==================== design 1
--- src/rtl/coin_pkg.sv ---
// Shared coin definitions for the acceptor and dispenser FSMs.
// Holds the state encoding and the coin values in nickel units.
package coin_pkg;

  typedef enum logic [1:0] {
    ST_IDLE  = 2'd0,
    ST_PULSE = 2'd1,
    ST_GAP   = 2'd2,
    ST_DONE  = 2'd3
  } coin_state_e;

  localparam int NICKEL_VAL = 1;
  localparam int DIME_VAL   = 2;

endpackage

--- src/rtl/coin_gap_timer.sv ---
// Down-counter that spaces coin pulses: loaded with GAP as a coin is emitted,
// flags expiry on the last idle cycle so the next pulse lands on schedule.
module coin_gap_timer #(
  parameter int GAP = 1
) (
  input  logic clk,
  input  logic rst_n,
  input  logic load,
  output logic expired
);

  localparam int CW = (GAP > 1) ? $clog2(GAP + 1) : 1;

  logic [CW-1:0] cnt_q, cnt_d;

  always_comb begin
    cnt_d = cnt_q;
    if (load)
      cnt_d = CW'(GAP);
    else if (cnt_q != '0)
      cnt_d = cnt_q - 1'b1;
  end

  always_ff @(posedge clk or negedge rst_n) begin
    if (!rst_n)
      cnt_q <= '0;
    else
      cnt_q <= cnt_d;
  end

  assign expired = (cnt_q == CW'(1));

endmodule

--- src/rtl/coin_change_dispenser.sv ---
// Greedy dime-first change dispenser emitting one-cycle D/N hopper pulses.
// Optional COIN_DISP_DIME_EMPTY_EN adds a dime_empty input forcing nickels.
module coin_change_dispenser
  import coin_pkg::*;
#(
  parameter int AMT_W = 4,
  parameter int GAP   = 1
) (
  input  logic             Clock,
  input  logic             Resetn,
  input  logic             start,
  input  logic [AMT_W-1:0] amount,
`ifdef COIN_DISP_DIME_EMPTY_EN
  input  logic             dime_empty,
`endif
  output logic             D,
  output logic             N,
  output logic             busy,
  output logic             done
);

  coin_state_e      state_q;
  logic [AMT_W-1:0] rem_q;
  logic             d_q, n_q;
  logic             gap_expired;

  logic [AMT_W-1:0] coin_src;
  logic [AMT_W-1:0] rem_d;
  logic             dime_d;
  logic             dime_ok;

`ifdef COIN_DISP_DIME_EMPTY_EN
  assign dime_ok = ~dime_empty;
`else
  assign dime_ok = 1'b1;
`endif

  // The first coin is decided straight from the request so it appears in the
  // cycle after start; later coins come from the latched remainder.
  always_comb begin
    coin_src = (state_q == ST_IDLE) ? amount : rem_q;
    dime_d   = dime_ok && (coin_src >= AMT_W'(DIME_VAL));
    rem_d    = dime_d ? coin_src - AMT_W'(DIME_VAL) : coin_src - AMT_W'(NICKEL_VAL);
  end

  generate
    if (GAP > 0) begin : g_gap
      coin_gap_timer #(.GAP(GAP)) u_gap_timer (
        .clk     (Clock),
        .rst_n   (Resetn),
        .load    ((state_q == ST_PULSE) && (rem_q != '0)),
        .expired (gap_expired)
      );
    end else begin : g_no_gap
      assign gap_expired = 1'b1;
    end
  endgenerate

  always_ff @(posedge Clock or negedge Resetn) begin
    if (!Resetn) begin
      state_q <= ST_IDLE;
      rem_q   <= '0;
      d_q     <= 1'b0;
      n_q     <= 1'b0;
    end else begin
      d_q <= 1'b0;
      n_q <= 1'b0;
      case (state_q)
        ST_IDLE: begin
          if (start) begin
            if (amount != '0) begin
              state_q <= ST_PULSE;
              rem_q   <= rem_d;
              d_q     <= dime_d;
              n_q     <= ~dime_d;
            end else begin
              state_q <= ST_DONE;
            end
          end
        end
        ST_PULSE: begin
          if (rem_q == '0) begin
            state_q <= ST_DONE;
          end else if (GAP > 0) begin
            state_q <= ST_GAP;
          end else begin
            rem_q <= rem_d;
            d_q   <= dime_d;
            n_q   <= ~dime_d;
          end
        end
        ST_GAP: begin
          if (gap_expired) begin
            state_q <= ST_PULSE;
            rem_q   <= rem_d;
            d_q     <= dime_d;
            n_q     <= ~dime_d;
          end
        end
        default: state_q <= ST_IDLE;
      endcase
    end
  end

  assign D    = d_q;
  assign N    = n_q;
  assign busy = (state_q != ST_IDLE);
  assign done = (state_q == ST_DONE);

endmodule

--- config.mk ---
export PLATFORM = sky130hd
export DESIGN_NAME = coin_change_dispenser
export DESIGN_NICKNAME = d
export VERILOG_FILES = /design/src/rtl/coin_pkg.sv /design/src/rtl/coin_gap_timer.sv /design/src/rtl/coin_change_dispenser.sv
export SDC_FILE = /design/constraint.sdc
export NUM_CORES = 1
export LEC_CHECK = 0
export ABC_AREA = 1
export CAP_MARGIN = 20
export CORE_AREA = 2 2 45 47
export CTS_CLUSTER_SIZE = 28
export DETAILED_ROUTE_END_ITERATION = 10
export DIE_AREA = 0 0 47 49
export SLEW_MARGIN = 20
export SYNTH_ARGS = -nofsm -noshare
export SYNTH_HDL_FRONTEND = slang
export SYNTH_SLANG_ARGS = --single-unit
--- constraint.sdc ---
create_clock -name Clock -period 2.97 [get_ports Clock]
set_input_delay 0.297 -clock Clock [delete_from_list [all_inputs] [get_ports Clock]]
set_output_delay 0.297 -clock Clock [all_outputs]
set_load 0.03 [all_outputs]
**Design 1: M1 wires**

Supply wires on this layer in gray.
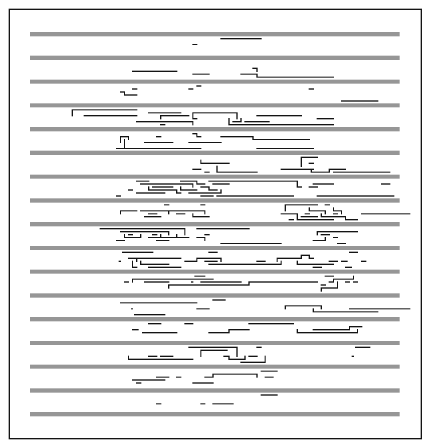
share of all routed wire: 43%
longest straight run: 12.0 µm
main direction: horizontal
Total Wirelength: 1240 µm
met1 usage: 0.136
Vias: 523

**Design 1: signal wires on met2**

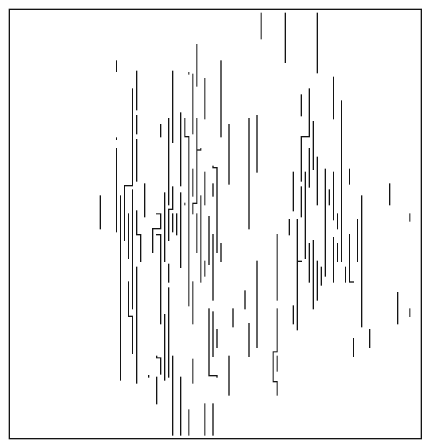
nets with wire on the layer: 84
wire length on this layer: 628 µm
longest straight run: 21.1 µm
main direction: vertical
share of all routed wire: 51%
met2 Use GR: 0.224

==> out/results.ini <==
[sta]
max_freq_mhz=521
period_used_share=0.646
setup_viol=0
relSlewSlack=0.734

[setup_path]
end_kind=output port
critPathMaxFanout=6
cp_top_family=buffers and inverters
arrival_ps=1620

[final_layout]
seq_cells=9
area_dominant_class=logic gates
clkCellAreaFrac=0.0339
drive_above_1_share=0.275
nNonClkBuffers=10

[synthesis]
yosysUniqueCellTypes=18
simple_gate_area_frac=0.425
ys_top_cells_by_count=nand2_1 (14), nand2_2 (10), dfrtp_1 (9)

[power]
p_sw_uw=44.8
p_clk_uw=91.1
p_sw_frac=0.198

[status]
outcome=finished clean

[clock_tree]
htree_levels=1
post_cts_resized=0

[routing]
topRoutingLayerUsed=met4
vias_per_cell=4.43
firstDrtPassIters=2


==================== design 2
<file path="src/rtl/bitwise_gate_pipe.sv">
// bitwise_gate_pipe: selectable bitwise two-input function behind a STAGES-deep valid/ready pipeline.
// Define BITWISE_GATE_PIPE_STATS_EN to add the xfer_count and stall ports.
module bitwise_gate_pipe #(
  parameter int WIDTH  = 8,
  parameter int STAGES = 2
) (
  input  logic             clk,
  input  logic             rst_n,
  input  logic             in_valid,
  output logic             in_ready,
  input  logic [2:0]       op,
  input  logic [WIDTH-1:0] in1,
  input  logic [WIDTH-1:0] in2,
  output logic             out_valid,
  input  logic             out_ready,
  output logic [WIDTH-1:0] out,
`ifdef BITWISE_GATE_PIPE_STATS_EN
  output logic [15:0]      xfer_count,
  output logic             stall,
`endif
  output logic             busy
);
  if (STAGES < 1 || STAGES > 4) begin : g_bad_stages
    $error("bitwise_gate_pipe: STAGES must be 1..4");
  end
  logic [STAGES-1:0] v_q, v_d, ld;
  logic [WIDTH-1:0]  d_q [STAGES];
  logic [WIDTH-1:0]  d_d [STAGES];
  logic [WIDTH-1:0]  f;
  always_comb
    f = op == 3'd0 ? in1 & in2 :
        op == 3'd1 ? in1 | in2 :
        op == 3'd2 ? ~(in1 & in2) :
        op == 3'd3 ? ~(in1 | in2) :
        op == 3'd4 ? in1 ^ in2 :
        op == 3'd5 ? ~(in1 ^ in2) :
        op == 3'd6 ? in1 & ~in2 : in1;
  // A stage can load when empty or when its contents move on, so bubbles collapse.
  always_comb begin
    ld = '0;
    v_d = v_q;
    d_d = d_q;
    ld[STAGES-1] = !v_q[STAGES-1] || out_ready;
    for (int k = STAGES - 2; k >= 0; k--) ld[k] = !v_q[k] || ld[k+1];
    v_d[0] = ld[0] ? in_valid : v_q[0];
    d_d[0] = (ld[0] && in_valid) ? f : d_q[0];
    for (int k = 1; k < STAGES; k++) begin
      v_d[k] = ld[k] ? v_q[k-1] : v_q[k];
      d_d[k] = (ld[k] && v_q[k-1]) ? d_q[k-1] : d_q[k];
    end
  end
  always_ff @(posedge clk or negedge rst_n)
    if (!rst_n) begin
      v_q <= '0;
      d_q <= '{default: '0};
    end else begin
      v_q <= v_d;
      d_q <= d_d;
    end
  assign in_ready  = ld[0];
  assign out_valid = v_q[STAGES-1];
  assign out       = d_q[STAGES-1];
  assign busy      = |v_q;
`ifdef BITWISE_GATE_PIPE_STATS_EN
  logic [15:0] xfer_count_q, xfer_count_d;
  logic        stall_q, stall_d;
  always_comb begin
    xfer_count_d = (out_valid && out_ready && xfer_count_q != 16'hFFFF) ? xfer_count_q + 16'd1 : xfer_count_q;
    stall_d      = out_valid && !out_ready;
  end
  always_ff @(posedge clk or negedge rst_n)
    if (!rst_n) begin
      xfer_count_q <= '0;
      stall_q      <= 1'b0;
    end else begin
      xfer_count_q <= xfer_count_d;
      stall_q      <= stall_d;
    end
  assign xfer_count = xfer_count_q;
  assign stall      = stall_q;
`endif
endmodule

</file>
<file path="config.mk">
export PLATFORM = sky130hd
export DESIGN_NAME = bitwise_gate_pipe
export DESIGN_NICKNAME = d
export VERILOG_FILES = /design/src/rtl/bitwise_gate_pipe.sv
export SDC_FILE = /design/constraint.sdc
export NUM_CORES = 1
export LEC_CHECK = 0
export CAP_MARGIN = 10
export CORE_UTILIZATION = 40
export DETAILED_ROUTE_END_ITERATION = 8
export SLEW_MARGIN = 10
export SYNTH_ARGS = -nofsm -noshare
export SYNTH_HDL_FRONTEND = slang
export SYNTH_SLANG_ARGS = --single-unit
</file>
<file path="constraint.sdc">
create_clock -name clk -period 1.6 [get_ports clk]
set_input_delay 0.16 -clock clk [delete_from_list [all_inputs] [get_ports clk]]
set_output_delay 0.16 -clock clk [all_outputs]
set_load 0.005 [all_outputs]
</file>
**Design 2: M1 wires**

Supply wires on this layer in gray.
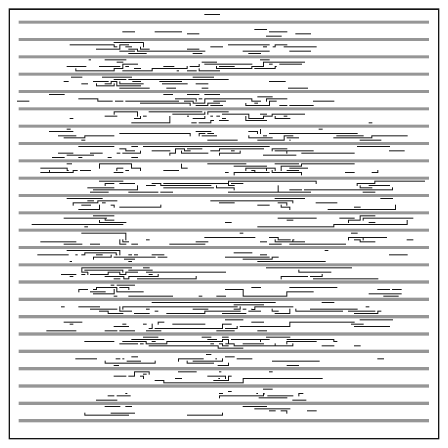
share of all routed wire: 49%
wire length on this layer: 1670 µm
main direction: horizontal
nets with wire on the layer: 229
Vias: 1416
Total Wirelength: 3420 µm
met1 usage: 0.203

==> out/results.ini <==
[synthesis]
syn_inst=190
avgSynthCellArea_um2=8.94
syn_area_mm2=0.00170
syn_nets=237
topCombFamilyByArea=adder cells
most_common_cell=ha_1
fa_ha_area_frac=0.177

[final_layout]
nets=281
area_dominant_class=logic gates
inv_count=23
comb_area_frac=0.470
combGateArea_mm2=0.00105
seq_cells=18
antenna_cells=0

[flow_run]
maxCapViolCount=0
warnings=42

[grt]
grt_pass1_wl_um=5580
use_met3=0.0270
grt_max_degree=24
antenna_found_initial=0
track_usage=0.160

[power]
p_clk_uw=367
ir_drop_mv=0.371
p_sw_frac=0.280
seqPwrFrac=0.392

[routing]
firstDrtPassIters=4
ant_nets=0
wire_per_inst_um=12.1
drt_iter0_drc=45
topRoutingLayerUsed=met4

[sta]
max_freq_mhz=659
relSlewSlack=0.604
setup_viol=0
maxSlewViolCount=0
timing.hold.ws_ps=242
fin_skew_ps=2.01

[placed_design]
gp_congestion=0.809
pre_cts_slack_ps=-227
dp.cells=278

[setup_path]
ff2ff_setup_slack_ps=270
reg2regPathDepth=6
worstSetupPathType=primary input to flop
critPathSlowestCell=clkdlybuf4s50_1

[die]
nWellTaps=50

[status]
outcome=finished clean


==================== design 3
### src/rtl/slavefifo2b_pkg.sv
// Shared encodings for the FX3 slave-FIFO 2-bit bus multiplexer.
// Holds the requested-mode encoding and the mux FSM state encoding.
package slavefifo2b_pkg;

    typedef enum logic [1:0] {
        MODE_NONE    = 2'd0,
        MODE_STREAM  = 2'd1,
        MODE_PARTIAL = 2'd2,
        MODE_ZLP     = 2'd3
    } mode_e;

    typedef enum logic [1:0] {
        ST_IDLE  = 2'd0,
        ST_RUN   = 2'd1,
        ST_DRAIN = 2'd2
    } state_e;

    localparam int CNT_W = 4;

endpackage

### src/rtl/slavefifo2b_bus_mux.sv
// Multiplexes three FX3 write generators onto one slave-FIFO bus with a drain gap between modes.
// Optional write-strobe counter enabled by defining SLAVEFIFO2B_WR_COUNT_EN.
module slavefifo2b_bus_mux
    import slavefifo2b_pkg::*;
#(
    parameter int DRAIN_CYCLES = 8
) (
    input  logic        clk_100,
    input  logic        reset,
    input  logic [1:0]  mode_sel,
    input  logic        flaga,
    input  logic        flagb,
    output logic        flaga_d,
    output logic        flagb_d,
    output logic        stream_mode_selected,
    output logic        partial_mode_selected,
    output logic        zlp_mode_selected,
    input  logic        slwr_stream_,
    input  logic        slwr_partial_,
    input  logic        slwr_zlp_,
    input  logic        pktend_stream_,
    input  logic        pktend_partial_,
    input  logic        pktend_zlp_,
    input  logic [31:0] data_stream,
    input  logic [31:0] data_partial,
    input  logic [31:0] data_zlp,
    output logic        slwr_,
    output logic        pktend_,
    output logic [31:0] fdata,
    output logic [1:0]  faddr,
    output logic        slcs_,
    output logic        sloe_,
    output logic        slrd_,
    output logic [31:0] wr_count
);

    localparam logic [CNT_W-1:0] DRAIN_LAST = CNT_W'(DRAIN_CYCLES);

    state_e            state_q, state_d;
    mode_e             mode_q;
    mode_e             active_q, active_d;
    logic [CNT_W-1:0]  cnt_q, cnt_d;
    logic              flaga_q, flagb_q;
    logic              slwr_q, slwr_d;
    logic              pktend_q, pktend_d;
    logic [31:0]       fdata_q, fdata_d;
    logic              run;
    logic              gen_slwr, gen_pktend;
    logic [31:0]       gen_data;

    always_ff @(posedge clk_100 or posedge reset) begin
        if (reset) begin
            state_q  <= ST_IDLE;
            mode_q   <= MODE_NONE;
            active_q <= MODE_NONE;
            cnt_q    <= '0;
            flaga_q  <= 1'b0;
            flagb_q  <= 1'b0;
            slwr_q   <= 1'b1;
            pktend_q <= 1'b1;
            fdata_q  <= '0;
        end else begin
            state_q  <= state_d;
            mode_q   <= mode_e'(mode_sel);
            active_q <= active_d;
            cnt_q    <= cnt_d;
            flaga_q  <= flaga;
            flagb_q  <= flagb;
            slwr_q   <= slwr_d;
            pktend_q <= pktend_d;
            fdata_q  <= fdata_d;
        end
    end

    // DRAIN exits once the counter reaches DRAIN_CYCLES, i.e. it holds the bus quiet for DRAIN_CYCLES+1 cycles.
    always_comb begin
        state_d  = state_q;
        active_d = active_q;
        cnt_d    = cnt_q;
        case (state_q)
            ST_IDLE: begin
                if (mode_q != MODE_NONE) begin
                    active_d = mode_q;
                    state_d  = ST_RUN;
                end
            end
            ST_RUN: begin
                if (mode_q != active_q) begin
                    state_d = ST_DRAIN;
                    cnt_d   = '0;
                end
            end
            ST_DRAIN: begin
                if (cnt_q == DRAIN_LAST) begin
                    state_d = ST_IDLE;
                    cnt_d   = '0;
                end else begin
                    cnt_d = cnt_q + CNT_W'(1);
                end
            end
            default: state_d = ST_IDLE;
        endcase
    end

    always_comb begin
        gen_slwr   = 1'b1;
        gen_pktend = 1'b1;
        gen_data   = fdata_q;
        case (active_q)
            MODE_STREAM:  begin gen_slwr = slwr_stream_;  gen_pktend = pktend_stream_;  gen_data = data_stream;  end
            MODE_PARTIAL: begin gen_slwr = slwr_partial_; gen_pktend = pktend_partial_; gen_data = data_partial; end
            MODE_ZLP:     begin gen_slwr = slwr_zlp_;     gen_pktend = pktend_zlp_;     gen_data = data_zlp;     end
            default:      ;
        endcase
    end

    // The strobe sampled on the RUN->DRAIN edge still reaches the bus because run is taken from state_q.
    assign run      = (state_q == ST_RUN);
    assign slwr_d   = run ? gen_slwr : 1'b1;
    assign pktend_d = (run && flaga_q) ? gen_pktend : 1'b1;
    assign fdata_d  = run ? gen_data : fdata_q;

    assign stream_mode_selected  = run && (active_q == MODE_STREAM);
    assign partial_mode_selected = run && (active_q == MODE_PARTIAL);
    assign zlp_mode_selected     = run && (active_q == MODE_ZLP);

    assign flaga_d = flaga_q;
    assign flagb_d = flagb_q;
    assign slwr_   = slwr_q;
    assign pktend_ = pktend_q;
    assign fdata   = fdata_q;
    assign faddr   = 2'b00;
    assign slcs_   = 1'b0;
    assign sloe_   = 1'b1;
    assign slrd_   = 1'b1;

`ifdef SLAVEFIFO2B_WR_COUNT_EN
    logic [31:0] wr_cnt_q;

    always_ff @(posedge clk_100 or posedge reset) begin
        if (reset) begin
            wr_cnt_q <= '0;
        end else if (!slwr_q) begin
            wr_cnt_q <= wr_cnt_q + 32'd1;
        end
    end

    assign wr_count = wr_cnt_q;
`else
    assign wr_count = '0;
`endif

endmodule

### config.mk
export PLATFORM = sky130hd
export DESIGN_NAME = slavefifo2b_bus_mux
export DESIGN_NICKNAME = d
export VERILOG_FILES = /design/src/rtl/slavefifo2b_pkg.sv /design/src/rtl/slavefifo2b_bus_mux.sv
export SDC_FILE = /design/constraint.sdc
export NUM_CORES = 1
export LEC_CHECK = 0
export CORE_MARGIN = 4
export CORE_UTILIZATION = 34
export DETAILED_ROUTE_END_ITERATION = 16
export PLACE_DENSITY = 0.87
export SLEW_MARGIN = 10
export SYNTH_ARGS = -nofsm -noshare
export SYNTH_HDL_FRONTEND = slang
export SYNTH_SLANG_ARGS = --single-unit
### constraint.sdc
create_clock -name clk_100 -period 1.2 [get_ports clk_100]
set_input_delay 0.12 -clock clk_100 [delete_from_list [all_inputs] [get_ports clk_100]]
set_output_delay 0.12 -clock clk_100 [all_outputs]
set_load 0.1 [all_outputs]
**Design 3: M1 wires**

Supply wires on this layer in gray.
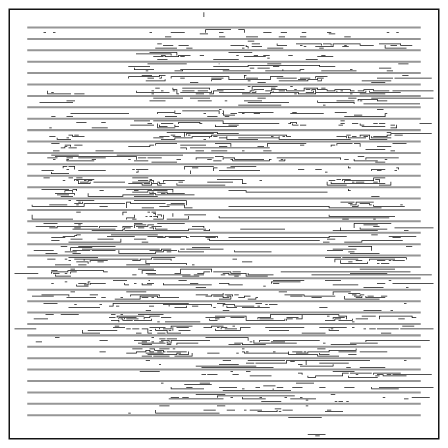
longest straight run: 40.5 µm
nets with wire on the layer: 458
share of all routed wire: 35%

**Design 3: signal wires on met2**

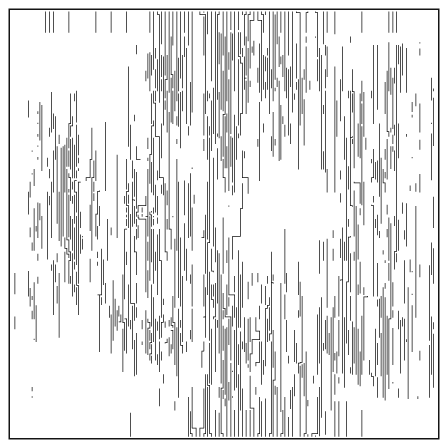
wire length on this layer: 5930 µm
longest straight run: 49.1 µm
nets with wire on the layer: 527
share of all routed wire: 56%
Total Wirelength: 10600 µm
Vias: 2922
met2 Use GR: 0.371

**Design 3: the metal 3 layer**

Scale bar: 20 µm. Cells faint in the background.
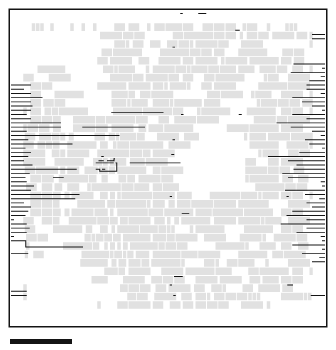
wire length on this layer: 767 µm
nets with wire on the layer: 107
longest straight run: 34.7 µm
share of all routed wire: 7.2%
main direction: horizontal

==> out/results.ini <==
[clock_tree]
cts_root_buffer=clkbuf_8

[synthesis]
postSynthSeqShare=0.383
aoi_share=0.231
most_common_cell=buf_4
yosysTopAreaCell=dfrtp_1
yosysUniqueCellTypes=38
topCombFamilyByArea=AND-OR/OR-AND gates
async_flop_share=1.00

[status]
violations=setup timing
outcome=complete, but fails checks

[placed_design]
dp.cells=548
io_buffer_count=146

[sta]
max_freq_mhz=670
final_hold_viol_count=0
timing.hold.ws_ps=233
finalWorstSetupSlack_ps=-292
setup_viol=44

[routing]
post-route-drc-count=0
ant_nets=0
vias_per_cell=5.13

[final_layout]
drive_above_1_share=0.439
layout.cells.non_filler=570
final_cell_mix=clkdlybuf4s50_1 (107), buf_12 (47), conb_1 (37)
nNonClkBuffers=186
area_growth_pct=95.3
logic_gates=215
final_util=0.678
lay_top_count=clkdlybuf4s50_1

[setup_path]
cp_top_family=flip-flops
critPathSlowestCell=dfrtp_4

[die]
initCoreUtil=0.347
nWellTaps=108
ios=184

[grt]
use_met3=0.0485
use_met1=0.195

[power]
p_int_uw=9480
power_uw=20100


==================== design 4
### src/rtl/nand_latch_cycle.sv
// NAND command/address latch-cycle generator: CE#/CLE/ALE setup, WE# low pulse, hold, done pulse.
// Define WAIT_RB_EN to add the post-cycle R/B# fall/rise wait with a 2-flop pad synchronizer.

module nand_latch_cycle #(
  parameter int unsigned T_SETUP    = 2,
  parameter int unsigned T_WP       = 3,
  parameter int unsigned T_WH       = 2,
  parameter int unsigned T_WB       = 4,
  parameter int unsigned RB_TIMEOUT = 1000
) (
  input  logic       clk,
  input  logic       rst,
  input  logic       req,
  input  logic       req_is_addr,
  input  logic       req_wait_rb,
  input  logic [7:0] req_byte,
  output logic       busy,
  output logic       done,
  output logic       timeout,
  output logic       nand_ce_n,
  output logic       nand_cle,
  output logic       nand_ale,
  output logic       nand_we_n,
  output logic [7:0] nand_io_out,
  output logic       nand_io_oe,
  input  logic       nand_rb_n
);

  localparam int unsigned CNT_W  = 16;
  localparam int unsigned BYTE_W = 8;

  // Zero-length phases are stretched to one cycle.
  localparam int unsigned T_SETUP_E = (T_SETUP == 0)    ? 1 : T_SETUP;
  localparam int unsigned T_WP_E    = (T_WP == 0)       ? 1 : T_WP;
  localparam int unsigned T_WH_E    = (T_WH == 0)       ? 1 : T_WH;
  localparam int unsigned T_WB_E    = (T_WB == 0)       ? 1 : T_WB;
  localparam int unsigned T_TO_E    = (RB_TIMEOUT == 0) ? 1 : RB_TIMEOUT;

  localparam logic [CNT_W-1:0] SETUP_LD = CNT_W'(T_SETUP_E - 1);
  localparam logic [CNT_W-1:0] WP_LD    = CNT_W'(T_WP_E - 1);
  localparam logic [CNT_W-1:0] WH_LD    = CNT_W'(T_WH_E - 1);
  localparam logic [CNT_W-1:0] WB_LD    = CNT_W'(T_WB_E - 1);
  localparam logic [CNT_W-1:0] TO_LD    = CNT_W'(T_TO_E - 1);

  typedef enum logic [2:0] {
    S_IDLE,
    S_SETUP,
    S_WE_LOW,
    S_WE_HIGH,
    S_RB_FALL,
    S_RB_RISE
  } state_e;

  state_e              state_q, state_d;
  logic [CNT_W-1:0]    cnt_q, cnt_d;
  logic [BYTE_W-1:0]   byte_q, byte_d;
  logic                is_addr_q, is_addr_d;
  logic                busy_q, busy_d;
  logic                done_q, done_d;
  logic                timeout_q, timeout_d;
  logic                ce_n_q, ce_n_d;
  logic                cle_q, cle_d;
  logic                ale_q, ale_d;
  logic                we_n_q, we_n_d;
  logic [BYTE_W-1:0]   io_out_q, io_out_d;
  logic                io_oe_q, io_oe_d;

`ifdef WAIT_RB_EN
  logic wait_rb_q, wait_rb_d;
  logic rb_meta_q, rb_meta_d;
  logic rb_sync_q, rb_sync_d;
`else
  logic unused_rb;
  assign unused_rb = ^{req_wait_rb, nand_rb_n, WB_LD, TO_LD};
`endif

  always_ff @(posedge clk) begin
    if (rst) begin
      state_q   <= S_IDLE;
      cnt_q     <= '0;
      byte_q    <= '0;
      is_addr_q <= 1'b0;
      busy_q    <= 1'b0;
      done_q    <= 1'b0;
      timeout_q <= 1'b0;
      ce_n_q    <= 1'b1;
      cle_q     <= 1'b0;
      ale_q     <= 1'b0;
      we_n_q    <= 1'b1;
      io_out_q  <= '0;
      io_oe_q   <= 1'b0;
`ifdef WAIT_RB_EN
      wait_rb_q <= 1'b0;
      rb_meta_q <= 1'b1;
      rb_sync_q <= 1'b1;
`endif
    end else begin
      state_q   <= state_d;
      cnt_q     <= cnt_d;
      byte_q    <= byte_d;
      is_addr_q <= is_addr_d;
      busy_q    <= busy_d;
      done_q    <= done_d;
      timeout_q <= timeout_d;
      ce_n_q    <= ce_n_d;
      cle_q     <= cle_d;
      ale_q     <= ale_d;
      we_n_q    <= we_n_d;
      io_out_q  <= io_out_d;
      io_oe_q   <= io_oe_d;
`ifdef WAIT_RB_EN
      wait_rb_q <= wait_rb_d;
      rb_meta_q <= rb_meta_d;
      rb_sync_q <= rb_sync_d;
`endif
    end
  end

  // Next state, phase countdown, and pad values registered from the next state.
  always_comb begin
    state_d   = state_q;
    cnt_d     = cnt_q;
    byte_d    = byte_q;
    is_addr_d = is_addr_q;
    done_d    = 1'b0;
    timeout_d = 1'b0;
`ifdef WAIT_RB_EN
    wait_rb_d = wait_rb_q;
    rb_meta_d = nand_rb_n;
    rb_sync_d = rb_meta_q;
`endif

    case (state_q)
      S_IDLE: begin
        if (req) begin
          state_d   = S_SETUP;
          cnt_d     = SETUP_LD;
          byte_d    = req_byte;
          is_addr_d = req_is_addr;
`ifdef WAIT_RB_EN
          wait_rb_d = req_wait_rb;
`endif
        end
      end
      S_SETUP: begin
        if (cnt_q == '0) begin
          state_d = S_WE_LOW;
          cnt_d   = WP_LD;
        end else begin
          cnt_d = cnt_q - CNT_W'(1);
        end
      end
      S_WE_LOW: begin
        if (cnt_q == '0) begin
          state_d = S_WE_HIGH;
          cnt_d   = WH_LD;
        end else begin
          cnt_d = cnt_q - CNT_W'(1);
        end
      end
      S_WE_HIGH: begin
        if (cnt_q == '0) begin
          state_d = S_IDLE;
          done_d  = 1'b1;
`ifdef WAIT_RB_EN
          if (wait_rb_q) begin
            state_d = S_RB_FALL;
            cnt_d   = WB_LD;
            done_d  = 1'b0;
          end
`endif
        end else begin
          cnt_d = cnt_q - CNT_W'(1);
        end
      end
`ifdef WAIT_RB_EN
      // Device may never show busy; give up on the fall after T_WB cycles.
      S_RB_FALL: begin
        if (!rb_sync_q || cnt_q == '0) begin
          state_d = S_RB_RISE;
          cnt_d   = TO_LD;
        end else begin
          cnt_d = cnt_q - CNT_W'(1);
        end
      end
      S_RB_RISE: begin
        if (rb_sync_q) begin
          state_d = S_IDLE;
          done_d  = 1'b1;
        end else if (cnt_q == '0) begin
          state_d   = S_IDLE;
          done_d    = 1'b1;
          timeout_d = 1'b1;
        end else begin
          cnt_d = cnt_q - CNT_W'(1);
        end
      end
`endif
      default: state_d = S_IDLE;
    endcase

    busy_d   = (state_d != S_IDLE);
    ce_n_d   = 1'b1;
    cle_d    = 1'b0;
    ale_d    = 1'b0;
    we_n_d   = 1'b1;
    io_oe_d  = 1'b0;
    io_out_d = '0;
    case (state_d)
      S_SETUP, S_WE_LOW, S_WE_HIGH: begin
        ce_n_d   = 1'b0;
        cle_d    = ~is_addr_d;
        ale_d    = is_addr_d;
        io_oe_d  = 1'b1;
        io_out_d = byte_d;
        we_n_d   = (state_d != S_WE_LOW);
      end
      S_RB_FALL, S_RB_RISE: ce_n_d = 1'b0;
      default: ;
    endcase
  end

  assign busy        = busy_q;
  assign done        = done_q;
  assign timeout     = timeout_q;
  assign nand_ce_n   = ce_n_q;
  assign nand_cle    = cle_q;
  assign nand_ale    = ale_q;
  assign nand_we_n   = we_n_q;
  assign nand_io_out = io_out_q;
  assign nand_io_oe  = io_oe_q;

endmodule

### config.mk
export PLATFORM = sky130hd
export DESIGN_NAME = nand_latch_cycle
export DESIGN_NICKNAME = d
export VERILOG_FILES = /design/src/rtl/nand_latch_cycle.sv
export SDC_FILE = /design/constraint.sdc
export NUM_CORES = 1
export LEC_CHECK = 0
export ABC_AREA = 1
export CAP_MARGIN = 20
export CORE_UTILIZATION = 48
export CTS_CLUSTER_DIAMETER = 40
export CTS_CLUSTER_SIZE = 25
export DETAILED_ROUTE_END_ITERATION = 7
export GPL_TIMING_DRIVEN = 0
export HOLD_SLACK_MARGIN = 0.06
export PLACE_DENSITY = 0.83
export SLEW_MARGIN = 30
export SYNTH_ARGS = -nofsm -noshare
export SYNTH_HDL_FRONTEND = slang
export SYNTH_SLANG_ARGS = --single-unit
### constraint.sdc
create_clock -name clk -period 1.9 [get_ports clk]
set_clock_uncertainty 0.2 [all_clocks]
set_input_delay 0.38 -clock clk [delete_from_list [all_inputs] [get_ports clk]]
set_output_delay 0.38 -clock clk [all_outputs]
set_load 0.01 [all_outputs]
**Design 4: M1 wires**

Supply wires on this layer in gray.
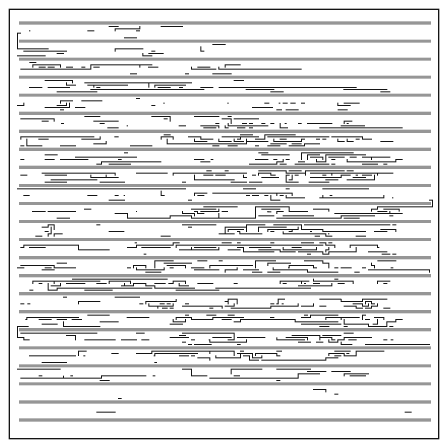
nets with wire on the layer: 278
main direction: horizontal
Total Wirelength: 3860 µm
met1 usage: 0.239
Vias: 1647

**Design 4: signal wires on met2**

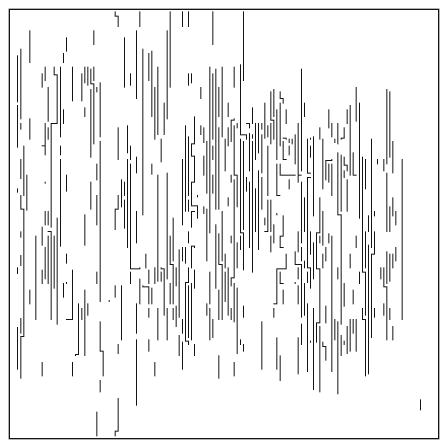
nets with wire on the layer: 251
wire length on this layer: 1910 µm
share of all routed wire: 50%
longest straight run: 25.0 µm

==> out/results.ini <==
[final_layout]
area_dominant_class=logic gates
num-fill-cells=321
seq_cells=43
inv_count=34

[power]
p_clk_frac=0.312
p_sw_frac=0.302
p_comb_uw=524

[grt]
grt-busiest-layer=met2
track_usage=0.207

[routing]
wl_met2_um=1910

[synthesis]
ys_cells=250

[die]
chipWidth_um=64.5
ios=30

[clock_tree]
clk_pin_slew_ps=80

[status]
outcome=finished clean

[sta]
tns_ps=0

[placed_design]
pre_cts_slack_ps=-265


==================== design 5
--- config.mk ---
export PLATFORM = sky130hd
export DESIGN_NAME = parking_entry_arbiter
export DESIGN_NICKNAME = d
export VERILOG_FILES = /design/src/rtl/parking_entry_arbiter.sv
export SDC_FILE = /design/constraint.sdc
export NUM_CORES = 1
export LEC_CHECK = 0
export ABC_AREA = 1
export CAP_MARGIN = 20
export CELL_PAD_IN_SITES_DETAIL_PLACEMENT = 2
export CELL_PAD_IN_SITES_GLOBAL_PLACEMENT = 2
export CORE_ASPECT_RATIO = 1.75
export CORE_MARGIN = 8
export CORE_UTILIZATION = 31
export CTS_CLUSTER_SIZE = 16
export DETAILED_ROUTE_END_ITERATION = 7
export PLACE_DENSITY = 0.84
export REMOVE_ABC_BUFFERS = 1
export SLEW_MARGIN = 20
export SYNTH_ARGS = -nofsm -noshare
export SYNTH_HDL_FRONTEND = slang
export SYNTH_SLANG_ARGS = --single-unit
--- constraint.sdc ---
create_clock -name clk_1Hz_i -period 4.2 [get_ports clk_1Hz_i]
set_input_delay 0.84 -clock clk_1Hz_i [delete_from_list [all_inputs] [get_ports clk_1Hz_i]]
set_output_delay 0.84 -clock clk_1Hz_i [all_outputs]
set_load 0.05 [all_outputs]
--- src/rtl/parking_entry_arbiter.sv ---
// Round-robin entry-lane arbiter for a shared car-park slot pool: grants one lane,
// holds its gate open until the car passes, backs away or times out, then cools down.
//
// state  | meaning
// IDLE   | waiting for a request while free slots remain
// GRANT  | granted lane's gate open, waiting for pass / back-away / timeout
// COMMIT | one-cycle slot allocation pulse to the slot counter
// COOL   | all gates closed so the updated slot count settles before the next grant
module parking_entry_arbiter #(
  parameter int NUM_LANES    = 4,
  parameter int OPEN_TIMEOUT = 10,
  parameter int COOLDOWN     = 2
) (
  input  logic                 clk_1Hz_i,
  input  logic                 reset_i,
  input  logic [NUM_LANES-1:0] lane_req_i,
  input  logic [NUM_LANES-1:0] lane_pass_i,
  input  logic [3:0]           remaining_slots_i,
  output logic [NUM_LANES-1:0] gate_open_o,
  output logic [1:0]           grant_lane_o,
  output logic                 busy_o,
  output logic                 commit_o,
  output logic                 timeout_evt_o,
  output logic                 full_lamp_o
);

  localparam int TMAX = (OPEN_TIMEOUT > COOLDOWN) ? OPEN_TIMEOUT : COOLDOWN;
  localparam int TW   = (TMAX > 2) ? $clog2(TMAX) : 1;
  localparam logic [TW-1:0] T_OPEN = TW'(OPEN_TIMEOUT - 1);
  localparam logic [TW-1:0] T_COOL = TW'(COOLDOWN - 1);

  typedef enum logic [1:0] {IDLE, GRANT, COMMIT, COOL} state_t;

  state_t               state_q;
  logic [TW-1:0]        timer_q;
  logic [1:0]           rr_q, grant_q;
  logic [NUM_LANES-1:0] gate_q;
  logic                 busy_q, commit_q, timeout_q;

  logic [1:0]           sel_d, rr_d, lane_idx;
  logic                 found_d;
  logic [NUM_LANES-1:0] sel_oh_d;
  int                   idx;

  // Search starts at the round-robin pointer and wraps modulo NUM_LANES.
  always_comb begin
    sel_d    = rr_q;
    found_d  = 1'b0;
    idx      = 0;
    lane_idx = 2'd0;
    for (int k = 0; k < NUM_LANES; k++) begin
      idx = int'(rr_q) + k;
      if (idx >= NUM_LANES) idx = idx - NUM_LANES;
      lane_idx = 2'(idx);
      if (!found_d && lane_req_i[lane_idx]) begin
        sel_d   = lane_idx;
        found_d = 1'b1;
      end
    end
    sel_oh_d        = '0;
    sel_oh_d[sel_d] = 1'b1;
    rr_d            = (int'(sel_d) == NUM_LANES - 1) ? 2'd0 : sel_d + 2'd1;
  end

  always_ff @(posedge clk_1Hz_i or posedge reset_i) begin
    if (reset_i) begin
      state_q   <= IDLE;
      timer_q   <= '0;
      rr_q      <= 2'd0;
      grant_q   <= 2'd0;
      gate_q    <= '0;
      busy_q    <= 1'b0;
      commit_q  <= 1'b0;
      timeout_q <= 1'b0;
    end else begin
      commit_q  <= 1'b0;
      timeout_q <= 1'b0;
      case (state_q)
        IDLE: begin
          if (found_d && remaining_slots_i != 4'd0) begin
            state_q <= GRANT;
            gate_q  <= sel_oh_d;
            grant_q <= sel_d;
            rr_q    <= rr_d;
            timer_q <= T_OPEN;
            busy_q  <= 1'b1;
          end
        end
        GRANT: begin
          // Pass outranks timeout so a car clearing on the last open cycle is still counted.
          if (lane_pass_i[grant_q]) begin
            state_q  <= COMMIT;
            gate_q   <= '0;
            commit_q <= 1'b1;
          end else if (!lane_req_i[grant_q]) begin
            state_q <= COOL;
            gate_q  <= '0;
            timer_q <= T_COOL;
          end else if (timer_q == '0) begin
            state_q   <= COOL;
            gate_q    <= '0;
            timeout_q <= 1'b1;
            timer_q   <= T_COOL;
          end else begin
            timer_q <= timer_q - 1'b1;
          end
        end
        COMMIT: begin
          state_q <= COOL;
          timer_q <= T_COOL;
        end
        COOL: begin
          if (timer_q == '0) begin
            state_q <= IDLE;
            busy_q  <= 1'b0;
          end else begin
            timer_q <= timer_q - 1'b1;
          end
        end
        default: state_q <= IDLE;
      endcase
    end
  end

  assign gate_open_o   = gate_q;
  assign grant_lane_o  = grant_q;
  assign busy_o        = busy_q;
  assign commit_o      = commit_q;
  assign timeout_evt_o = timeout_q;
  assign full_lamp_o   = (remaining_slots_i == 4'd0);

endmodule

**Design 5: M1 wires**

Supply wires on this layer in gray.
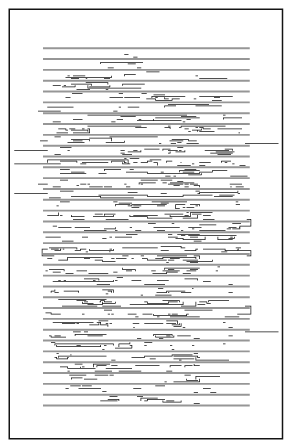
wire length on this layer: 1660 µm
longest straight run: 24.8 µm
main direction: horizontal
share of all routed wire: 35%
met1 usage: 0.126
Vias: 1552
Total Wirelength: 4780 µm

**Design 5: signal wires on met2**

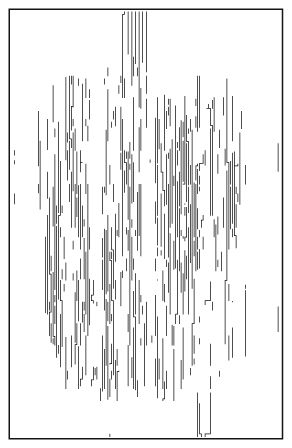
share of all routed wire: 61%
longest straight run: 40.8 µm
main direction: vertical
nets with wire on the layer: 242

==> out/results.ini <==
[power]
combPwrFrac=0.721
p_seq_uw=314
p_int_uw=677

[sta]
max_freq_mhz=318
period_used_share=0.749
fin_skew_ps=4.46
final_hold_viol_count=0

[grt]
antenna_found_initial=0
use_met3=0.0146
grt_pass1_wl_um=8200
grt_pass1_vias=1763

[final_layout]
layout.nonclk_buf_frac=0.129
seq_cells=17
final_cell_mix=nand2_1 (91), nand3_1 (28), inv_1 (25)
area_growth_pct=20.4
num-fill-cells=586

[synthesis]
synth-seq-cells=17
ys_warn_count=0
yosys-stat-area_mm2=0.00148
simple_gate_area_frac=0.467
yosysUniqueCellTypes=22

[die]
fp.dieH_um=108
core_mm2=0.00467

[setup_path]
rr_endpoint=gate_open_o[3]$_DFFE_PP0P_
reg2regPathDepth=11

[worst_hold_path]
worstHoldStart=gate_open_o[3]$_DFFE_PP0P_

[routing]
vias_per_cell=5.19
wl_met1_um=1660

[clock_tree]
cts_setup_buffers=0

[status]
outcome=finished clean


==================== design 6
**Design 6: M1 wires**

Supply wires on this layer in gray.
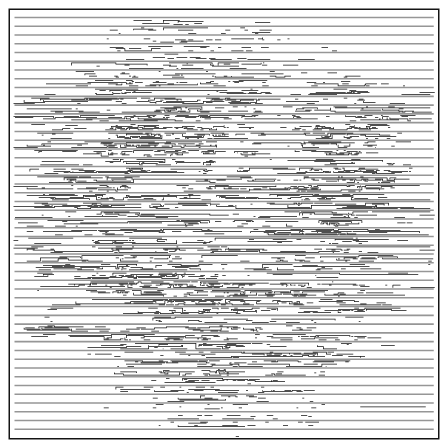
**Design 6: signal wires on met2**

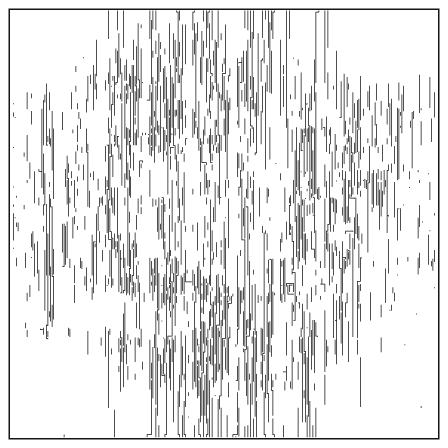
**Design 6: the metal 3 layer**

Scale bar: 50 µm. Cells faint in the background.
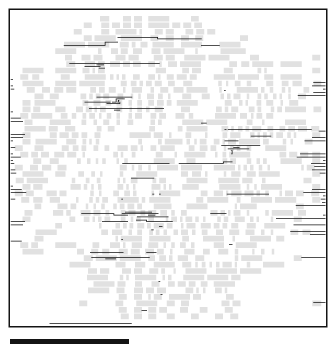
[src/rtl/cnn_pkg.sv]
// cnn_pkg: shared conv-datapath states, default widths and ReLU helper
package cnn_pkg;
  localparam int DEF_WIDTH = 32;
  localparam int DEF_CNT_W = 8;
  typedef enum logic [1:0] {IDLE, ACC, OUT} acc_state_t;
  function automatic logic signed [DEF_WIDTH-1:0] relu_clamp(input logic signed [DEF_WIDTH-1:0] x);
    return x[DEF_WIDTH-1] ? '0 : x;
  endfunction
endpackage

[src/rtl/psum_accumulator.sv]
// psum_accumulator: accumulates cfg_len adder-tree sums plus bias, optional ReLU, valid/ready output
module psum_accumulator
  import cnn_pkg::*;
#(
  parameter int WIDTH = DEF_WIDTH,
  parameter int CNT_W = DEF_CNT_W
) (
  input  logic             clk,
  input  logic             rst_n,
  input  logic [CNT_W-1:0] cfg_len,
  input  logic [WIDTH-1:0] cfg_bias,
  input  logic             cfg_relu,
  input  logic             in_valid,
  output logic             in_ready,
  input  logic [WIDTH-1:0] in_data,
  output logic             out_valid,
  input  logic             out_ready,
  output logic [WIDTH-1:0] out_data,
  output logic             busy
);
  acc_state_t state, state_d;
  logic [WIDTH-1:0] acc, acc_d, out_q;
  logic [CNT_W-1:0] cnt, len_q, len_eff;
  logic relu_q, relu_d, beat, last;
  assign in_ready = state != OUT;
  assign out_valid = state == OUT;
  assign busy = state != IDLE;
  assign out_data = out_q;
  assign beat = in_valid && in_ready;
  assign len_eff = (cfg_len == '0) ? CNT_W'(1) : cfg_len;
  assign relu_d = (state == IDLE) ? cfg_relu : relu_q;
  always_comb begin
    acc_d = (state == IDLE) ? cfg_bias + in_data : acc + in_data;
    last = (state == IDLE) ? (len_eff == CNT_W'(1)) : (cnt + CNT_W'(1) == len_q);
    state_d = state;
    if (state == OUT) state_d = out_ready ? IDLE : OUT;
    else if (beat) state_d = last ? OUT : ACC;
  end
  always_ff @(posedge clk or negedge rst_n) begin
    if (!rst_n) begin
      state <= IDLE;
      acc <= '0;
      cnt <= '0;
      len_q <= '0;
      relu_q <= 1'b0;
      out_q <= '0;
    end else begin
      state <= state_d;
      if (beat) begin
        acc <= acc_d;
        cnt <= (state == IDLE) ? CNT_W'(1) : cnt + CNT_W'(1);
        if (state == IDLE) begin
          len_q <= len_eff;
          relu_q <= cfg_relu;
        end
        // result is captured once on the final beat so it stays put under backpressure
        if (last) out_q <= relu_d ? relu_clamp(acc_d) : acc_d;
      end
    end
  end
endmodule

[config.mk]
export PLATFORM = sky130hd
export DESIGN_NAME = psum_accumulator
export DESIGN_NICKNAME = d
export VERILOG_FILES = /design/src/rtl/cnn_pkg.sv /design/src/rtl/psum_accumulator.sv
export SDC_FILE = /design/constraint.sdc
export NUM_CORES = 1
export LEC_CHECK = 0
export CELL_PAD_IN_SITES_DETAIL_PLACEMENT = 1
export CELL_PAD_IN_SITES_GLOBAL_PLACEMENT = 2
export CORE_UTILIZATION = 33
export CTS_CLUSTER_SIZE = 28
export DETAILED_ROUTE_END_ITERATION = 12
export PLACE_DENSITY = 0.94
export SLEW_MARGIN = 20
export SYNTH_ARGS = -nofsm -noshare
export SYNTH_HDL_FRONTEND = slang
export SYNTH_SLANG_ARGS = --single-unit
[constraint.sdc]
create_clock -name clk -period 4.6 [get_ports clk]
set_input_delay 0.46 -clock clk [delete_from_list [all_inputs] [get_ports clk]]
set_output_delay 0.46 -clock clk [all_outputs]
set_load 0.01 [all_outputs]
==> out/results.ini <==
[synthesis]
yosysTopAreaCell=dfrtp_1
fa_ha_area_frac=0.0810

[setup_path]
crit_start=state[0]$_DFFE_PN0P_
crit_cells=12
arrival_ps=4410

[status]
outcome=finished clean

[clock_tree]
htree_levels=3
cts.path.max_buffers=2
clk_pin_slew_ps=70
post_cts_resized=0

[routing]
ant_nets=0

[final_layout]
final_util=0.437
layout.nonclk_buf_frac=0.159
nNonClkBuffers=115

[flow_run]
maxCapViolCount=0
warnings=29

[sta]
fin_skew_ps=11.6

Notes on 'M1 wires' of design 6 above:
nets with wire on the layer: 726
main direction: horizontal
longest straight run: 42.8 µm
wire length on this layer: 7810 µm
Vias: 4851
met1 usage: 0.267

Notes on 'signal wires on met2' of design 6 above:
longest straight run: 37.6 µm
nets with wire on the layer: 713
wire length on this layer: 8020 µm
main direction: vertical

Notes on 'the metal 3 layer' of design 6 above:
share of all routed wire: 4.5%
nets with wire on the layer: 86
wire length on this layer: 767 µm


==================== design 7
**Design 7: M1 wires**

Supply wires on this layer in gray.
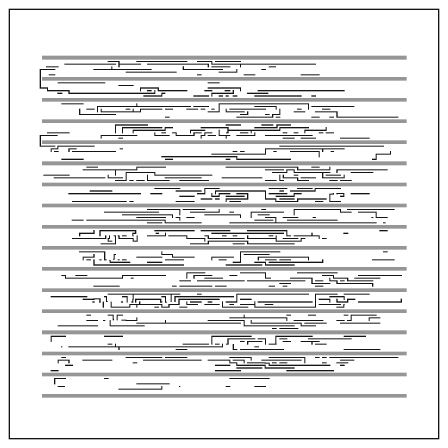
**Design 7: signal wires on met2**

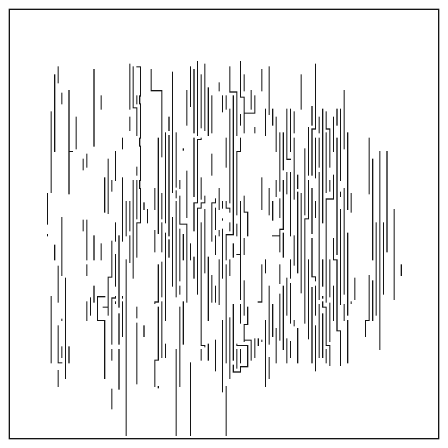
===== src/rtl/uart_pkg.sv =====
// rtl/uart_pkg.sv - shared UART types, line levels and width helper
package uart_pkg;

  // Frame sequencing states shared by the transmit and receive paths
  typedef enum logic [2:0] {
    S_IDLE   = 3'd0,
    S_START  = 3'd1,
    S_DATA   = 3'd2,
    S_PARITY = 3'd3,
    S_STOP   = 3'd4
  } uart_state_t;

  localparam logic LINE_IDLE  = 1'b1;
  localparam logic LINE_START = 1'b0;

  // Counter width able to hold 0..n-1, never narrower than one bit
  function automatic int width_of(input int n);
    return (n <= 2) ? 1 : $clog2(n);
  endfunction

endpackage


===== src/rtl/uart_baud_cnt.sv =====
// rtl/uart_baud_cnt.sv - bit-period counter with terminal-count strobe
module uart_baud_cnt
  import uart_pkg::*;
#(
  parameter int CLKS_PER_BIT = 868
) (
  input  logic CLK,
  input  logic RST,
  input  logic clear,
  output logic bit_end
);

  localparam int CW = width_of(CLKS_PER_BIT);
  localparam logic [CW-1:0] LAST = CW'(CLKS_PER_BIT - 1);

  logic [CW-1:0] r_cnt;

  assign bit_end = (r_cnt == LAST);

  // Count 0..CLKS_PER_BIT-1 and wrap; held at 0 while cleared
  always_ff @(posedge CLK) begin
    if (RST || clear) begin
      r_cnt <= '0;
    end else if (bit_end) begin
      r_cnt <= '0;
    end else begin
      r_cnt <= r_cnt + 1'b1;
    end
  end

endmodule


===== src/rtl/uart_tx.sv =====
// rtl/uart_tx.sv - UART transmitter, optional parity bit via UART_TX_PARITY_EN
module uart_tx
  import uart_pkg::*;
#(
  parameter int CLKS_PER_BIT = 868,
  parameter int DATA_BITS    = 8,
  parameter int STOP_BITS    = 1,
  parameter int PARITY_ODD   = 0
) (
  input  logic                 CLK,
  input  logic                 RST,
  input  logic [DATA_BITS-1:0] DATA,
  input  logic                 DATA_VALID,
  output logic                 READY,
  output logic                 TX,
  output logic                 BUSY
);

  localparam int BW = width_of(DATA_BITS + 1);
  localparam logic [BW-1:0] LAST_DATA = BW'(DATA_BITS - 1);
  localparam logic [BW-1:0] LAST_STOP = BW'(STOP_BITS - 1);

  uart_state_t          r_state;
  uart_state_t          w_state_next;
  logic [DATA_BITS-1:0] r_shift;
  logic [DATA_BITS-1:0] w_shift_next;
  logic [BW-1:0]        r_bit_cnt;
  logic [BW-1:0]        w_bit_next;
  logic                 r_tx;
  logic                 r_ready;
  logic                 r_busy;
  logic                 w_tx_next;
  logic                 w_bit_end;
  logic                 w_clear;
`ifdef UART_TX_PARITY_EN
  logic                 r_par;
  logic                 w_par_next;
  localparam logic      ODD_SENSE = (PARITY_ODD != 0);
`else
  localparam int        unused_parity_odd = PARITY_ODD;
`endif

  // Baud counter sits at 0 in IDLE so the start bit gets a full period
  assign w_clear = (r_state == S_IDLE);

  uart_baud_cnt #(
    .CLKS_PER_BIT(CLKS_PER_BIT)
  ) u_baud (
    .CLK    (CLK),
    .RST    (RST),
    .clear  (w_clear),
    .bit_end(w_bit_end)
  );

  // Next state, shift/bit counters, and the line level the next state drives
  always_comb begin
    w_state_next = r_state;
    w_shift_next = r_shift;
    w_bit_next   = r_bit_cnt;
`ifdef UART_TX_PARITY_EN
    w_par_next   = r_par;
`endif
    case (r_state)
      S_IDLE: begin
        if (DATA_VALID) begin
          w_state_next = S_START;
          w_shift_next = DATA;
          w_bit_next   = '0;
`ifdef UART_TX_PARITY_EN
          w_par_next   = 1'b0;
`endif
        end
      end
      S_START: begin
        if (w_bit_end) w_state_next = S_DATA;
      end
      S_DATA: begin
        if (w_bit_end) begin
          // Parity accumulates from the latched bits as they leave the shifter
          w_shift_next = r_shift >> 1;
`ifdef UART_TX_PARITY_EN
          w_par_next   = r_par ^ r_shift[0];
`endif
          if (r_bit_cnt == LAST_DATA) begin
            w_bit_next = '0;
`ifdef UART_TX_PARITY_EN
            w_state_next = S_PARITY;
`else
            w_state_next = S_STOP;
`endif
          end else begin
            w_bit_next = r_bit_cnt + 1'b1;
          end
        end
      end
`ifdef UART_TX_PARITY_EN
      S_PARITY: begin
        if (w_bit_end) w_state_next = S_STOP;
      end
`endif
      S_STOP: begin
        // Bit counter is reused to count stop periods
        if (w_bit_end) begin
          if (r_bit_cnt == LAST_STOP) begin
            w_state_next = S_IDLE;
            w_bit_next   = '0;
          end else begin
            w_bit_next = r_bit_cnt + 1'b1;
          end
        end
      end
      default: w_state_next = S_IDLE;
    endcase

    case (w_state_next)
      S_START:  w_tx_next = LINE_START;
      S_DATA:   w_tx_next = w_shift_next[0];
`ifdef UART_TX_PARITY_EN
      S_PARITY: w_tx_next = w_par_next ^ ODD_SENSE;
`endif
      default:  w_tx_next = LINE_IDLE;
    endcase
  end

  // State and registered outputs; reset abandons any frame with the line high
  always_ff @(posedge CLK) begin
    if (RST) begin
      r_state   <= S_IDLE;
      r_shift   <= '0;
      r_bit_cnt <= '0;
      r_tx      <= LINE_IDLE;
      r_ready   <= 1'b1;
      r_busy    <= 1'b0;
`ifdef UART_TX_PARITY_EN
      r_par     <= 1'b0;
`endif
    end else begin
      r_state   <= w_state_next;
      r_shift   <= w_shift_next;
      r_bit_cnt <= w_bit_next;
      r_tx      <= w_tx_next;
      r_ready   <= (w_state_next == S_IDLE);
      r_busy    <= (w_state_next != S_IDLE);
`ifdef UART_TX_PARITY_EN
      r_par     <= w_par_next;
`endif
    end
  end

  assign TX    = r_tx;
  assign READY = r_ready;
  assign BUSY  = r_busy;

endmodule

===== config.mk =====
export PLATFORM = sky130hd
export DESIGN_NAME = uart_tx
export DESIGN_NICKNAME = d
export VERILOG_FILES = /design/src/rtl/uart_pkg.sv /design/src/rtl/uart_baud_cnt.sv /design/src/rtl/uart_tx.sv
export SDC_FILE = /design/constraint.sdc
export NUM_CORES = 1
export LEC_CHECK = 0
export CAP_MARGIN = 15
export CORE_MARGIN = 4
export CORE_UTILIZATION = 62
export CTS_BUF_LIST = sky130_fd_sc_hd__clkbuf_8
export CTS_CLUSTER_DIAMETER = 40
export DETAILED_ROUTE_END_ITERATION = 12
export PLACE_DENSITY = 0.86
export RECOVER_POWER = 100
export SLEW_MARGIN = 10
export SYNTH_ARGS = -nofsm -noshare
export SYNTH_HDL_FRONTEND = slang
export SYNTH_HIERARCHICAL = 1
export SYNTH_SLANG_ARGS = --single-unit

===== constraint.sdc =====
create_clock -name CLK -period 3.41 [get_ports CLK]
set_clock_uncertainty 0.2 [all_clocks]
set_input_delay 0.682 -clock CLK [delete_from_list [all_inputs] [get_ports CLK]]
set_output_delay 0.682 -clock CLK [all_outputs]
set_load 0.02 [all_outputs]

==> out/results.ini <==
[power]
p_clk_uw=262
power.group.top=sequential cells

[grt]
grt_max_degree=20

[synthesis]
synth-xor-area-share=0.0318
syn_nets=168
postSynthSeqShare=0.408
topCombFamilyByArea=simple AND/OR/NAND/NOR gates
ys_top_cells_by_count=dfxtp_1 (28), nor2_1 (22), nand3_1 (10)

[sta]
setup_viol=0
worst_pin_slew_ps=886

[setup_path]
arrival_ps=2680
ff2ff_setup_slack_ps=660
critPathSlowestCell=nor4b_1

[final_layout]
lay_top_count=dfxtp_1
clkCellAreaFrac=0.0455
inv_count=6
num-fill-cells=167
largest_register=u_baud/r_cnt

[clock_tree]
cts.sinks=28
numCtsBuffers=3
clk_pin_slew_ps=90

[routing]
wl_met2_um=1530

[status]
outcome=finished clean

[worst_hold_path]
worstHoldStart=u_baud/r_cnt[0]$_SDFF_PP0_

[placed_design]
gp_congestion=0.805

About 'M1 wires' of design 7:
main direction: horizontal
share of all routed wire: 43%
wire length on this layer: 1370 µm
longest straight run: 19.8 µm
nets with wire on the layer: 164

About 'signal wires on met2' of design 7:
nets with wire on the layer: 155
wire length on this layer: 1530 µm
share of all routed wire: 48%
main direction: vertical
met2 Use GR: 0.390
Vias: 1223
Total Wirelength: 3170 µm


==================== design 8
**src/rtl/m_store_pack_if.sv**
```systemverilog
// Request/bus/exception bundle between a store producer and m_store_pack.
// The master drives store requests and bus acceptance; the slave (the packer) drives the rest.
interface m_store_pack_if;
    logic        req_valid;
    logic        req_ready;
    logic [1:0]  req_op;
    logic [31:0] req_addr;
    logic [31:0] req_wdata;
    logic        out_valid;
    logic        out_ready;
    logic [31:0] out_addr;
    logic [31:0] out_data;
    logic [3:0]  out_be;
    logic        exc_valid;
    logic [4:0]  exc_code;
    logic [31:0] exc_addr;

    modport master (
        output req_valid, req_op, req_addr, req_wdata, out_ready,
        input  req_ready, out_valid, out_addr, out_data, out_be,
        input  exc_valid, exc_code, exc_addr
    );

    modport slave (
        input  req_valid, req_op, req_addr, req_wdata, out_ready,
        output req_ready, out_valid, out_addr, out_data, out_be,
        output exc_valid, exc_code, exc_addr
    );
endinterface

```
**src/rtl/m_store_pack.sv**
```systemverilog
// Store packer: lane-aligns sw/sh/sb data into byte enables and queues them in a DEPTH-entry FIFO.
// Define MISALIGN_EXC_EN to trap misaligned sw/sh with AdES; otherwise they are force-aligned.
module m_store_pack #(
    parameter int DEPTH = 2
) (
    input  logic          clk,
    input  logic          reset,
    input  logic          flush,
    m_store_pack_if.slave bus
);
    localparam int DATA_W = 32;
    localparam int PTR_W  = $clog2(DEPTH);
    localparam logic [PTR_W:0] FULL_CNT = (PTR_W + 1)'(DEPTH);

    localparam logic [1:0] OP_NONE = 2'b00;
    localparam logic [1:0] OP_SW   = 2'b01;
    localparam logic [1:0] OP_SH   = 2'b10;
    localparam logic [1:0] OP_SB   = 2'b11;

    function automatic logic [1:0] align_lsb(input logic [1:0] op, input logic [1:0] lsb);
        case (op)
            OP_SW:   align_lsb = 2'b00;
            OP_SH:   align_lsb = {lsb[1], 1'b0};
            default: align_lsb = lsb;
        endcase
    endfunction

    function automatic logic [3:0] pack_be(input logic [1:0] op, input logic [1:0] lsb);
        case (op)
            OP_SW:   pack_be = 4'b1111;
            OP_SH:   pack_be = lsb[1] ? 4'b1100 : 4'b0011;
            OP_SB:   pack_be = 4'b0001 << lsb;
            default: pack_be = 4'b0000;
        endcase
    endfunction

    function automatic logic [DATA_W-1:0] pack_data(input logic [1:0] op,
                                                    input logic [DATA_W-1:0] wdata);
        case (op)
            OP_SH:   pack_data = {2{wdata[15:0]}};
            OP_SB:   pack_data = {4{wdata[7:0]}};
            default: pack_data = wdata;
        endcase
    endfunction

`ifdef MISALIGN_EXC_EN
    localparam logic [4:0] EXC_ADES = 5'd5;

    function automatic logic is_misaligned(input logic [1:0] op, input logic [1:0] lsb);
        is_misaligned = ((op == OP_SW) && (lsb != 2'b00)) || ((op == OP_SH) && lsb[0]);
    endfunction
`endif

    logic              vld_p0;
    logic              mis_p0;
    logic              push_p0;
    logic [1:0]        lsb_p0;
    logic [3:0]        be_p0;
    logic [DATA_W-1:0] data_p0;

    logic [PTR_W-1:0]  wr_ptr_p1;
    logic [PTR_W-1:0]  rd_ptr_p1;
    logic [PTR_W:0]    count_p1;
    logic              vld_p1;
    logic              pop_p1;

    logic [29:0]       addr_mem_p1 [DEPTH];
    logic [DATA_W-1:0] data_mem_p1 [DEPTH];
    logic [3:0]        be_mem_p1   [DEPTH];

    // Stage p0: accept and pack the incoming request
    assign vld_p0  = bus.req_valid && bus.req_ready && (bus.req_op != OP_NONE);
`ifdef MISALIGN_EXC_EN
    assign mis_p0  = is_misaligned(bus.req_op, bus.req_addr[1:0]);
`else
    assign mis_p0  = 1'b0;
`endif
    assign lsb_p0  = align_lsb(bus.req_op, bus.req_addr[1:0]);
    assign be_p0   = pack_be(bus.req_op, lsb_p0);
    assign data_p0 = pack_data(bus.req_op, bus.req_wdata);
    assign push_p0 = vld_p0 && !mis_p0;

    // Stage p1: FIFO control; reset outranks flush, both outrank push/pop
    assign vld_p1 = (count_p1 != '0);
    assign pop_p1 = vld_p1 && bus.out_ready;

    always_ff @(posedge clk) begin
        if (reset || flush) begin
            wr_ptr_p1 <= '0;
            rd_ptr_p1 <= '0;
            count_p1  <= '0;
        end else begin
            if (push_p0) begin
                wr_ptr_p1 <= wr_ptr_p1 + 1'b1;
            end
            if (pop_p1) begin
                rd_ptr_p1 <= rd_ptr_p1 + 1'b1;
            end
            case ({push_p0, pop_p1})
                2'b10:   count_p1 <= count_p1 + 1'b1;
                2'b01:   count_p1 <= count_p1 - 1'b1;
                default: count_p1 <= count_p1;
            endcase
        end
    end

    always_ff @(posedge clk) begin
        if (push_p0) begin
            addr_mem_p1[wr_ptr_p1] <= bus.req_addr[31:2];
            data_mem_p1[wr_ptr_p1] <= data_p0;
            be_mem_p1[wr_ptr_p1]   <= be_p0;
        end
    end

    // Outputs read zero while empty so stale storage never leaks onto the bus
    assign bus.req_ready = (count_p1 != FULL_CNT);
    assign bus.out_valid = vld_p1;
    assign bus.out_addr  = vld_p1 ? {addr_mem_p1[rd_ptr_p1], 2'b00} : '0;
    assign bus.out_data  = vld_p1 ? data_mem_p1[rd_ptr_p1] : '0;
    assign bus.out_be    = vld_p1 ? be_mem_p1[rd_ptr_p1] : '0;

`ifdef MISALIGN_EXC_EN
    logic        exc_vld_p1;
    logic [31:0] exc_addr_p1;

    always_ff @(posedge clk) begin
        if (reset || flush) begin
            exc_vld_p1 <= 1'b0;
        end else begin
            exc_vld_p1 <= vld_p0 && mis_p0;
        end
    end

    always_ff @(posedge clk) begin
        if (vld_p0 && mis_p0) begin
            exc_addr_p1 <= bus.req_addr;
        end
    end

    assign bus.exc_valid = exc_vld_p1;
    assign bus.exc_code  = exc_vld_p1 ? EXC_ADES : 5'd0;
    assign bus.exc_addr  = exc_vld_p1 ? exc_addr_p1 : '0;
`else
    assign bus.exc_valid = 1'b0;
    assign bus.exc_code  = 5'd0;
    assign bus.exc_addr  = '0;
`endif
endmodule

```
**src/flat_wrapper.sv**
```systemverilog
// flat-port wrapper written by rule: the top's interface ports become plain ports
module m_store_pack_flat 
#(
    parameter int DEPTH = 2
)
  (clk, reset, flush, bus_req_valid, bus_req_op, bus_req_addr, bus_req_wdata, bus_out_ready, bus_req_ready, bus_out_valid, bus_out_addr, bus_out_data, bus_out_be, bus_exc_valid, bus_exc_code, bus_exc_addr);
  m_store_pack_if bus_i ();
  input  logic clk;
  input  logic reset;
  input  logic flush;
  input wire logic [$bits(bus_i.req_valid)-1:0] bus_req_valid;
  input wire logic [$bits(bus_i.req_op)-1:0] bus_req_op;
  input wire logic [$bits(bus_i.req_addr)-1:0] bus_req_addr;
  input wire logic [$bits(bus_i.req_wdata)-1:0] bus_req_wdata;
  input wire logic [$bits(bus_i.out_ready)-1:0] bus_out_ready;
  output wire logic [$bits(bus_i.req_ready)-1:0] bus_req_ready;
  output wire logic [$bits(bus_i.out_valid)-1:0] bus_out_valid;
  output wire logic [$bits(bus_i.out_addr)-1:0] bus_out_addr;
  output wire logic [$bits(bus_i.out_data)-1:0] bus_out_data;
  output wire logic [$bits(bus_i.out_be)-1:0] bus_out_be;
  output wire logic [$bits(bus_i.exc_valid)-1:0] bus_exc_valid;
  output wire logic [$bits(bus_i.exc_code)-1:0] bus_exc_code;
  output wire logic [$bits(bus_i.exc_addr)-1:0] bus_exc_addr;
  assign bus_i.req_valid = bus_req_valid;
  assign bus_i.req_op = bus_req_op;
  assign bus_i.req_addr = bus_req_addr;
  assign bus_i.req_wdata = bus_req_wdata;
  assign bus_i.out_ready = bus_out_ready;
  assign bus_req_ready = bus_i.req_ready;
  assign bus_out_valid = bus_i.out_valid;
  assign bus_out_addr = bus_i.out_addr;
  assign bus_out_data = bus_i.out_data;
  assign bus_out_be = bus_i.out_be;
  assign bus_exc_valid = bus_i.exc_valid;
  assign bus_exc_code = bus_i.exc_code;
  assign bus_exc_addr = bus_i.exc_addr;
  m_store_pack #(.DEPTH(DEPTH)) u_core (.clk(clk), .reset(reset), .flush(flush), .bus(bus_i));
endmodule
```
**config.mk**
```make
export PLATFORM = sky130hd
export DESIGN_NAME = m_store_pack_flat
export DESIGN_NICKNAME = d
export VERILOG_FILES = /design/src/rtl/m_store_pack_if.sv /design/src/rtl/m_store_pack.sv /design/src/flat_wrapper.sv
export SDC_FILE = /design/constraint.sdc
export NUM_CORES = 1
export LEC_CHECK = 0
export CORE_MARGIN = 4
export CORE_UTILIZATION = 24
export CTS_CLUSTER_DIAMETER = 150
export DETAILED_ROUTE_END_ITERATION = 7
export SYNTH_ARGS = -nofsm -noshare
export SYNTH_HDL_FRONTEND = slang
export SYNTH_SLANG_ARGS = --single-unit
export TNS_END_PERCENT = 5
```
**constraint.sdc**
```tcl
create_clock -name clk -period 5.3 [get_ports clk]
set_input_delay 0.795 -clock clk [delete_from_list [all_inputs] [get_ports clk]]
set_output_delay 0.795 -clock clk [all_outputs]
set_load 0.05 [all_outputs]
```
**Design 8: M1 wires**

Supply wires on this layer in gray.
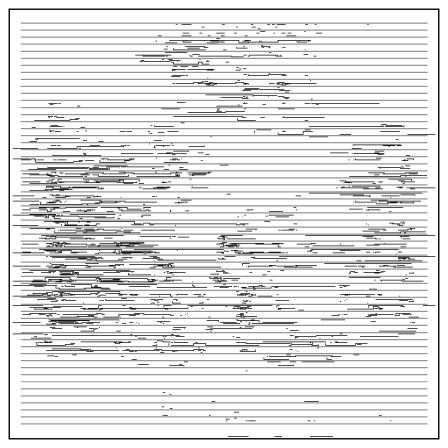
main direction: horizontal
share of all routed wire: 42%
Total Wirelength: 13400 µm
Vias: 3556
met1 usage: 0.122

**Design 8: signal wires on met2**

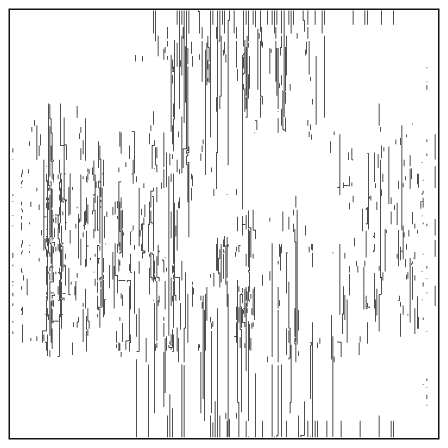
share of all routed wire: 48%
main direction: vertical
wire length on this layer: 6450 µm
nets with wire on the layer: 533
met2 Use GR: 0.158

==> out/results.ini <==
[power]
p_per_area_mw_per_mm2=348
ir_drop_mv=0.164
p_int_uw=2080
seqPwrFrac=0.446
power_uw=2830

[final_layout]
fin_area_mm2=0.00813
area_dominant_class=sequential cells
largest_reg_flops=64
drive_above_1_share=0.0854
reg_top3=u_core.data_mem_p1 (64), u_core.addr_mem_p1 (60), u_core.be_mem_p1 (8)
num-fill-cells=2413
antenna_cells=0
final_cell_mix=clkdlybuf4s50_1 (138), edfxtp_1 (132), nor2_1 (69)

[flow_run]
warnings=28

[sta]
fin_skew_ps=9.11
setup_viol=0
finalWorstSetupSlack_ps=1680

[routing]
post-route-drc-count=0

[setup_path]
cp_top_family=buffers and inverters
end_kind=output port
arrival_ps=2820
crit_cells=4
cp_data_required_time_ps=4510
worstSetupPathType=flop to output port

[synthesis]
topCombFamilyByArea=multiplexers
async_flop_share=0
simple_gate_area_frac=0.0733
synth-xor-area-share=0.00441
mux_share=0.122
fa_ha_area_frac=0.00840
ff_type=edfxtp_1
postSynthSeqShare=0.682

[grt]
antenna_found_initial=0
grt-busiest-layer=met2

[worst_hold_path]
min_path_cells=2

[placed_design]
gp_congestion=0.813
hpwl_um=9310

[status]
outcome=finished clean

[die]
chipWidth_um=166
initCoreUtil=0.244
core_mm2=0.0244

**Design 8: the metal 3 layer**

Scale bar: 50 µm. Cells faint in the background.
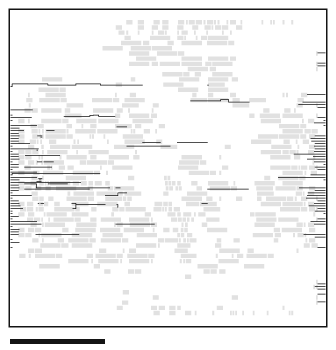
main direction: horizontal
wire length on this layer: 1080 µm
nets with wire on the layer: 119
met3 Use GR: 0.0362


==================== design 9
[src/rtl/uart_regs_pkg.sv]
// Shared register map, STATUS bit positions and TX drain states for uart_fifo_bridge.
package uart_regs_pkg;

  localparam logic [1:0] ADDR_DATA   = 2'd0;
  localparam logic [1:0] ADDR_STATUS = 2'd1;
  localparam logic [1:0] ADDR_IRQEN  = 2'd2;

  localparam int unsigned ST_TX_FULL    = 0;
  localparam int unsigned ST_TX_EMPTY   = 1;
  localparam int unsigned ST_RX_EMPTY   = 2;
  localparam int unsigned ST_RX_FULL    = 3;
  localparam int unsigned ST_RX_OVERRUN = 4;
  localparam int unsigned ST_TX_DROP    = 5;

  typedef enum logic [1:0] {
    IDLE,
    ISSUE,
    GUARD
  } tx_state_e;

endpackage

[src/rtl/uart_fifo_bridge_if.sv]
// CPU-side register bus of uart_fifo_bridge; signal names match the original port list.
interface uart_fifo_bridge_if;
  logic        sel;
  logic        we;
  logic [1:0]  addr;
  logic [31:0] wdata;
  logic [31:0] rdata;
  logic        irq;

  modport master (output sel, output we, output addr, output wdata, input rdata, input irq);
  modport slave  (input sel, input we, input addr, input wdata, output rdata, output irq);
endinterface

[src/rtl/sync_fifo.sv]
// Synchronous FIFO with combinational head; a push on a full FIFO is accepted only when a pop happens in the same cycle.
module sync_fifo #(
  parameter int unsigned WIDTH = 8,
  parameter int unsigned DEPTH = 16
) (
  input  logic                     clk,
  input  logic                     resetq,
  input  logic                     push,
  input  logic                     pop,
  input  logic [WIDTH-1:0]         wdata,
  output logic [WIDTH-1:0]         rdata,
  output logic                     full,
  output logic                     empty,
  output logic [$clog2(DEPTH):0]   level
);
  localparam int unsigned AW = $clog2(DEPTH);
  localparam logic [AW:0] FULL_LVL = DEPTH[AW:0];

  logic [WIDTH-1:0] mem_q [DEPTH];
  logic [WIDTH-1:0] mem_d [DEPTH];
  logic [AW-1:0]    wr_ptr_q, wr_ptr_d, rd_ptr_q, rd_ptr_d;
  logic [AW:0]      level_q, level_d;
  logic             do_push, do_pop;

  assign full  = (level_q == FULL_LVL);
  assign empty = (level_q == '0);
  assign level = level_q;
  assign rdata = mem_q[rd_ptr_q];

  always_comb begin
    do_pop   = pop & ~empty;
    do_push  = push & (~full | do_pop);
    mem_d    = mem_q;
    wr_ptr_d = wr_ptr_q;
    rd_ptr_d = rd_ptr_q;
    level_d  = level_q;
    if (do_push) begin
      mem_d[wr_ptr_q] = wdata;
      wr_ptr_d        = wr_ptr_q + AW'(1);
    end
    if (do_pop) rd_ptr_d = rd_ptr_q + AW'(1);
    case ({do_push, do_pop})
      2'b10:   level_d = level_q + (AW+1)'(1);
      2'b01:   level_d = level_q - (AW+1)'(1);
      default: level_d = level_q;
    endcase
  end

  always_ff @(posedge clk) begin
    if (!resetq) begin
      wr_ptr_q <= '0;
      rd_ptr_q <= '0;
      level_q  <= '0;
    end else begin
      wr_ptr_q <= wr_ptr_d;
      rd_ptr_q <= rd_ptr_d;
      level_q  <= level_d;
    end
  end

  always_ff @(posedge clk) begin
    mem_q <= mem_d;
  end
endmodule

[src/rtl/uart_fifo_bridge.sv]
// Memory-mapped front end for buart: TX FIFO drained by a 3-state strobe FSM, RX FIFO filled from buart, status/irq.
module uart_fifo_bridge
  import uart_regs_pkg::*;
#(
  parameter int unsigned TX_DEPTH = 16,
  parameter int unsigned RX_DEPTH = 16
) (
  input  logic                clk,
  input  logic                resetq,
  uart_fifo_bridge_if.slave   bus,
  output logic                uart_wr,
  output logic [7:0]          uart_tx_data,
  input  logic                uart_busy,
  output logic                uart_rd,
  input  logic [7:0]          uart_rx_data,
  input  logic                uart_valid
);
  localparam int unsigned TLW = $clog2(TX_DEPTH) + 1;
  localparam int unsigned RLW = $clog2(RX_DEPTH) + 1;

  tx_state_e   state_q, state_d;
  logic [7:0]  tx_data_q, tx_data_d;
  logic [31:0] rdata_q, rdata_d;
  logic        irq_q, irq_d;
  logic        ie_rx_q, ie_rx_d, ie_tx_q, ie_tx_d;
  logic        rx_overrun_q, rx_overrun_d, tx_drop_q, tx_drop_d;

  logic            tx_push, tx_pop, tx_full, tx_empty;
  logic            rx_push, rx_pop, rx_full, rx_empty;
  logic [7:0]      tx_head, rx_head;
  logic [TLW-1:0]  tx_level;
  logic [RLW-1:0]  rx_level;
  logic            rd_acc, wr_data, rd_data, wr_status, wr_irqen;
  logic [31:0]     status;

  assign rd_acc    = bus.sel & ~bus.we;
  assign wr_data   = bus.sel & bus.we & (bus.addr == ADDR_DATA);
  assign rd_data   = rd_acc & (bus.addr == ADDR_DATA);
  assign wr_status = bus.sel & bus.we & (bus.addr == ADDR_STATUS);
  assign wr_irqen  = bus.sel & bus.we & (bus.addr == ADDR_IRQEN);

  assign tx_push = wr_data;
  assign tx_pop  = (state_q == IDLE) & ~tx_empty & ~uart_busy;
  assign rx_push = uart_valid;
  assign rx_pop  = rd_data & ~rx_empty;

  // uart_rd is unconditional, so a byte arriving with a full FIFO is consumed and dropped.
  assign uart_rd      = uart_valid;
  assign uart_wr      = (state_q == ISSUE);
  assign uart_tx_data = tx_data_q;
  assign bus.rdata    = rdata_q;
  assign bus.irq      = irq_q;

  sync_fifo #(.WIDTH(8), .DEPTH(TX_DEPTH)) u_tx_fifo (
    .clk(clk), .resetq(resetq), .push(tx_push), .pop(tx_pop), .wdata(bus.wdata[7:0]),
    .rdata(tx_head), .full(tx_full), .empty(tx_empty), .level(tx_level)
  );

  sync_fifo #(.WIDTH(8), .DEPTH(RX_DEPTH)) u_rx_fifo (
    .clk(clk), .resetq(resetq), .push(rx_push), .pop(rx_pop), .wdata(uart_rx_data),
    .rdata(rx_head), .full(rx_full), .empty(rx_empty), .level(rx_level)
  );

  always_comb begin
    status                = '0;
    status[ST_TX_FULL]    = tx_full;
    status[ST_TX_EMPTY]   = tx_empty;
    status[ST_RX_EMPTY]   = rx_empty;
    status[ST_RX_FULL]    = rx_full;
    status[ST_RX_OVERRUN] = rx_overrun_q;
    status[ST_TX_DROP]    = tx_drop_q;
    status[15:8]          = 8'(rx_level);
    status[23:16]         = 8'(tx_level);
  end

  always_comb begin
    state_d   = state_q;
    tx_data_d = tx_data_q;
    case (state_q)
      IDLE: if (tx_pop) begin
        state_d   = ISSUE;
        tx_data_d = tx_head;
      end
      ISSUE:   state_d = GUARD;
      GUARD:   state_d = IDLE;
      default: state_d = IDLE;
    endcase
  end

  always_comb begin
    rdata_d = rdata_q;
    ie_rx_d = ie_rx_q;
    ie_tx_d = ie_tx_q;
    if (rd_acc) begin
      case (bus.addr)
        ADDR_DATA:   rdata_d = rx_empty ? '0 : {23'b0, 1'b1, rx_head};
        ADDR_STATUS: rdata_d = status;
        ADDR_IRQEN:  rdata_d = {30'b0, ie_tx_q, ie_rx_q};
        default:     rdata_d = '0;
      endcase
    end
    if (wr_irqen) begin
      ie_rx_d = bus.wdata[0];
      ie_tx_d = bus.wdata[1];
    end
    // Clear is applied before set so a same-cycle error keeps the flag.
    rx_overrun_d = (rx_overrun_q & ~(wr_status & bus.wdata[ST_RX_OVERRUN]))
                 | (uart_valid & rx_full & ~rx_pop);
    tx_drop_d    = (tx_drop_q & ~(wr_status & bus.wdata[ST_TX_DROP]))
                 | (tx_push & tx_full & ~tx_pop);
    irq_d        = (ie_rx_q & ~rx_empty) | (ie_tx_q & tx_empty);
  end

  always_ff @(posedge clk) begin
    if (!resetq) begin
      state_q      <= IDLE;
      tx_data_q    <= '0;
      rdata_q      <= '0;
      irq_q        <= 1'b0;
      ie_rx_q      <= 1'b0;
      ie_tx_q      <= 1'b0;
      rx_overrun_q <= 1'b0;
      tx_drop_q    <= 1'b0;
    end else begin
      state_q      <= state_d;
      tx_data_q    <= tx_data_d;
      rdata_q      <= rdata_d;
      irq_q        <= irq_d;
      ie_rx_q      <= ie_rx_d;
      ie_tx_q      <= ie_tx_d;
      rx_overrun_q <= rx_overrun_d;
      tx_drop_q    <= tx_drop_d;
    end
  end
endmodule

[src/flat_wrapper.sv]
// flat-port wrapper written by rule: the top's interface ports become plain ports
module uart_fifo_bridge_flat import uart_regs_pkg::*;
#(
  parameter int unsigned TX_DEPTH = 16,
  parameter int unsigned RX_DEPTH = 16
)
  (clk, resetq, uart_wr, uart_tx_data, uart_busy, uart_rd, uart_rx_data, uart_valid, bus_sel, bus_we, bus_addr, bus_wdata, bus_rdata, bus_irq);
  uart_fifo_bridge_if bus_i ();
  input  logic clk;
  input  logic resetq;
  output logic uart_wr;
  output logic [7:0] uart_tx_data;
  input  logic uart_busy;
  output logic uart_rd;
  input  logic [7:0] uart_rx_data;
  input  logic uart_valid;
  input wire logic [$bits(bus_i.sel)-1:0] bus_sel;
  input wire logic [$bits(bus_i.we)-1:0] bus_we;
  input wire logic [$bits(bus_i.addr)-1:0] bus_addr;
  input wire logic [$bits(bus_i.wdata)-1:0] bus_wdata;
  output wire logic [$bits(bus_i.rdata)-1:0] bus_rdata;
  output wire logic [$bits(bus_i.irq)-1:0] bus_irq;
  assign bus_i.sel = bus_sel;
  assign bus_i.we = bus_we;
  assign bus_i.addr = bus_addr;
  assign bus_i.wdata = bus_wdata;
  assign bus_rdata = bus_i.rdata;
  assign bus_irq = bus_i.irq;
  uart_fifo_bridge #(.TX_DEPTH(TX_DEPTH), .RX_DEPTH(RX_DEPTH)) u_core (.clk(clk), .resetq(resetq), .bus(bus_i), .uart_wr(uart_wr), .uart_tx_data(uart_tx_data), .uart_busy(uart_busy), .uart_rd(uart_rd), .uart_rx_data(uart_rx_data), .uart_valid(uart_valid));
endmodule
[config.mk]
export PLATFORM = sky130hd
export DESIGN_NAME = uart_fifo_bridge_flat
export DESIGN_NICKNAME = d
export VERILOG_FILES = /design/src/rtl/uart_regs_pkg.sv /design/src/rtl/uart_fifo_bridge_if.sv /design/src/rtl/sync_fifo.sv /design/src/rtl/uart_fifo_bridge.sv /design/src/flat_wrapper.sv
export SDC_FILE = /design/constraint.sdc
export NUM_CORES = 1
export LEC_CHECK = 0
export ABC_CLOCK_PERIOD_IN_PS = 4100
export CORE_MARGIN = 10
export CORE_UTILIZATION = 30
export DETAILED_ROUTE_END_ITERATION = 12
export HOLD_SLACK_MARGIN = 0.06
export PLACE_DENSITY_LB_ADDON = 0.1
export SYNTH_ARGS = -nofsm -noshare
export SYNTH_HDL_FRONTEND = slang
export SYNTH_SLANG_ARGS = --single-unit
[constraint.sdc]
create_clock -name clk -period 4.1 [get_ports clk]
set_input_delay 1.025 -clock clk [delete_from_list [all_inputs] [get_ports clk]]
set_output_delay 1.025 -clock clk [all_outputs]
set_load 0.01 [all_outputs]
**Design 9: M1 wires**

Supply wires on this layer in gray.
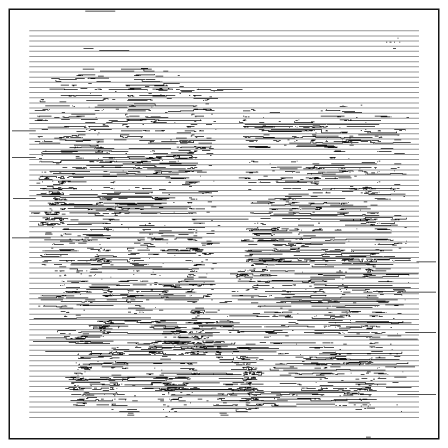
longest straight run: 65.3 µm
wire length on this layer: 12800 µm

**Design 9: signal wires on met2**

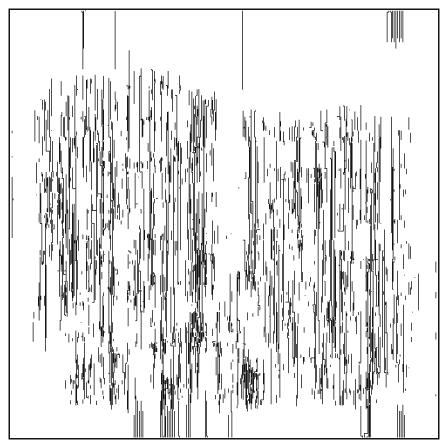
wire length on this layer: 15900 µm
longest straight run: 81.4 µm
nets with wire on the layer: 788
main direction: vertical

**Design 9: the metal 3 layer**

Scale bar: 50 µm. Cells faint in the background.
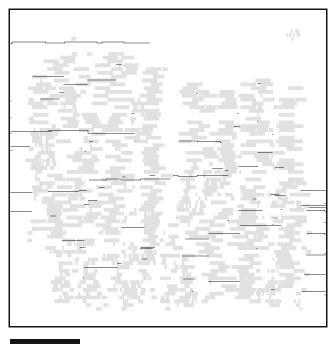
longest straight run: 33.1 µm
wire length on this layer: 926 µm
met3 Use GR: 0.0213
Total Wirelength: 30400 µm
Vias: 6792

==> out/results.ini <==
[final_layout]
layout.nonclk_buf_frac=0.0587
antenna_cells=0
final_cell_mix=edfxtp_1 (256), nor2_1 (73), mux4_2 (64)

[setup_path]
path_cells=clkdlybuf4s50_1, buf_4, or2_2, a311oi_4, inv_1, ha_1, xor2_1, ha_1, a21oi_1, o22ai_1, a222oi_1, or3_1, a21oi_1
r2r-start=u_core.state_q[1]$_SDFFE_PN0P_
reg2regPathDepth=11
arrival_ps=3930

[sta]
finalWorstSetupSlack_ps=530
relSlewSlack=0.407

[synthesis]
mux_share=0.122
aoi_share=0.0542
postSynthSeqShare=0.698
fa_ha_area_frac=0.0183
yosys-stat-area_mm2=0.0127
area_leaders=edfxtp_1 (60%), mux4_2 (11%), dfxtp_1 (9.3%)

[status]
outcome=finished clean

[die]
dieArea_mm2=0.0510
ios=91
chipWidth_um=226

[flow_run]
maxCapViolCount=0
warnings=57

[worst_hold_path]
min_path_cells=2

[placed_design]
io_buffer_count=52

[power]
p_sw_uw=1730

[clock_tree]
cts_setup_buffers=0


==================== design 10
**Design 10: M1 wires**

Supply wires on this layer in gray.
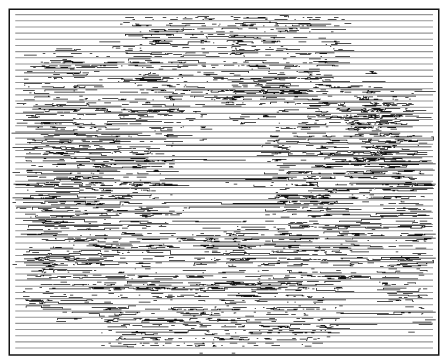
**Design 10: signal wires on met2**

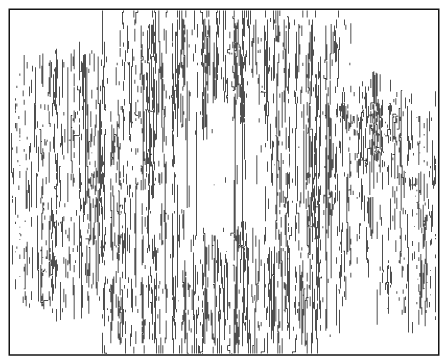
<file path="src/rtl/ads8528_responder_if.sv">
// Parallel-bus bundle between the ADC controller (master) and the ADS8528 responder (slave).
interface ads8528_responder_if #(
  parameter int DATA_WIDTH = 16
);
  logic                      read_n;
  logic                      write_n;
  logic                      chipselect_n;
  logic                      hardware_mode_n;
  logic                      parallel_mode_n;
  logic                      standby_n;
  logic                      conv_start_a;
  logic                      conv_start_b;
  logic                      conv_start_c;
  logic                      conv_start_d;
  logic [DATA_WIDTH-1:0]     data_in;
  logic [8*DATA_WIDTH-1:0]   sample_in;
  logic                      busy;
  logic [DATA_WIDTH-1:0]     data_out;
  logic                      data_oe;
  logic [DATA_WIDTH-1:0]     config_out;
  logic                      overrun;

  modport master (
    output read_n, write_n, chipselect_n, hardware_mode_n, parallel_mode_n, standby_n,
    output conv_start_a, conv_start_b, conv_start_c, conv_start_d, data_in, sample_in,
    input  busy, data_out, data_oe, config_out, overrun
  );

  modport slave (
    input  read_n, write_n, chipselect_n, hardware_mode_n, parallel_mode_n, standby_n,
    input  conv_start_a, conv_start_b, conv_start_c, conv_start_d, data_in, sample_in,
    output busy, data_out, data_oe, config_out, overrun
  );
endinterface

</file>
<file path="src/rtl/ads8528_responder.sv">
// ADS8528 converter-side model: timed busy pulse, 8-channel read sequencing, config latch.
// Optional ADS8528_RESPONDER_RAMP_EN replaces sample_in with per-channel ramp counters.
module ads8528_responder #(
  parameter int DATA_WIDTH  = 16,
  parameter int CONV_CYCLES = 64,
  parameter int NUM_CH      = 8
) (
  input  logic                 clk,
  input  logic                 reset_n,
  ads8528_responder_if.slave   bus
);
  localparam int CW = 10;
  localparam logic [0:0] ST_IDLE = 1'b0;
  localparam logic [0:0] ST_CONV = 1'b1;

  logic                  read_n_r;
  logic                  write_n_r;
  logic [3:0]            start_r;
  logic [3:0]            start_s;
  logic [3:0]            rise_s;
  logic                  read_fall_s;
  logic                  write_rise_s;
  logic                  powered_down_s;
  logic                  read_en_s;
  logic                  write_en_s;
  logic                  conv_done_s;

  logic [0:0]            state_r;
  logic [CW-1:0]         cnt_r;
  logic [3:0]            pend_r;
  logic                  busy_r;
  logic [2:0]            ptr_r;
  logic [DATA_WIDTH-1:0] hold_r   [NUM_CH];
  logic [DATA_WIDTH-1:0] result_r [NUM_CH];
  logic [DATA_WIDTH-1:0] sample_s [NUM_CH];
  logic [DATA_WIDTH-1:0] data_out_r;
  logic [DATA_WIDTH-1:0] config_r;
  logic                  overrun_r;

  // Strobe decode from the current inputs and their one-cycle history.
  always_comb begin
    start_s        = {bus.conv_start_d, bus.conv_start_c, bus.conv_start_b, bus.conv_start_a};
    rise_s         = start_s & ~start_r;
    read_fall_s    = !bus.read_n && read_n_r;
    write_rise_s   = bus.write_n && !write_n_r;
    powered_down_s = !bus.hardware_mode_n && !bus.standby_n;
    read_en_s      = !bus.chipselect_n && !bus.parallel_mode_n && read_fall_s;
    write_en_s     = !bus.chipselect_n && bus.hardware_mode_n && write_rise_s;
    conv_done_s    = (state_r == ST_CONV) && !powered_down_s && (cnt_r == {CW{1'b0}});
  end

`ifdef ADS8528_RESPONDER_RAMP_EN
  logic [DATA_WIDTH-4:0] ramp_r [NUM_CH];

  // Channel index in the top bits makes each captured word self-identifying.
  always_comb begin
    for (int k = 0; k < NUM_CH; k++) begin
      sample_s[k] = {3'(k), ramp_r[k]};
    end
  end

  // Ramp counters advance only for pairs whose conversion completed.
  always_ff @(posedge clk or negedge reset_n) begin
    if (!reset_n) begin
      for (int k = 0; k < NUM_CH; k++) ramp_r[k] <= '0;
    end else if (conv_done_s) begin
      for (int k = 0; k < NUM_CH; k++) begin
        if (pend_r[k>>1]) ramp_r[k] <= ramp_r[k] + 1'b1;
      end
    end
  end
`else
  // Channel k is a straight slice of the analog stand-in bus.
  always_comb begin
    for (int k = 0; k < NUM_CH; k++) begin
      sample_s[k] = bus.sample_in[k*DATA_WIDTH +: DATA_WIDTH];
    end
  end
`endif

  // Edge-detect history registers.
  always_ff @(posedge clk or negedge reset_n) begin
    if (!reset_n) begin
      read_n_r  <= 1'b1;
      write_n_r <= 1'b1;
      start_r   <= 4'b0000;
    end else begin
      read_n_r  <= bus.read_n;
      write_n_r <= bus.write_n;
      start_r   <= start_s;
    end
  end

  // Conversion FSM: capture on start, count down, publish results or abort on power-down.
  always_ff @(posedge clk or negedge reset_n) begin
    if (!reset_n) begin
      state_r <= ST_IDLE;
      cnt_r   <= {CW{1'b0}};
      pend_r  <= 4'b0000;
      busy_r  <= 1'b0;
      for (int k = 0; k < NUM_CH; k++) begin
        hold_r[k]   <= '0;
        result_r[k] <= '0;
      end
    end else begin
      case (state_r)
        ST_IDLE: begin
          if ((|rise_s) && !powered_down_s) begin
            for (int k = 0; k < NUM_CH; k++) begin
              if (rise_s[k>>1]) hold_r[k] <= sample_s[k];
            end
            pend_r  <= rise_s;
            cnt_r   <= CW'(CONV_CYCLES - 1);
            busy_r  <= 1'b1;
            state_r <= ST_CONV;
          end
        end
        ST_CONV: begin
          if (powered_down_s) begin
            pend_r  <= 4'b0000;
            busy_r  <= 1'b0;
            state_r <= ST_IDLE;
          end else if (conv_done_s) begin
            for (int k = 0; k < NUM_CH; k++) begin
              if (pend_r[k>>1]) result_r[k] <= hold_r[k];
            end
            pend_r  <= 4'b0000;
            busy_r  <= 1'b0;
            state_r <= ST_IDLE;
          end else begin
            cnt_r <= cnt_r - 1'b1;
          end
        end
        default: begin
          pend_r  <= 4'b0000;
          busy_r  <= 1'b0;
          state_r <= ST_IDLE;
        end
      endcase
    end
  end

  // Read pointer: completion rewinds to A0, otherwise each accepted read advances it.
  always_ff @(posedge clk or negedge reset_n) begin
    if (!reset_n) begin
      ptr_r <= 3'd0;
    end else if (conv_done_s) begin
      ptr_r <= 3'd0;
    end else if (read_en_s) begin
      ptr_r <= ptr_r + 3'd1;
    end
  end

  // Read data, config latch and sticky overrun.
  always_ff @(posedge clk or negedge reset_n) begin
    if (!reset_n) begin
      data_out_r <= '0;
      config_r   <= '0;
      overrun_r  <= 1'b0;
    end else begin
      if (read_en_s) data_out_r <= result_r[ptr_r];
      if (write_en_s) config_r <= bus.data_in;
      if ((state_r == ST_CONV) && (|rise_s)) overrun_r <= 1'b1;
    end
  end

  assign bus.busy       = busy_r;
  assign bus.data_out   = data_out_r;
  assign bus.config_out = config_r;
  assign bus.overrun    = overrun_r;
  assign bus.data_oe    = !bus.chipselect_n && !bus.read_n && !bus.parallel_mode_n;

endmodule

</file>
<file path="src/flat_wrapper.sv">
// flat-port wrapper written by rule: the top's interface ports become plain ports
module ads8528_responder_flat 
#(
  parameter int DATA_WIDTH  = 16,
  parameter int CONV_CYCLES = 64,
  parameter int NUM_CH      = 8
)
  (clk, reset_n, bus_read_n, bus_write_n, bus_chipselect_n, bus_hardware_mode_n, bus_parallel_mode_n, bus_standby_n, bus_conv_start_a, bus_conv_start_b, bus_conv_start_c, bus_conv_start_d, bus_data_in, bus_sample_in, bus_busy, bus_data_out, bus_data_oe, bus_config_out, bus_overrun);
  ads8528_responder_if #(.DATA_WIDTH(DATA_WIDTH)) bus_i ();
  input  logic clk;
  input  logic reset_n;
  input wire logic [$bits(bus_i.read_n)-1:0] bus_read_n;
  input wire logic [$bits(bus_i.write_n)-1:0] bus_write_n;
  input wire logic [$bits(bus_i.chipselect_n)-1:0] bus_chipselect_n;
  input wire logic [$bits(bus_i.hardware_mode_n)-1:0] bus_hardware_mode_n;
  input wire logic [$bits(bus_i.parallel_mode_n)-1:0] bus_parallel_mode_n;
  input wire logic [$bits(bus_i.standby_n)-1:0] bus_standby_n;
  input wire logic [$bits(bus_i.conv_start_a)-1:0] bus_conv_start_a;
  input wire logic [$bits(bus_i.conv_start_b)-1:0] bus_conv_start_b;
  input wire logic [$bits(bus_i.conv_start_c)-1:0] bus_conv_start_c;
  input wire logic [$bits(bus_i.conv_start_d)-1:0] bus_conv_start_d;
  input wire logic [$bits(bus_i.data_in)-1:0] bus_data_in;
  input wire logic [$bits(bus_i.sample_in)-1:0] bus_sample_in;
  output wire logic [$bits(bus_i.busy)-1:0] bus_busy;
  output wire logic [$bits(bus_i.data_out)-1:0] bus_data_out;
  output wire logic [$bits(bus_i.data_oe)-1:0] bus_data_oe;
  output wire logic [$bits(bus_i.config_out)-1:0] bus_config_out;
  output wire logic [$bits(bus_i.overrun)-1:0] bus_overrun;
  assign bus_i.read_n = bus_read_n;
  assign bus_i.write_n = bus_write_n;
  assign bus_i.chipselect_n = bus_chipselect_n;
  assign bus_i.hardware_mode_n = bus_hardware_mode_n;
  assign bus_i.parallel_mode_n = bus_parallel_mode_n;
  assign bus_i.standby_n = bus_standby_n;
  assign bus_i.conv_start_a = bus_conv_start_a;
  assign bus_i.conv_start_b = bus_conv_start_b;
  assign bus_i.conv_start_c = bus_conv_start_c;
  assign bus_i.conv_start_d = bus_conv_start_d;
  assign bus_i.data_in = bus_data_in;
  assign bus_i.sample_in = bus_sample_in;
  assign bus_busy = bus_i.busy;
  assign bus_data_out = bus_i.data_out;
  assign bus_data_oe = bus_i.data_oe;
  assign bus_config_out = bus_i.config_out;
  assign bus_overrun = bus_i.overrun;
  ads8528_responder #(.DATA_WIDTH(DATA_WIDTH), .CONV_CYCLES(CONV_CYCLES), .NUM_CH(NUM_CH)) u_core (.clk(clk), .reset_n(reset_n), .bus(bus_i));
endmodule
</file>
<file path="config.mk">
export PLATFORM = sky130hd
export DESIGN_NAME = ads8528_responder_flat
export DESIGN_NICKNAME = d
export VERILOG_FILES = /design/src/rtl/ads8528_responder_if.sv /design/src/rtl/ads8528_responder.sv /design/src/flat_wrapper.sv
export SDC_FILE = /design/constraint.sdc
export NUM_CORES = 1
export LEC_CHECK = 0
export CORE_ASPECT_RATIO = 0.8
export CORE_MARGIN = 2
export CORE_UTILIZATION = 47
export DETAILED_ROUTE_END_ITERATION = 10
export HOLD_SLACK_MARGIN = 0.08
export PLACE_DENSITY = 0.79
export SLEW_MARGIN = 20
export SYNTH_ARGS = -nofsm -noshare
export SYNTH_HDL_FRONTEND = slang
export SYNTH_SLANG_ARGS = --single-unit
</file>
<file path="constraint.sdc">
create_clock -name clk -period 2.3 [get_ports clk]
set_clock_uncertainty 0.05 [all_clocks]
set_input_delay 0.345 -clock clk [delete_from_list [all_inputs] [get_ports clk]]
set_output_delay 0.345 -clock clk [all_outputs]
set_load 0.1 [all_outputs]
</file>
==> out/results.ini <==
[power]
p_clk_uw=5300
seqPwrFrac=0.452
p_sw_uw=5130

[synthesis]
yosys-stat-area_mm2=0.0128
aoi_share=0.0238
fa_ha_area_frac=0.00293
syn_nets=947
top_cell_area_share=0.610
ys_top_cells_by_count=dfrtp_1 (312), mux2_2 (264), mux4_2 (32)

[setup_path]
path_common_cell=buf_12
crit_cells=8
critPathSlowestCell=or4b_4
critical-path-max-stage-delay_ps=490
rr_endpoint=u_core.result_r[37]$_DFFE_PN0P_
reg2regPathDepth=8

[worst_hold_path]
min_path_cells=1
worstHoldStart=bus_write_n

[die]
nWellTaps=364
row_count=54
fp.dieH_um=152

[final_layout]
final_util=0.616
logic_gates=433
combGateArea_mm2=0.00478
area_growth_pct=30.1
nNonClkBuffers=239
num-fill-cells=1994
comb_area_frac=0.287

[flow_run]
warnings=29

[grt]
grt_max_degree=72
grt_pass1_vias=7857

[status]
outcome=finished clean

[sta]
worst_pin_slew_ps=624
setup_viol=0

[placed_design]
dp.cells=1347
io_buffer_count=190

[routing]
wl_met1_um=12200

[clock_tree]
holdBufCountCts=1

About 'M1 wires' of design 10:
longest straight run: 61.2 µm
share of all routed wire: 45%
wire length on this layer: 12200 µm
met1 usage: 0.269
Vias: 7403
Total Wirelength: 27000 µm

About 'signal wires on met2' of design 10:
main direction: vertical
wire length on this layer: 13100 µm
nets with wire on the layer: 1114
met2 Use GR: 0.330


==================== design 11
**Design 11: M1 wires**

Supply wires on this layer in gray.
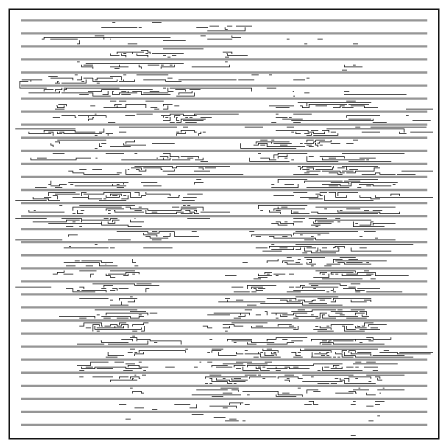
<file path="config.mk">
export PLATFORM = sky130hd
export DESIGN_NAME = hazard_unit_mdu
export DESIGN_NICKNAME = d
export VERILOG_FILES = /design/src/rtl/hazard_pkg.sv /design/src/rtl/mdu_busy_tracker.sv /design/src/rtl/hazard_unit_mdu.sv
export SDC_FILE = /design/constraint.sdc
export NUM_CORES = 1
export LEC_CHECK = 0
export ABC_AREA = 1
export CORE_MARGIN = 2
export CORE_UTILIZATION = 30
export CTS_BUF_LIST = sky130_fd_sc_hd__clkbuf_16
export DETAILED_ROUTE_END_ITERATION = 8
export PLACE_DENSITY_LB_ADDON = 0.15
export RECOVER_POWER = 100
export SETUP_SLACK_MARGIN = 0.05
export SYNTH_ARGS = -nofsm -noshare
export SYNTH_HDL_FRONTEND = slang
export SYNTH_SLANG_ARGS = --single-unit
</file>
<file path="constraint.sdc">
create_clock -name clk -period 3.1 [get_ports clk]
set_input_delay 0.93 -clock clk [delete_from_list [all_inputs] [get_ports clk]]
set_output_delay 0.93 -clock clk [all_outputs]
set_load 0.03 [all_outputs]
</file>
<file path="src/rtl/hazard_pkg.sv">
// rtl/hazard_pkg.sv - forwarding encodings and MDU state type shared by the hazard unit
package hazard_pkg;

   localparam logic [1:0] FWD_RF2 = 2'b00;
   localparam logic [1:0] FWD_W2  = 2'b01;
   localparam logic [1:0] FWD_M2  = 2'b10;

   localparam logic [2:0] FWD_RF3 = 3'b000;
   localparam logic [2:0] FWD_W3  = 3'b001;
   localparam logic [2:0] FWD_M3  = 3'b010;
   localparam logic [2:0] FWD_E3  = 3'b100;

   typedef enum logic {
      IDLE = 1'b0,
      BUSY = 1'b1
   } mduState_e;

endpackage

</file>
<file path="src/rtl/mdu_busy_tracker.sv">
// rtl/mdu_busy_tracker.sv - counts multiply/divide busy cycles after issue
module mdu_busy_tracker
   import hazard_pkg::*;
#(
   parameter int MUL_LAT = 4,
   parameter int DIV_LAT = 32
) (
   input  logic clk,
   input  logic reset,
   input  logic start,
   input  logic is_div,
   output logic busy
);

   localparam int MAX_LAT = (MUL_LAT > DIV_LAT) ? MUL_LAT : DIV_LAT;
   localparam int CW      = $clog2(MAX_LAT + 1);
   localparam logic [CW-1:0] MUL_LOAD = CW'(MUL_LAT - 1);
   localparam logic [CW-1:0] DIV_LOAD = CW'(DIV_LAT - 1);

   mduState_e       state;
   logic [CW-1:0]   cnt;

   // A start while busy reloads the counter so the newest operation governs the stall.
   always_ff @(posedge clk) begin
      if (reset) begin
         state <= IDLE;
         cnt   <= '0;
      end else begin
         case (state)
            IDLE: begin
               if (start) begin
                  cnt   <= is_div ? DIV_LOAD : MUL_LOAD;
                  state <= BUSY;
               end
            end
            BUSY: begin
               if (start) begin
                  cnt <= is_div ? DIV_LOAD : MUL_LOAD;
               end else if (cnt == '0) begin
                  state <= IDLE;
               end else begin
                  cnt <= cnt - 1'b1;
               end
            end
            default: state <= IDLE;
         endcase
      end
   end

   assign busy = (state == BUSY);

endmodule

</file>
<file path="src/rtl/hazard_unit_mdu.sv">
// rtl/hazard_unit_mdu.sv - 5-stage MIPS hazard unit with forwarding, stalls, flush and MDU tracking
module hazard_unit_mdu
   import hazard_pkg::*;
#(
   parameter int REG_AW  = 5,
   parameter int MUL_LAT = 4,
   parameter int DIV_LAT = 32,
   parameter int CNT_W   = 16
) (
   input  logic              clk,
   input  logic              reset,
   input  logic [REG_AW-1:0] RsD,
   input  logic [REG_AW-1:0] RtD,
   input  logic [REG_AW-1:0] RsE,
   input  logic [REG_AW-1:0] RtE,
   input  logic [REG_AW-1:0] WriteRegE,
   input  logic [REG_AW-1:0] WriteRegM,
   input  logic [REG_AW-1:0] WriteRegW,
   input  logic              RegWriteE,
   input  logic              RegWriteM,
   input  logic              RegWriteW,
   input  logic              MemtoRegE,
   input  logic              MemtoRegM,
   input  logic              BranchD,
   input  logic              PCSrcD,
   input  logic              MduUseD,
   input  logic              MduStartE,
   input  logic              MduIsDivE,
   output logic [1:0]        ForwardAE,
   output logic [1:0]        ForwardBE,
   output logic [2:0]        ForwardAD,
   output logic [2:0]        ForwardBD,
   output logic              StallF,
   output logic              StallD,
   output logic              FlushE,
   output logic              FlushD,
   output logic              MduBusy,
   output logic [CNT_W-1:0]  StallCount
);

   function automatic logic hit(input logic [REG_AW-1:0] src, input logic [REG_AW-1:0] dst,
                                input logic we);
      return we && (src != '0) && (src == dst);
   endfunction

   function automatic logic [1:0] fwdE(input logic [REG_AW-1:0] src);
      if (hit(src, WriteRegM, RegWriteM))      return FWD_M2;
      else if (hit(src, WriteRegW, RegWriteW)) return FWD_W2;
      else                                     return FWD_RF2;
   endfunction

   // A load in E has no data yet, so it is never a forwarding source for the branch compare.
   function automatic logic [2:0] fwdD(input logic [REG_AW-1:0] src);
      if (hit(src, WriteRegE, RegWriteE && !MemtoRegE)) return FWD_E3;
      else if (hit(src, WriteRegM, RegWriteM))          return FWD_M3;
      else if (hit(src, WriteRegW, RegWriteW))          return FWD_W3;
      else                                              return FWD_RF3;
   endfunction

   logic lwStall, branchStall, mduStall, stall;

   always_comb begin
      ForwardAE   = fwdE(RsE);
      ForwardBE   = fwdE(RtE);
      ForwardAD   = fwdD(RsD);
      ForwardBD   = fwdD(RtD);
      lwStall     = MemtoRegE && (hit(RsD, WriteRegE, RegWriteE) || hit(RtD, WriteRegE, RegWriteE));
      branchStall = BranchD && MemtoRegM &&
                    (hit(RsD, WriteRegM, RegWriteM) || hit(RtD, WriteRegM, RegWriteM));
      mduStall    = MduUseD && (MduBusy || MduStartE);
      stall       = lwStall || branchStall || mduStall;
   end

   assign StallF = stall;
   assign StallD = stall;
   assign FlushE = stall;
   assign FlushD = PCSrcD && !stall;

   mdu_busy_tracker #(
      .MUL_LAT (MUL_LAT),
      .DIV_LAT (DIV_LAT)
   ) uTracker (
      .clk    (clk),
      .reset  (reset),
      .start  (MduStartE),
      .is_div (MduIsDivE),
      .busy   (MduBusy)
   );

   always_ff @(posedge clk) begin
      if (reset) begin
         StallCount <= '0;
      end else if (stall && (StallCount != '1)) begin
         StallCount <= StallCount + 1'b1;
      end
   end

endmodule
</file>
==> out/results.ini <==
[sta]
setup_viol=0
worst_pin_slew_ps=539

[placed_design]
placed_area_mm2=0.00333
hpwl_um=5580

[worst_hold_path]
min_path_cells=2
min_to=uTracker.cnt[5]$_SDFFE_PP0P_

[synthesis]
yosys-stat-area_mm2=0.00218
aoi_share=0.131
most_common_cell=nand2_1
yosysUniqueCellTypes=34
synth-seq-cells=23

[setup_path]
cp_num_buf_inv=2
cp_top_family=buffers and inverters
cp_data_required_time_ps=2170

[final_layout]
seq_cells=23
inv_count=61
layout.cells.non_filler=600

[power]
seqPwrFrac=0.321

[die]
nWellTaps=99

[grt]
antenna_found_initial=0

[routing]
ant_nets=0

[status]
outcome=finished clean

Notes on 'M1 wires' of design 11 above:
nets with wire on the layer: 491
wire length on this layer: 3090 µm
longest straight run: 26.2 µm
main direction: horizontal
Vias: 2858
Total Wirelength: 7520 µm
met1 usage: 0.226


==================== design 12
[src/rtl/target_display.sv]
// target_display: renders N_TGT double-buffered square targets with blink control,
// reporting pixel coverage and the winning (lowest) target index two cycles later.
module target_display #(
    parameter int N_TGT = 4,
    parameter int SIZE = 48,
    parameter int BLINK_FRAMES = 15,
    localparam int IDX_W = (N_TGT > 1) ? $clog2(N_TGT) : 1
) (
    input  logic             clk,
    input  logic             rst,
    input  logic [9:0]       h_cnt,
    input  logic [9:0]       v_cnt,
    input  logic             frame_start,
    input  logic             wr_en,
    input  logic [IDX_W-1:0] wr_idx,
    input  logic [9:0]       wr_x,
    input  logic [9:0]       wr_y,
    input  logic             wr_vis,
    input  logic             wr_blink,
    output logic             enable_target,
    output logic [IDX_W-1:0] target_idx,
    output logic             update_pending,
    output logic             blink_phase
);
    localparam int CW = $clog2(BLINK_FRAMES + 1);

    logic [9:0]       sx_q [N_TGT];
    logic [9:0]       sy_q [N_TGT];
    logic [9:0]       ax_q [N_TGT];
    logic [9:0]       ay_q [N_TGT];
    logic [N_TGT-1:0] svis_q, sblk_q, avis_q, ablk_q;
    logic [N_TGT-1:0] hit_d, hit_q, shown;
    logic [CW-1:0]    fcnt_q;
    logic             phase_q, pend_q, en_q, wr_ok, wrap;
    logic [IDX_W-1:0] idx_d, idx_q;

    assign wr_ok = wr_en && ({1'b0, wr_idx} < (IDX_W + 1)'(N_TGT));
    assign wrap  = fcnt_q == CW'(BLINK_FRAMES - 1);

    // 11-bit compares so a target running past 1023 clips instead of wrapping
    always_comb begin
        hit_d = '0;
        for (int i = 0; i < N_TGT; i++)
            hit_d[i] = ({1'b0, h_cnt} >= {1'b0, ax_q[i]}) && ({1'b0, h_cnt} < {1'b0, ax_q[i]} + 11'(SIZE)) &&
                       ({1'b0, v_cnt} >= {1'b0, ay_q[i]}) && ({1'b0, v_cnt} < {1'b0, ay_q[i]} + 11'(SIZE));
    end

    always_comb begin
        shown = hit_q & avis_q & (~ablk_q | {N_TGT{phase_q}});
        idx_d = '0;
        for (int i = N_TGT - 1; i >= 0; i--)
            if (shown[i]) idx_d = IDX_W'(i);
    end

    always_ff @(posedge clk or posedge rst) begin
        if (rst) begin
            sx_q    <= '{default: '0};
            sy_q    <= '{default: '0};
            ax_q    <= '{default: '0};
            ay_q    <= '{default: '0};
            svis_q  <= '0;
            sblk_q  <= '0;
            avis_q  <= '0;
            ablk_q  <= '0;
            fcnt_q  <= '0;
            phase_q <= 1'b0;
            pend_q  <= 1'b0;
            hit_q   <= '0;
            en_q    <= 1'b0;
            idx_q   <= '0;
        end else begin
            if (frame_start) begin
                ax_q    <= sx_q;
                ay_q    <= sy_q;
                avis_q  <= svis_q;
                ablk_q  <= sblk_q;
                fcnt_q  <= wrap ? '0 : fcnt_q + CW'(1);
                phase_q <= phase_q ^ wrap;
            end
            if (wr_ok) begin
                sx_q[wr_idx]   <= wr_x;
                sy_q[wr_idx]   <= wr_y;
                svis_q[wr_idx] <= wr_vis;
                sblk_q[wr_idx] <= wr_blink;
            end
            pend_q <= wr_ok | (pend_q & ~frame_start);
            hit_q  <= hit_d;
            en_q   <= |shown;
            idx_q  <= idx_d;
        end
    end

    assign enable_target  = en_q;
    assign target_idx     = idx_q;
    assign update_pending = pend_q;
    assign blink_phase    = phase_q;
endmodule

[config.mk]
export PLATFORM = sky130hd
export DESIGN_NAME = target_display
export DESIGN_NICKNAME = d
export VERILOG_FILES = /design/src/rtl/target_display.sv
export SDC_FILE = /design/constraint.sdc
export NUM_CORES = 1
export LEC_CHECK = 0
export CORE_ASPECT_RATIO = 1.75
export CORE_MARGIN = 10
export CORE_UTILIZATION = 35
export DETAILED_ROUTE_END_ITERATION = 6
export DONT_BUFFER_PORTS = 1
export PLACE_DENSITY = 0.57
export RECOVER_POWER = 100
export SYNTH_ARGS = -nofsm -noshare
export SYNTH_HDL_FRONTEND = slang
export SYNTH_SLANG_ARGS = --single-unit
[constraint.sdc]
create_clock -name clk -period 21.5 [get_ports clk]
set_clock_uncertainty 0.15 [all_clocks]
set_input_delay 6.45 -clock clk [delete_from_list [all_inputs] [get_ports clk]]
set_output_delay 6.45 -clock clk [all_outputs]
set_load 0.1 [all_outputs]
**Design 12: M1 wires**

Supply wires on this layer in gray.
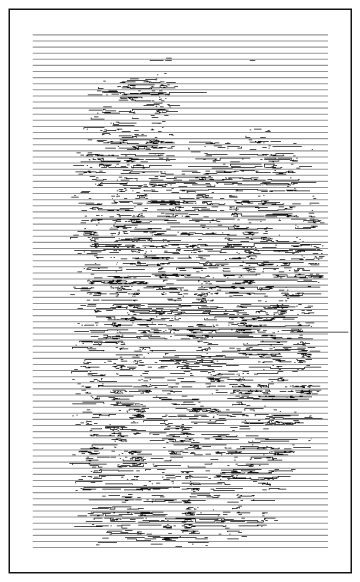
nets with wire on the layer: 1120
longest straight run: 53.8 µm
share of all routed wire: 35%
wire length on this layer: 9120 µm

==> out/results.ini <==
[synthesis]
synth-seq-cells=189
topCombFamilyByArea=adder cells
yosys-stat-area_mm2=0.0106
aoi_share=0.134
syn_nets=1186
edf_count=0

[routing]
wl_met2_um=14900
post-route-drc-count=0

[status]
outcome=complete, but fails checks
violations=capacitance limit, slew limit

[power]
seqPwrFrac=0.459
power.group.top=sequential cells
ir_drop_mv=0.0613
p_clk_uw=290
p_sw_uw=349

[final_layout]
fin_area_mm2=0.0115
num-fill-cells=3042
nets=1182
area_dominant_class=logic gates
clkCellAreaFrac=0.0462
comb_area_frac=0.473

[placed_design]
pre_cts_slack_ps=13310
hpwl_um=19900

[sta]
timing.hold.ws_ps=323
maxSlewViolCount=215
worst_pin_slew_ps=5480
finalWorstSetupSlack_ps=8910

[clock_tree]
cts.sinks=189
htree_levels=4

[grt]
antenna_found_initial=1
grt_pass1_vias=7608

[worst_hold_path]
worstHoldStart=sy_q[14]$_DFFE_PP0P_

[flow_run]
maxCapViolCount=3

[die]
initCoreUtil=0.353

[setup_path]
path_cells=clkinvlp_2, clkbuf_1
cp_data_required_time_ps=21100
cp-start-kind=primary input
cp_num_buf_inv=2


==================== design 13
==> src/rtl/timer_pkg.sv <==
// Shared definitions for the bcd_timer block.
//   bcd_t          : one 4-bit BCD digit
//   DIR_UP/DOWN    : encodings of the DIR input
//   seg7()         : hex digit -> active-low 7-segment pattern {g,f,e,d,c,b,a}
//   limit_bcd()    : two-digit BCD form of a minutes limit (0..99)
//   sanitise()     : clamp a {m_hi,m_lo,s_hi,s_lo} BCD word into the legal range
package timer_pkg;

  typedef logic [3:0] bcd_t;

  localparam logic DIR_UP   = 1'b0;
  localparam logic DIR_DOWN = 1'b1;

  // Active-low segments, bit 6 = g ... bit 0 = a.
  function automatic logic [6:0] seg7(input bcd_t d);
    logic [6:0] s;
    case (d)
      4'h0:    s = 7'b1000000;
      4'h1:    s = 7'b1111001;
      4'h2:    s = 7'b0100100;
      4'h3:    s = 7'b0110000;
      4'h4:    s = 7'b0011001;
      4'h5:    s = 7'b0010010;
      4'h6:    s = 7'b0000010;
      4'h7:    s = 7'b1111000;
      4'h8:    s = 7'b0000000;
      4'h9:    s = 7'b0010000;
      4'hA:    s = 7'b0001000;
      4'hB:    s = 7'b0000011;
      4'hC:    s = 7'b1000110;
      4'hD:    s = 7'b0100001;
      4'hE:    s = 7'b0000110;
      default: s = 7'b0001110;
    endcase
    return s;
  endfunction

  function automatic logic [7:0] limit_bcd(input int unsigned lim);
    logic [7:0] r;
    r = {4'(lim / 32'd10), 4'(lim % 32'd10)};
    return r;
  endfunction

  // Digit-wise clamp first, then compare the whole minutes value to the
  // limit so that e.g. m_hi=7 with a limit of 59 collapses to 59.
  function automatic logic [15:0] sanitise(input logic [15:0] v,
                                           input int unsigned min_limit);
    bcd_t        m_hi;
    bcd_t        m_lo;
    bcd_t        s_hi;
    bcd_t        s_lo;
    int unsigned minutes;
    logic [7:0]  lim;
    s_lo = (v[3:0]   > 4'd9) ? 4'd9 : v[3:0];
    s_hi = (v[7:4]   > 4'd5) ? 4'd5 : v[7:4];
    m_lo = (v[11:8]  > 4'd9) ? 4'd9 : v[11:8];
    m_hi = v[15:12];
    minutes = 32'(m_hi) * 32'd10 + 32'(m_lo);
    if (minutes > min_limit) begin
      lim  = limit_bcd(min_limit);
      m_hi = lim[7:4];
      m_lo = lim[3:0];
    end
    return {m_hi, m_lo, s_hi, s_lo};
  endfunction

endpackage

==> src/rtl/bcd_digit.sv <==
// One BCD digit counter, 0..MAX.
//   clk, rst : clock, asynchronous active-high reset (digit -> 0)
//   inc, dec : advance up / down by one (inc wins if both set)
//   load     : take value (overrides inc/dec)
//   value    : digit to load
//   q        : current digit
//   carry    : inc while at MAX (this digit rolls to 0)
//   borrow   : dec while at 0 (this digit rolls to MAX)
module bcd_digit
  import timer_pkg::*;
#(
  parameter int unsigned MAX = 9
) (
  input  logic clk,
  input  logic rst,
  input  logic inc,
  input  logic dec,
  input  logic load,
  input  bcd_t value,
  output bcd_t q,
  output logic carry,
  output logic borrow
);

  localparam bcd_t MAX_V = 4'(MAX);

  bcd_t q_q;
  bcd_t q_d;

  always_comb begin
    q_d = q_q;
    if (load) begin
      q_d = value;
    end else if (inc) begin
      q_d = (q_q >= MAX_V) ? '0 : q_q + 4'd1;
    end else if (dec) begin
      q_d = (q_q == '0) ? MAX_V : q_q - 4'd1;
    end
  end

  always_ff @(posedge clk or posedge rst) begin
    if (rst) begin
      q_q <= '0;
    end else begin
      q_q <= q_d;
    end
  end

  assign q      = q_q;
  assign carry  = inc && !load && (q_q >= MAX_V);
  assign borrow = dec && !inc && !load && (q_q == '0);

endmodule

==> src/rtl/bcd_timer.sv <==
// mm:ss up/down timer with BCD state and four 7-segment outputs.
//   CLK, RST    : clock, asynchronous active-high reset
//   RUN         : prescaler and counter advance
//   DIR         : 0 count up, 1 count down
//   FAST        : use the shortened tick period
//   LOAD        : load sanitised LOAD_VALUE (beats any step)
//   LOAD_VALUE  : BCD {m_hi,m_lo,s_hi,s_lo}
//   FREEZE      : hold the display latch; counting continues
//   DIGITS      : live BCD count
//   HEX0..HEX3  : active-low segments of the latched s_lo,s_hi,m_lo,m_hi
//   TICK        : one-cycle pulse on each count step
//   DONE        : one-cycle pulse on each terminal event
module bcd_timer
  import timer_pkg::*;
#(
  parameter int unsigned TICK_DIV    = 50_000_000,
  parameter int unsigned FAST_FACTOR = 10,
  parameter int unsigned MIN_LIMIT   = 59,
  parameter bit          WRAP        = 1'b1
) (
  input  logic        CLK,
  input  logic        RST,
  input  logic        RUN,
  input  logic        DIR,
  input  logic        FAST,
  input  logic        LOAD,
  input  logic [15:0] LOAD_VALUE,
  input  logic        FREEZE,
  output logic [15:0] DIGITS,
  output logic [6:0]  HEX0,
  output logic [6:0]  HEX1,
  output logic [6:0]  HEX2,
  output logic [6:0]  HEX3,
  output logic        TICK,
  output logic        DONE
);

  localparam int unsigned PW          = $clog2(TICK_DIV);
  localparam int unsigned FAST_DIV    = (FAST_FACTOR == 0) ? TICK_DIV : TICK_DIV / FAST_FACTOR;
  localparam int unsigned FAST_PERIOD = (FAST_DIV < 1) ? 1 : FAST_DIV;
  localparam logic [PW-1:0] SLOW_LAST = PW'(TICK_DIV - 1);
  localparam logic [PW-1:0] FAST_LAST = PW'(FAST_PERIOD - 1);
  localparam logic [7:0]    LIMIT_BCD = limit_bcd(MIN_LIMIT);

  // Registered state
  logic [PW-1:0] presc_q, presc_d;
  logic          stopped_q, stopped_d;
  logic          dir_q, dir_d;
  logic          tick_q, tick_d;
  logic          done_q, done_d;
  logic [15:0]   disp_q, disp_d;

  // Digit interface
  bcd_t s_lo, s_hi, m_lo, m_hi;
  logic s_lo_inc, s_lo_dec, s_lo_carry, s_lo_borrow;
  logic s_hi_carry, s_hi_borrow;
  logic m_lo_carry, m_lo_borrow;
  logic m_hi_carry, m_hi_borrow;
  logic        ld_all;
  logic [15:0] ld_value;

  // Step control
  logic          stopped_eff;
  logic          active;
  logic [PW-1:0] period_last;
  logic          step;
  logic          go;
  logic          down;
  logic          at_end;
  logic          term;

  // A DIR change releases a stopped timer in the same cycle, so the
  // prescaler resumes immediately rather than one cycle later.
  always_comb begin
    stopped_eff = stopped_q && (DIR == dir_q);
    active      = RUN && !stopped_eff;
    period_last = FAST ? FAST_LAST : SLOW_LAST;
    // >= rather than == so a switch to the shorter period mid-count fires at once.
    step        = active && (presc_q >= period_last);
    go          = step && !LOAD;
    down        = (DIR == DIR_DOWN);
    if (down) begin
      at_end = ({m_hi, m_lo} == 8'h00) && ({s_hi, s_lo} == 8'h00);
    end else begin
      at_end = ({m_hi, m_lo} == LIMIT_BCD) && ({s_hi, s_lo} == 8'h59);
    end
    term = go && at_end;
  end

  // Terminal steps never ripple through the digit chain: they either reload
  // the whole count (wrap) or leave it untouched (saturate).
  always_comb begin
    s_lo_inc = go && !down && !term;
    s_lo_dec = go &&  down && !term;
    ld_all   = LOAD || (term && WRAP);
    if (LOAD) begin
      ld_value = sanitise(LOAD_VALUE, MIN_LIMIT);
    end else if (down) begin
      ld_value = {LIMIT_BCD, 8'h59};
    end else begin
      ld_value = 16'h0000;
    end
  end

  bcd_digit #(.MAX(9)) u_s_lo (
    .clk    (CLK),
    .rst    (RST),
    .inc    (s_lo_inc),
    .dec    (s_lo_dec),
    .load   (ld_all),
    .value  (ld_value[3:0]),
    .q      (s_lo),
    .carry  (s_lo_carry),
    .borrow (s_lo_borrow)
  );

  bcd_digit #(.MAX(5)) u_s_hi (
    .clk    (CLK),
    .rst    (RST),
    .inc    (s_lo_carry),
    .dec    (s_lo_borrow),
    .load   (ld_all),
    .value  (ld_value[7:4]),
    .q      (s_hi),
    .carry  (s_hi_carry),
    .borrow (s_hi_borrow)
  );

  // Minutes never exceed MIN_LIMIT outside a terminal step, so plain 0..9
  // digits suffice; the limit itself is enforced by at_end and the reload.
  bcd_digit #(.MAX(9)) u_m_lo (
    .clk    (CLK),
    .rst    (RST),
    .inc    (s_hi_carry),
    .dec    (s_hi_borrow),
    .load   (ld_all),
    .value  (ld_value[11:8]),
    .q      (m_lo),
    .carry  (m_lo_carry),
    .borrow (m_lo_borrow)
  );

  bcd_digit #(.MAX(9)) u_m_hi (
    .clk    (CLK),
    .rst    (RST),
    .inc    (m_lo_carry),
    .dec    (m_lo_borrow),
    .load   (ld_all),
    .value  (ld_value[15:12]),
    .q      (m_hi),
    .carry  (m_hi_carry),
    .borrow (m_hi_borrow)
  );

  // The top digit's carry/borrow cannot occur: terminal detection catches it first.
  logic unused_top_digit;
  assign unused_top_digit = m_hi_carry | m_hi_borrow;

  always_comb begin
    presc_d = presc_q;
    if (LOAD || step) begin
      presc_d = '0;
    end else if (active) begin
      presc_d = presc_q + PW'(1);
    end
    stopped_d = !LOAD && (stopped_eff || (term && !WRAP));
    dir_d     = DIR;
    tick_d    = go;
    done_d    = term;
    disp_d    = FREEZE ? disp_q : DIGITS;
  end

  always_ff @(posedge CLK or posedge RST) begin
    if (RST) begin
      presc_q   <= '0;
      stopped_q <= 1'b0;
      dir_q     <= DIR_UP;
      tick_q    <= 1'b0;
      done_q    <= 1'b0;
      disp_q    <= '0;
    end else begin
      presc_q   <= presc_d;
      stopped_q <= stopped_d;
      dir_q     <= dir_d;
      tick_q    <= tick_d;
      done_q    <= done_d;
      disp_q    <= disp_d;
    end
  end

  always_comb begin
    DIGITS = {m_hi, m_lo, s_hi, s_lo};
    TICK   = tick_q;
    DONE   = done_q;
    HEX0   = seg7(disp_q[3:0]);
    HEX1   = seg7(disp_q[7:4]);
    HEX2   = seg7(disp_q[11:8]);
    HEX3   = seg7(disp_q[15:12]);
  end

endmodule

==> config.mk <==
export PLATFORM = sky130hd
export DESIGN_NAME = bcd_timer
export DESIGN_NICKNAME = d
export VERILOG_FILES = /design/src/rtl/timer_pkg.sv /design/src/rtl/bcd_digit.sv /design/src/rtl/bcd_timer.sv
export SDC_FILE = /design/constraint.sdc
export NUM_CORES = 1
export LEC_CHECK = 0
export CAP_MARGIN = 20
export CORE_MARGIN = 2
export CORE_UTILIZATION = 45
export DETAILED_ROUTE_END_ITERATION = 6
export GPL_ROUTABILITY_DRIVEN = 0
export HOLD_SLACK_MARGIN = 0.1
export PLACE_DENSITY = 0.67
export REMOVE_ABC_BUFFERS = 1
export SLEW_MARGIN = 10
export SYNTH_ARGS = -nofsm -noshare
export SYNTH_HDL_FRONTEND = slang
export SYNTH_SLANG_ARGS = --single-unit
==> constraint.sdc <==
create_clock -name CLK -period 3.5 [get_ports CLK]
set_clock_uncertainty 0.05 [all_clocks]
set_input_delay 1.05 -clock CLK [delete_from_list [all_inputs] [get_ports CLK]]
set_output_delay 1.05 -clock CLK [all_outputs]
set_load 0.05 [all_outputs]
**Design 13: M1 wires**

Supply wires on this layer in gray.
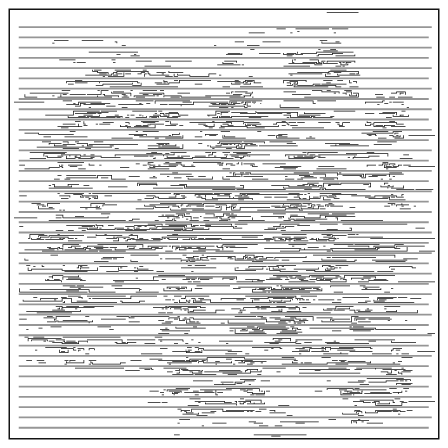
nets with wire on the layer: 719
wire length on this layer: 6260 µm
longest straight run: 25.8 µm
main direction: horizontal
share of all routed wire: 44%
Total Wirelength: 14100 µm
met1 usage: 0.277

==> out/results.ini <==
[status]
outcome=finished clean

[routing]
firstDrtPassIters=5
num_vias=4963

[final_layout]
reg_top3=presc_q (26), disp_q (16)
nNonClkBuffers=132
clkCellAreaFrac=0.0400
logic_gates=486

[die]
fp.dieH_um=113

[power]
p_int_uw=1810

[setup_path]
arrival_ps=3540
rr_endpoint=u_m_hi.q[3]$_DFFE_PP0P_
critical-path-max-stage-delay_ps=550

[clock_tree]
cts.path.max_buffers=2
clk_pin_slew_ps=60

[sta]
period_used_share=0.967
maxSlewViolCount=0
tns_ps=0
timing.hold.ws_ps=518

[synthesis]
aoi_share=0.216
avgSynthCellArea_um2=8.90
async_flop_share=1.00

**Design 13: signal wires on met2**

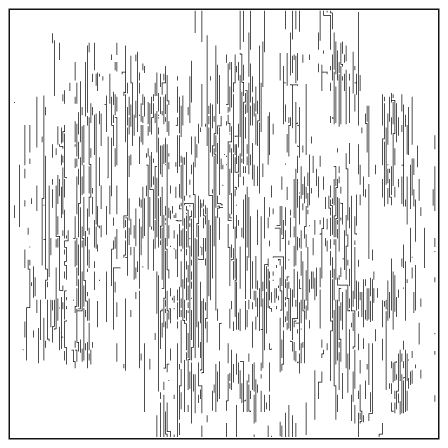
nets with wire on the layer: 670
main direction: vertical
share of all routed wire: 49%
longest straight run: 38.1 µm
wire length on this layer: 6920 µm



## Gallery

Gate-type map.
(a)
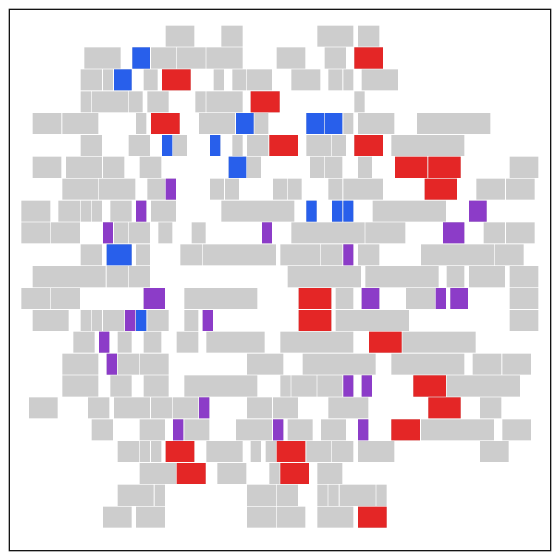
(b)
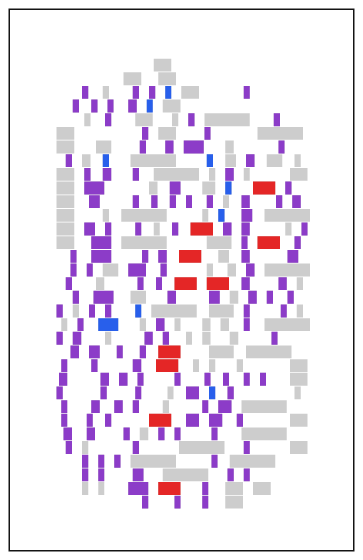
(c)
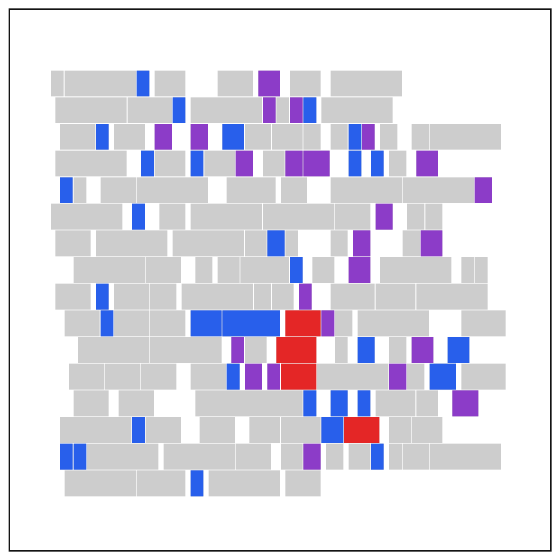
(d)
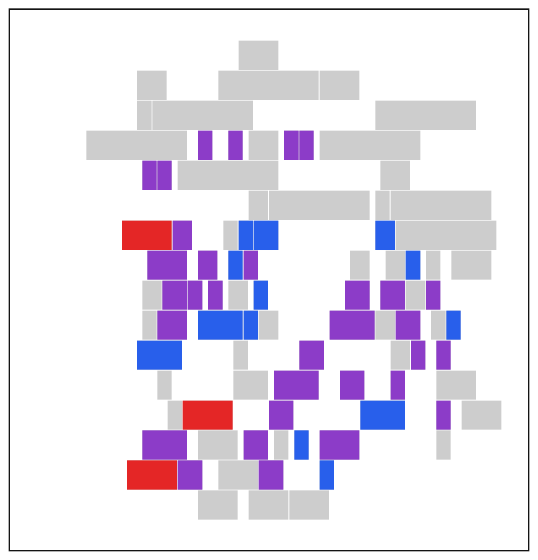
(e)
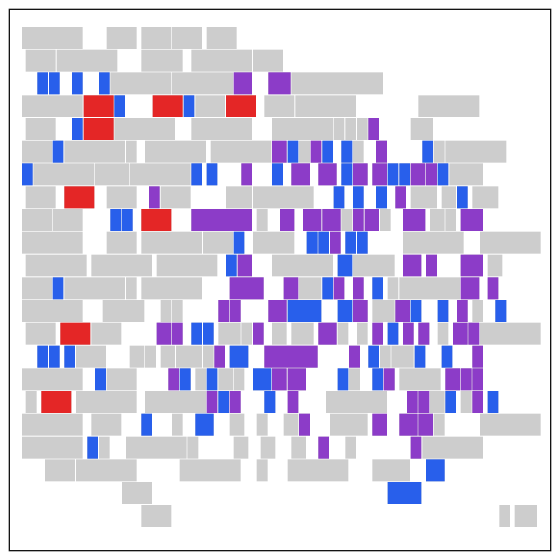
(e) -> design 4
(b) -> design 5
(c) -> design 7
(a) -> design 2
(d) -> design 1

Key to (b):
[NAND gates] purple | cells: 138 | most used: nand2_1
[NOR gates] blue | cells: 9 | most used: nor2_1
[adder and majority cells] red | cells: 10 | most used: ha_1 | where: center


==> gallery <==
Met4 routing.
Supply wires on this layer in gray. Cells faint in the background.
image #1
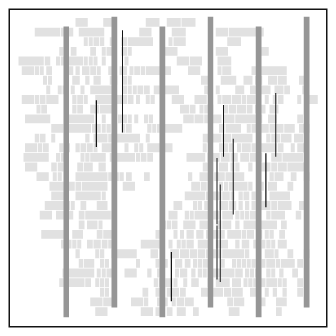
image #2
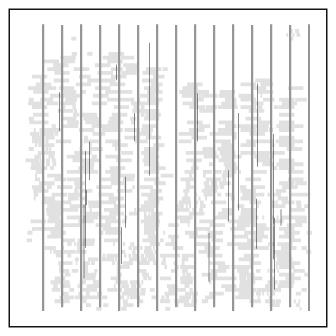
image #3
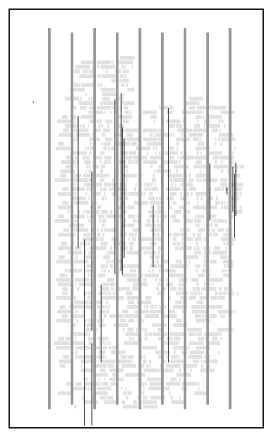
image #4
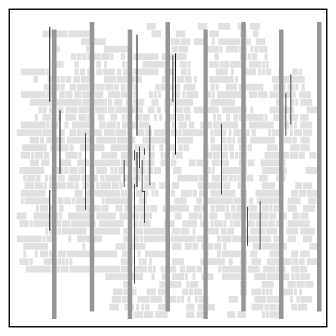
image #5
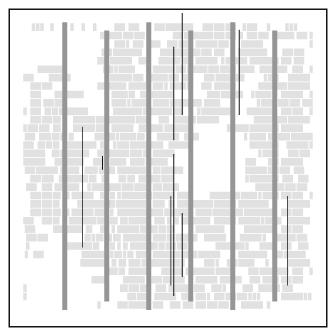
image #6
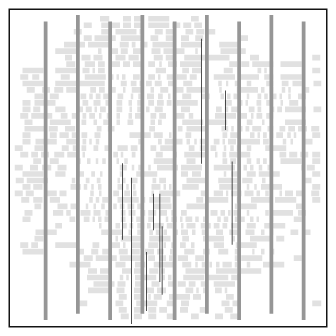
| from | picture |
|---|---|
| design 3 | image #5 |
| design 13 | image #4 |
| design 6 | image #6 |
| design 11 | image #1 |
| design 12 | image #3 |
| design 9 | image #2 |

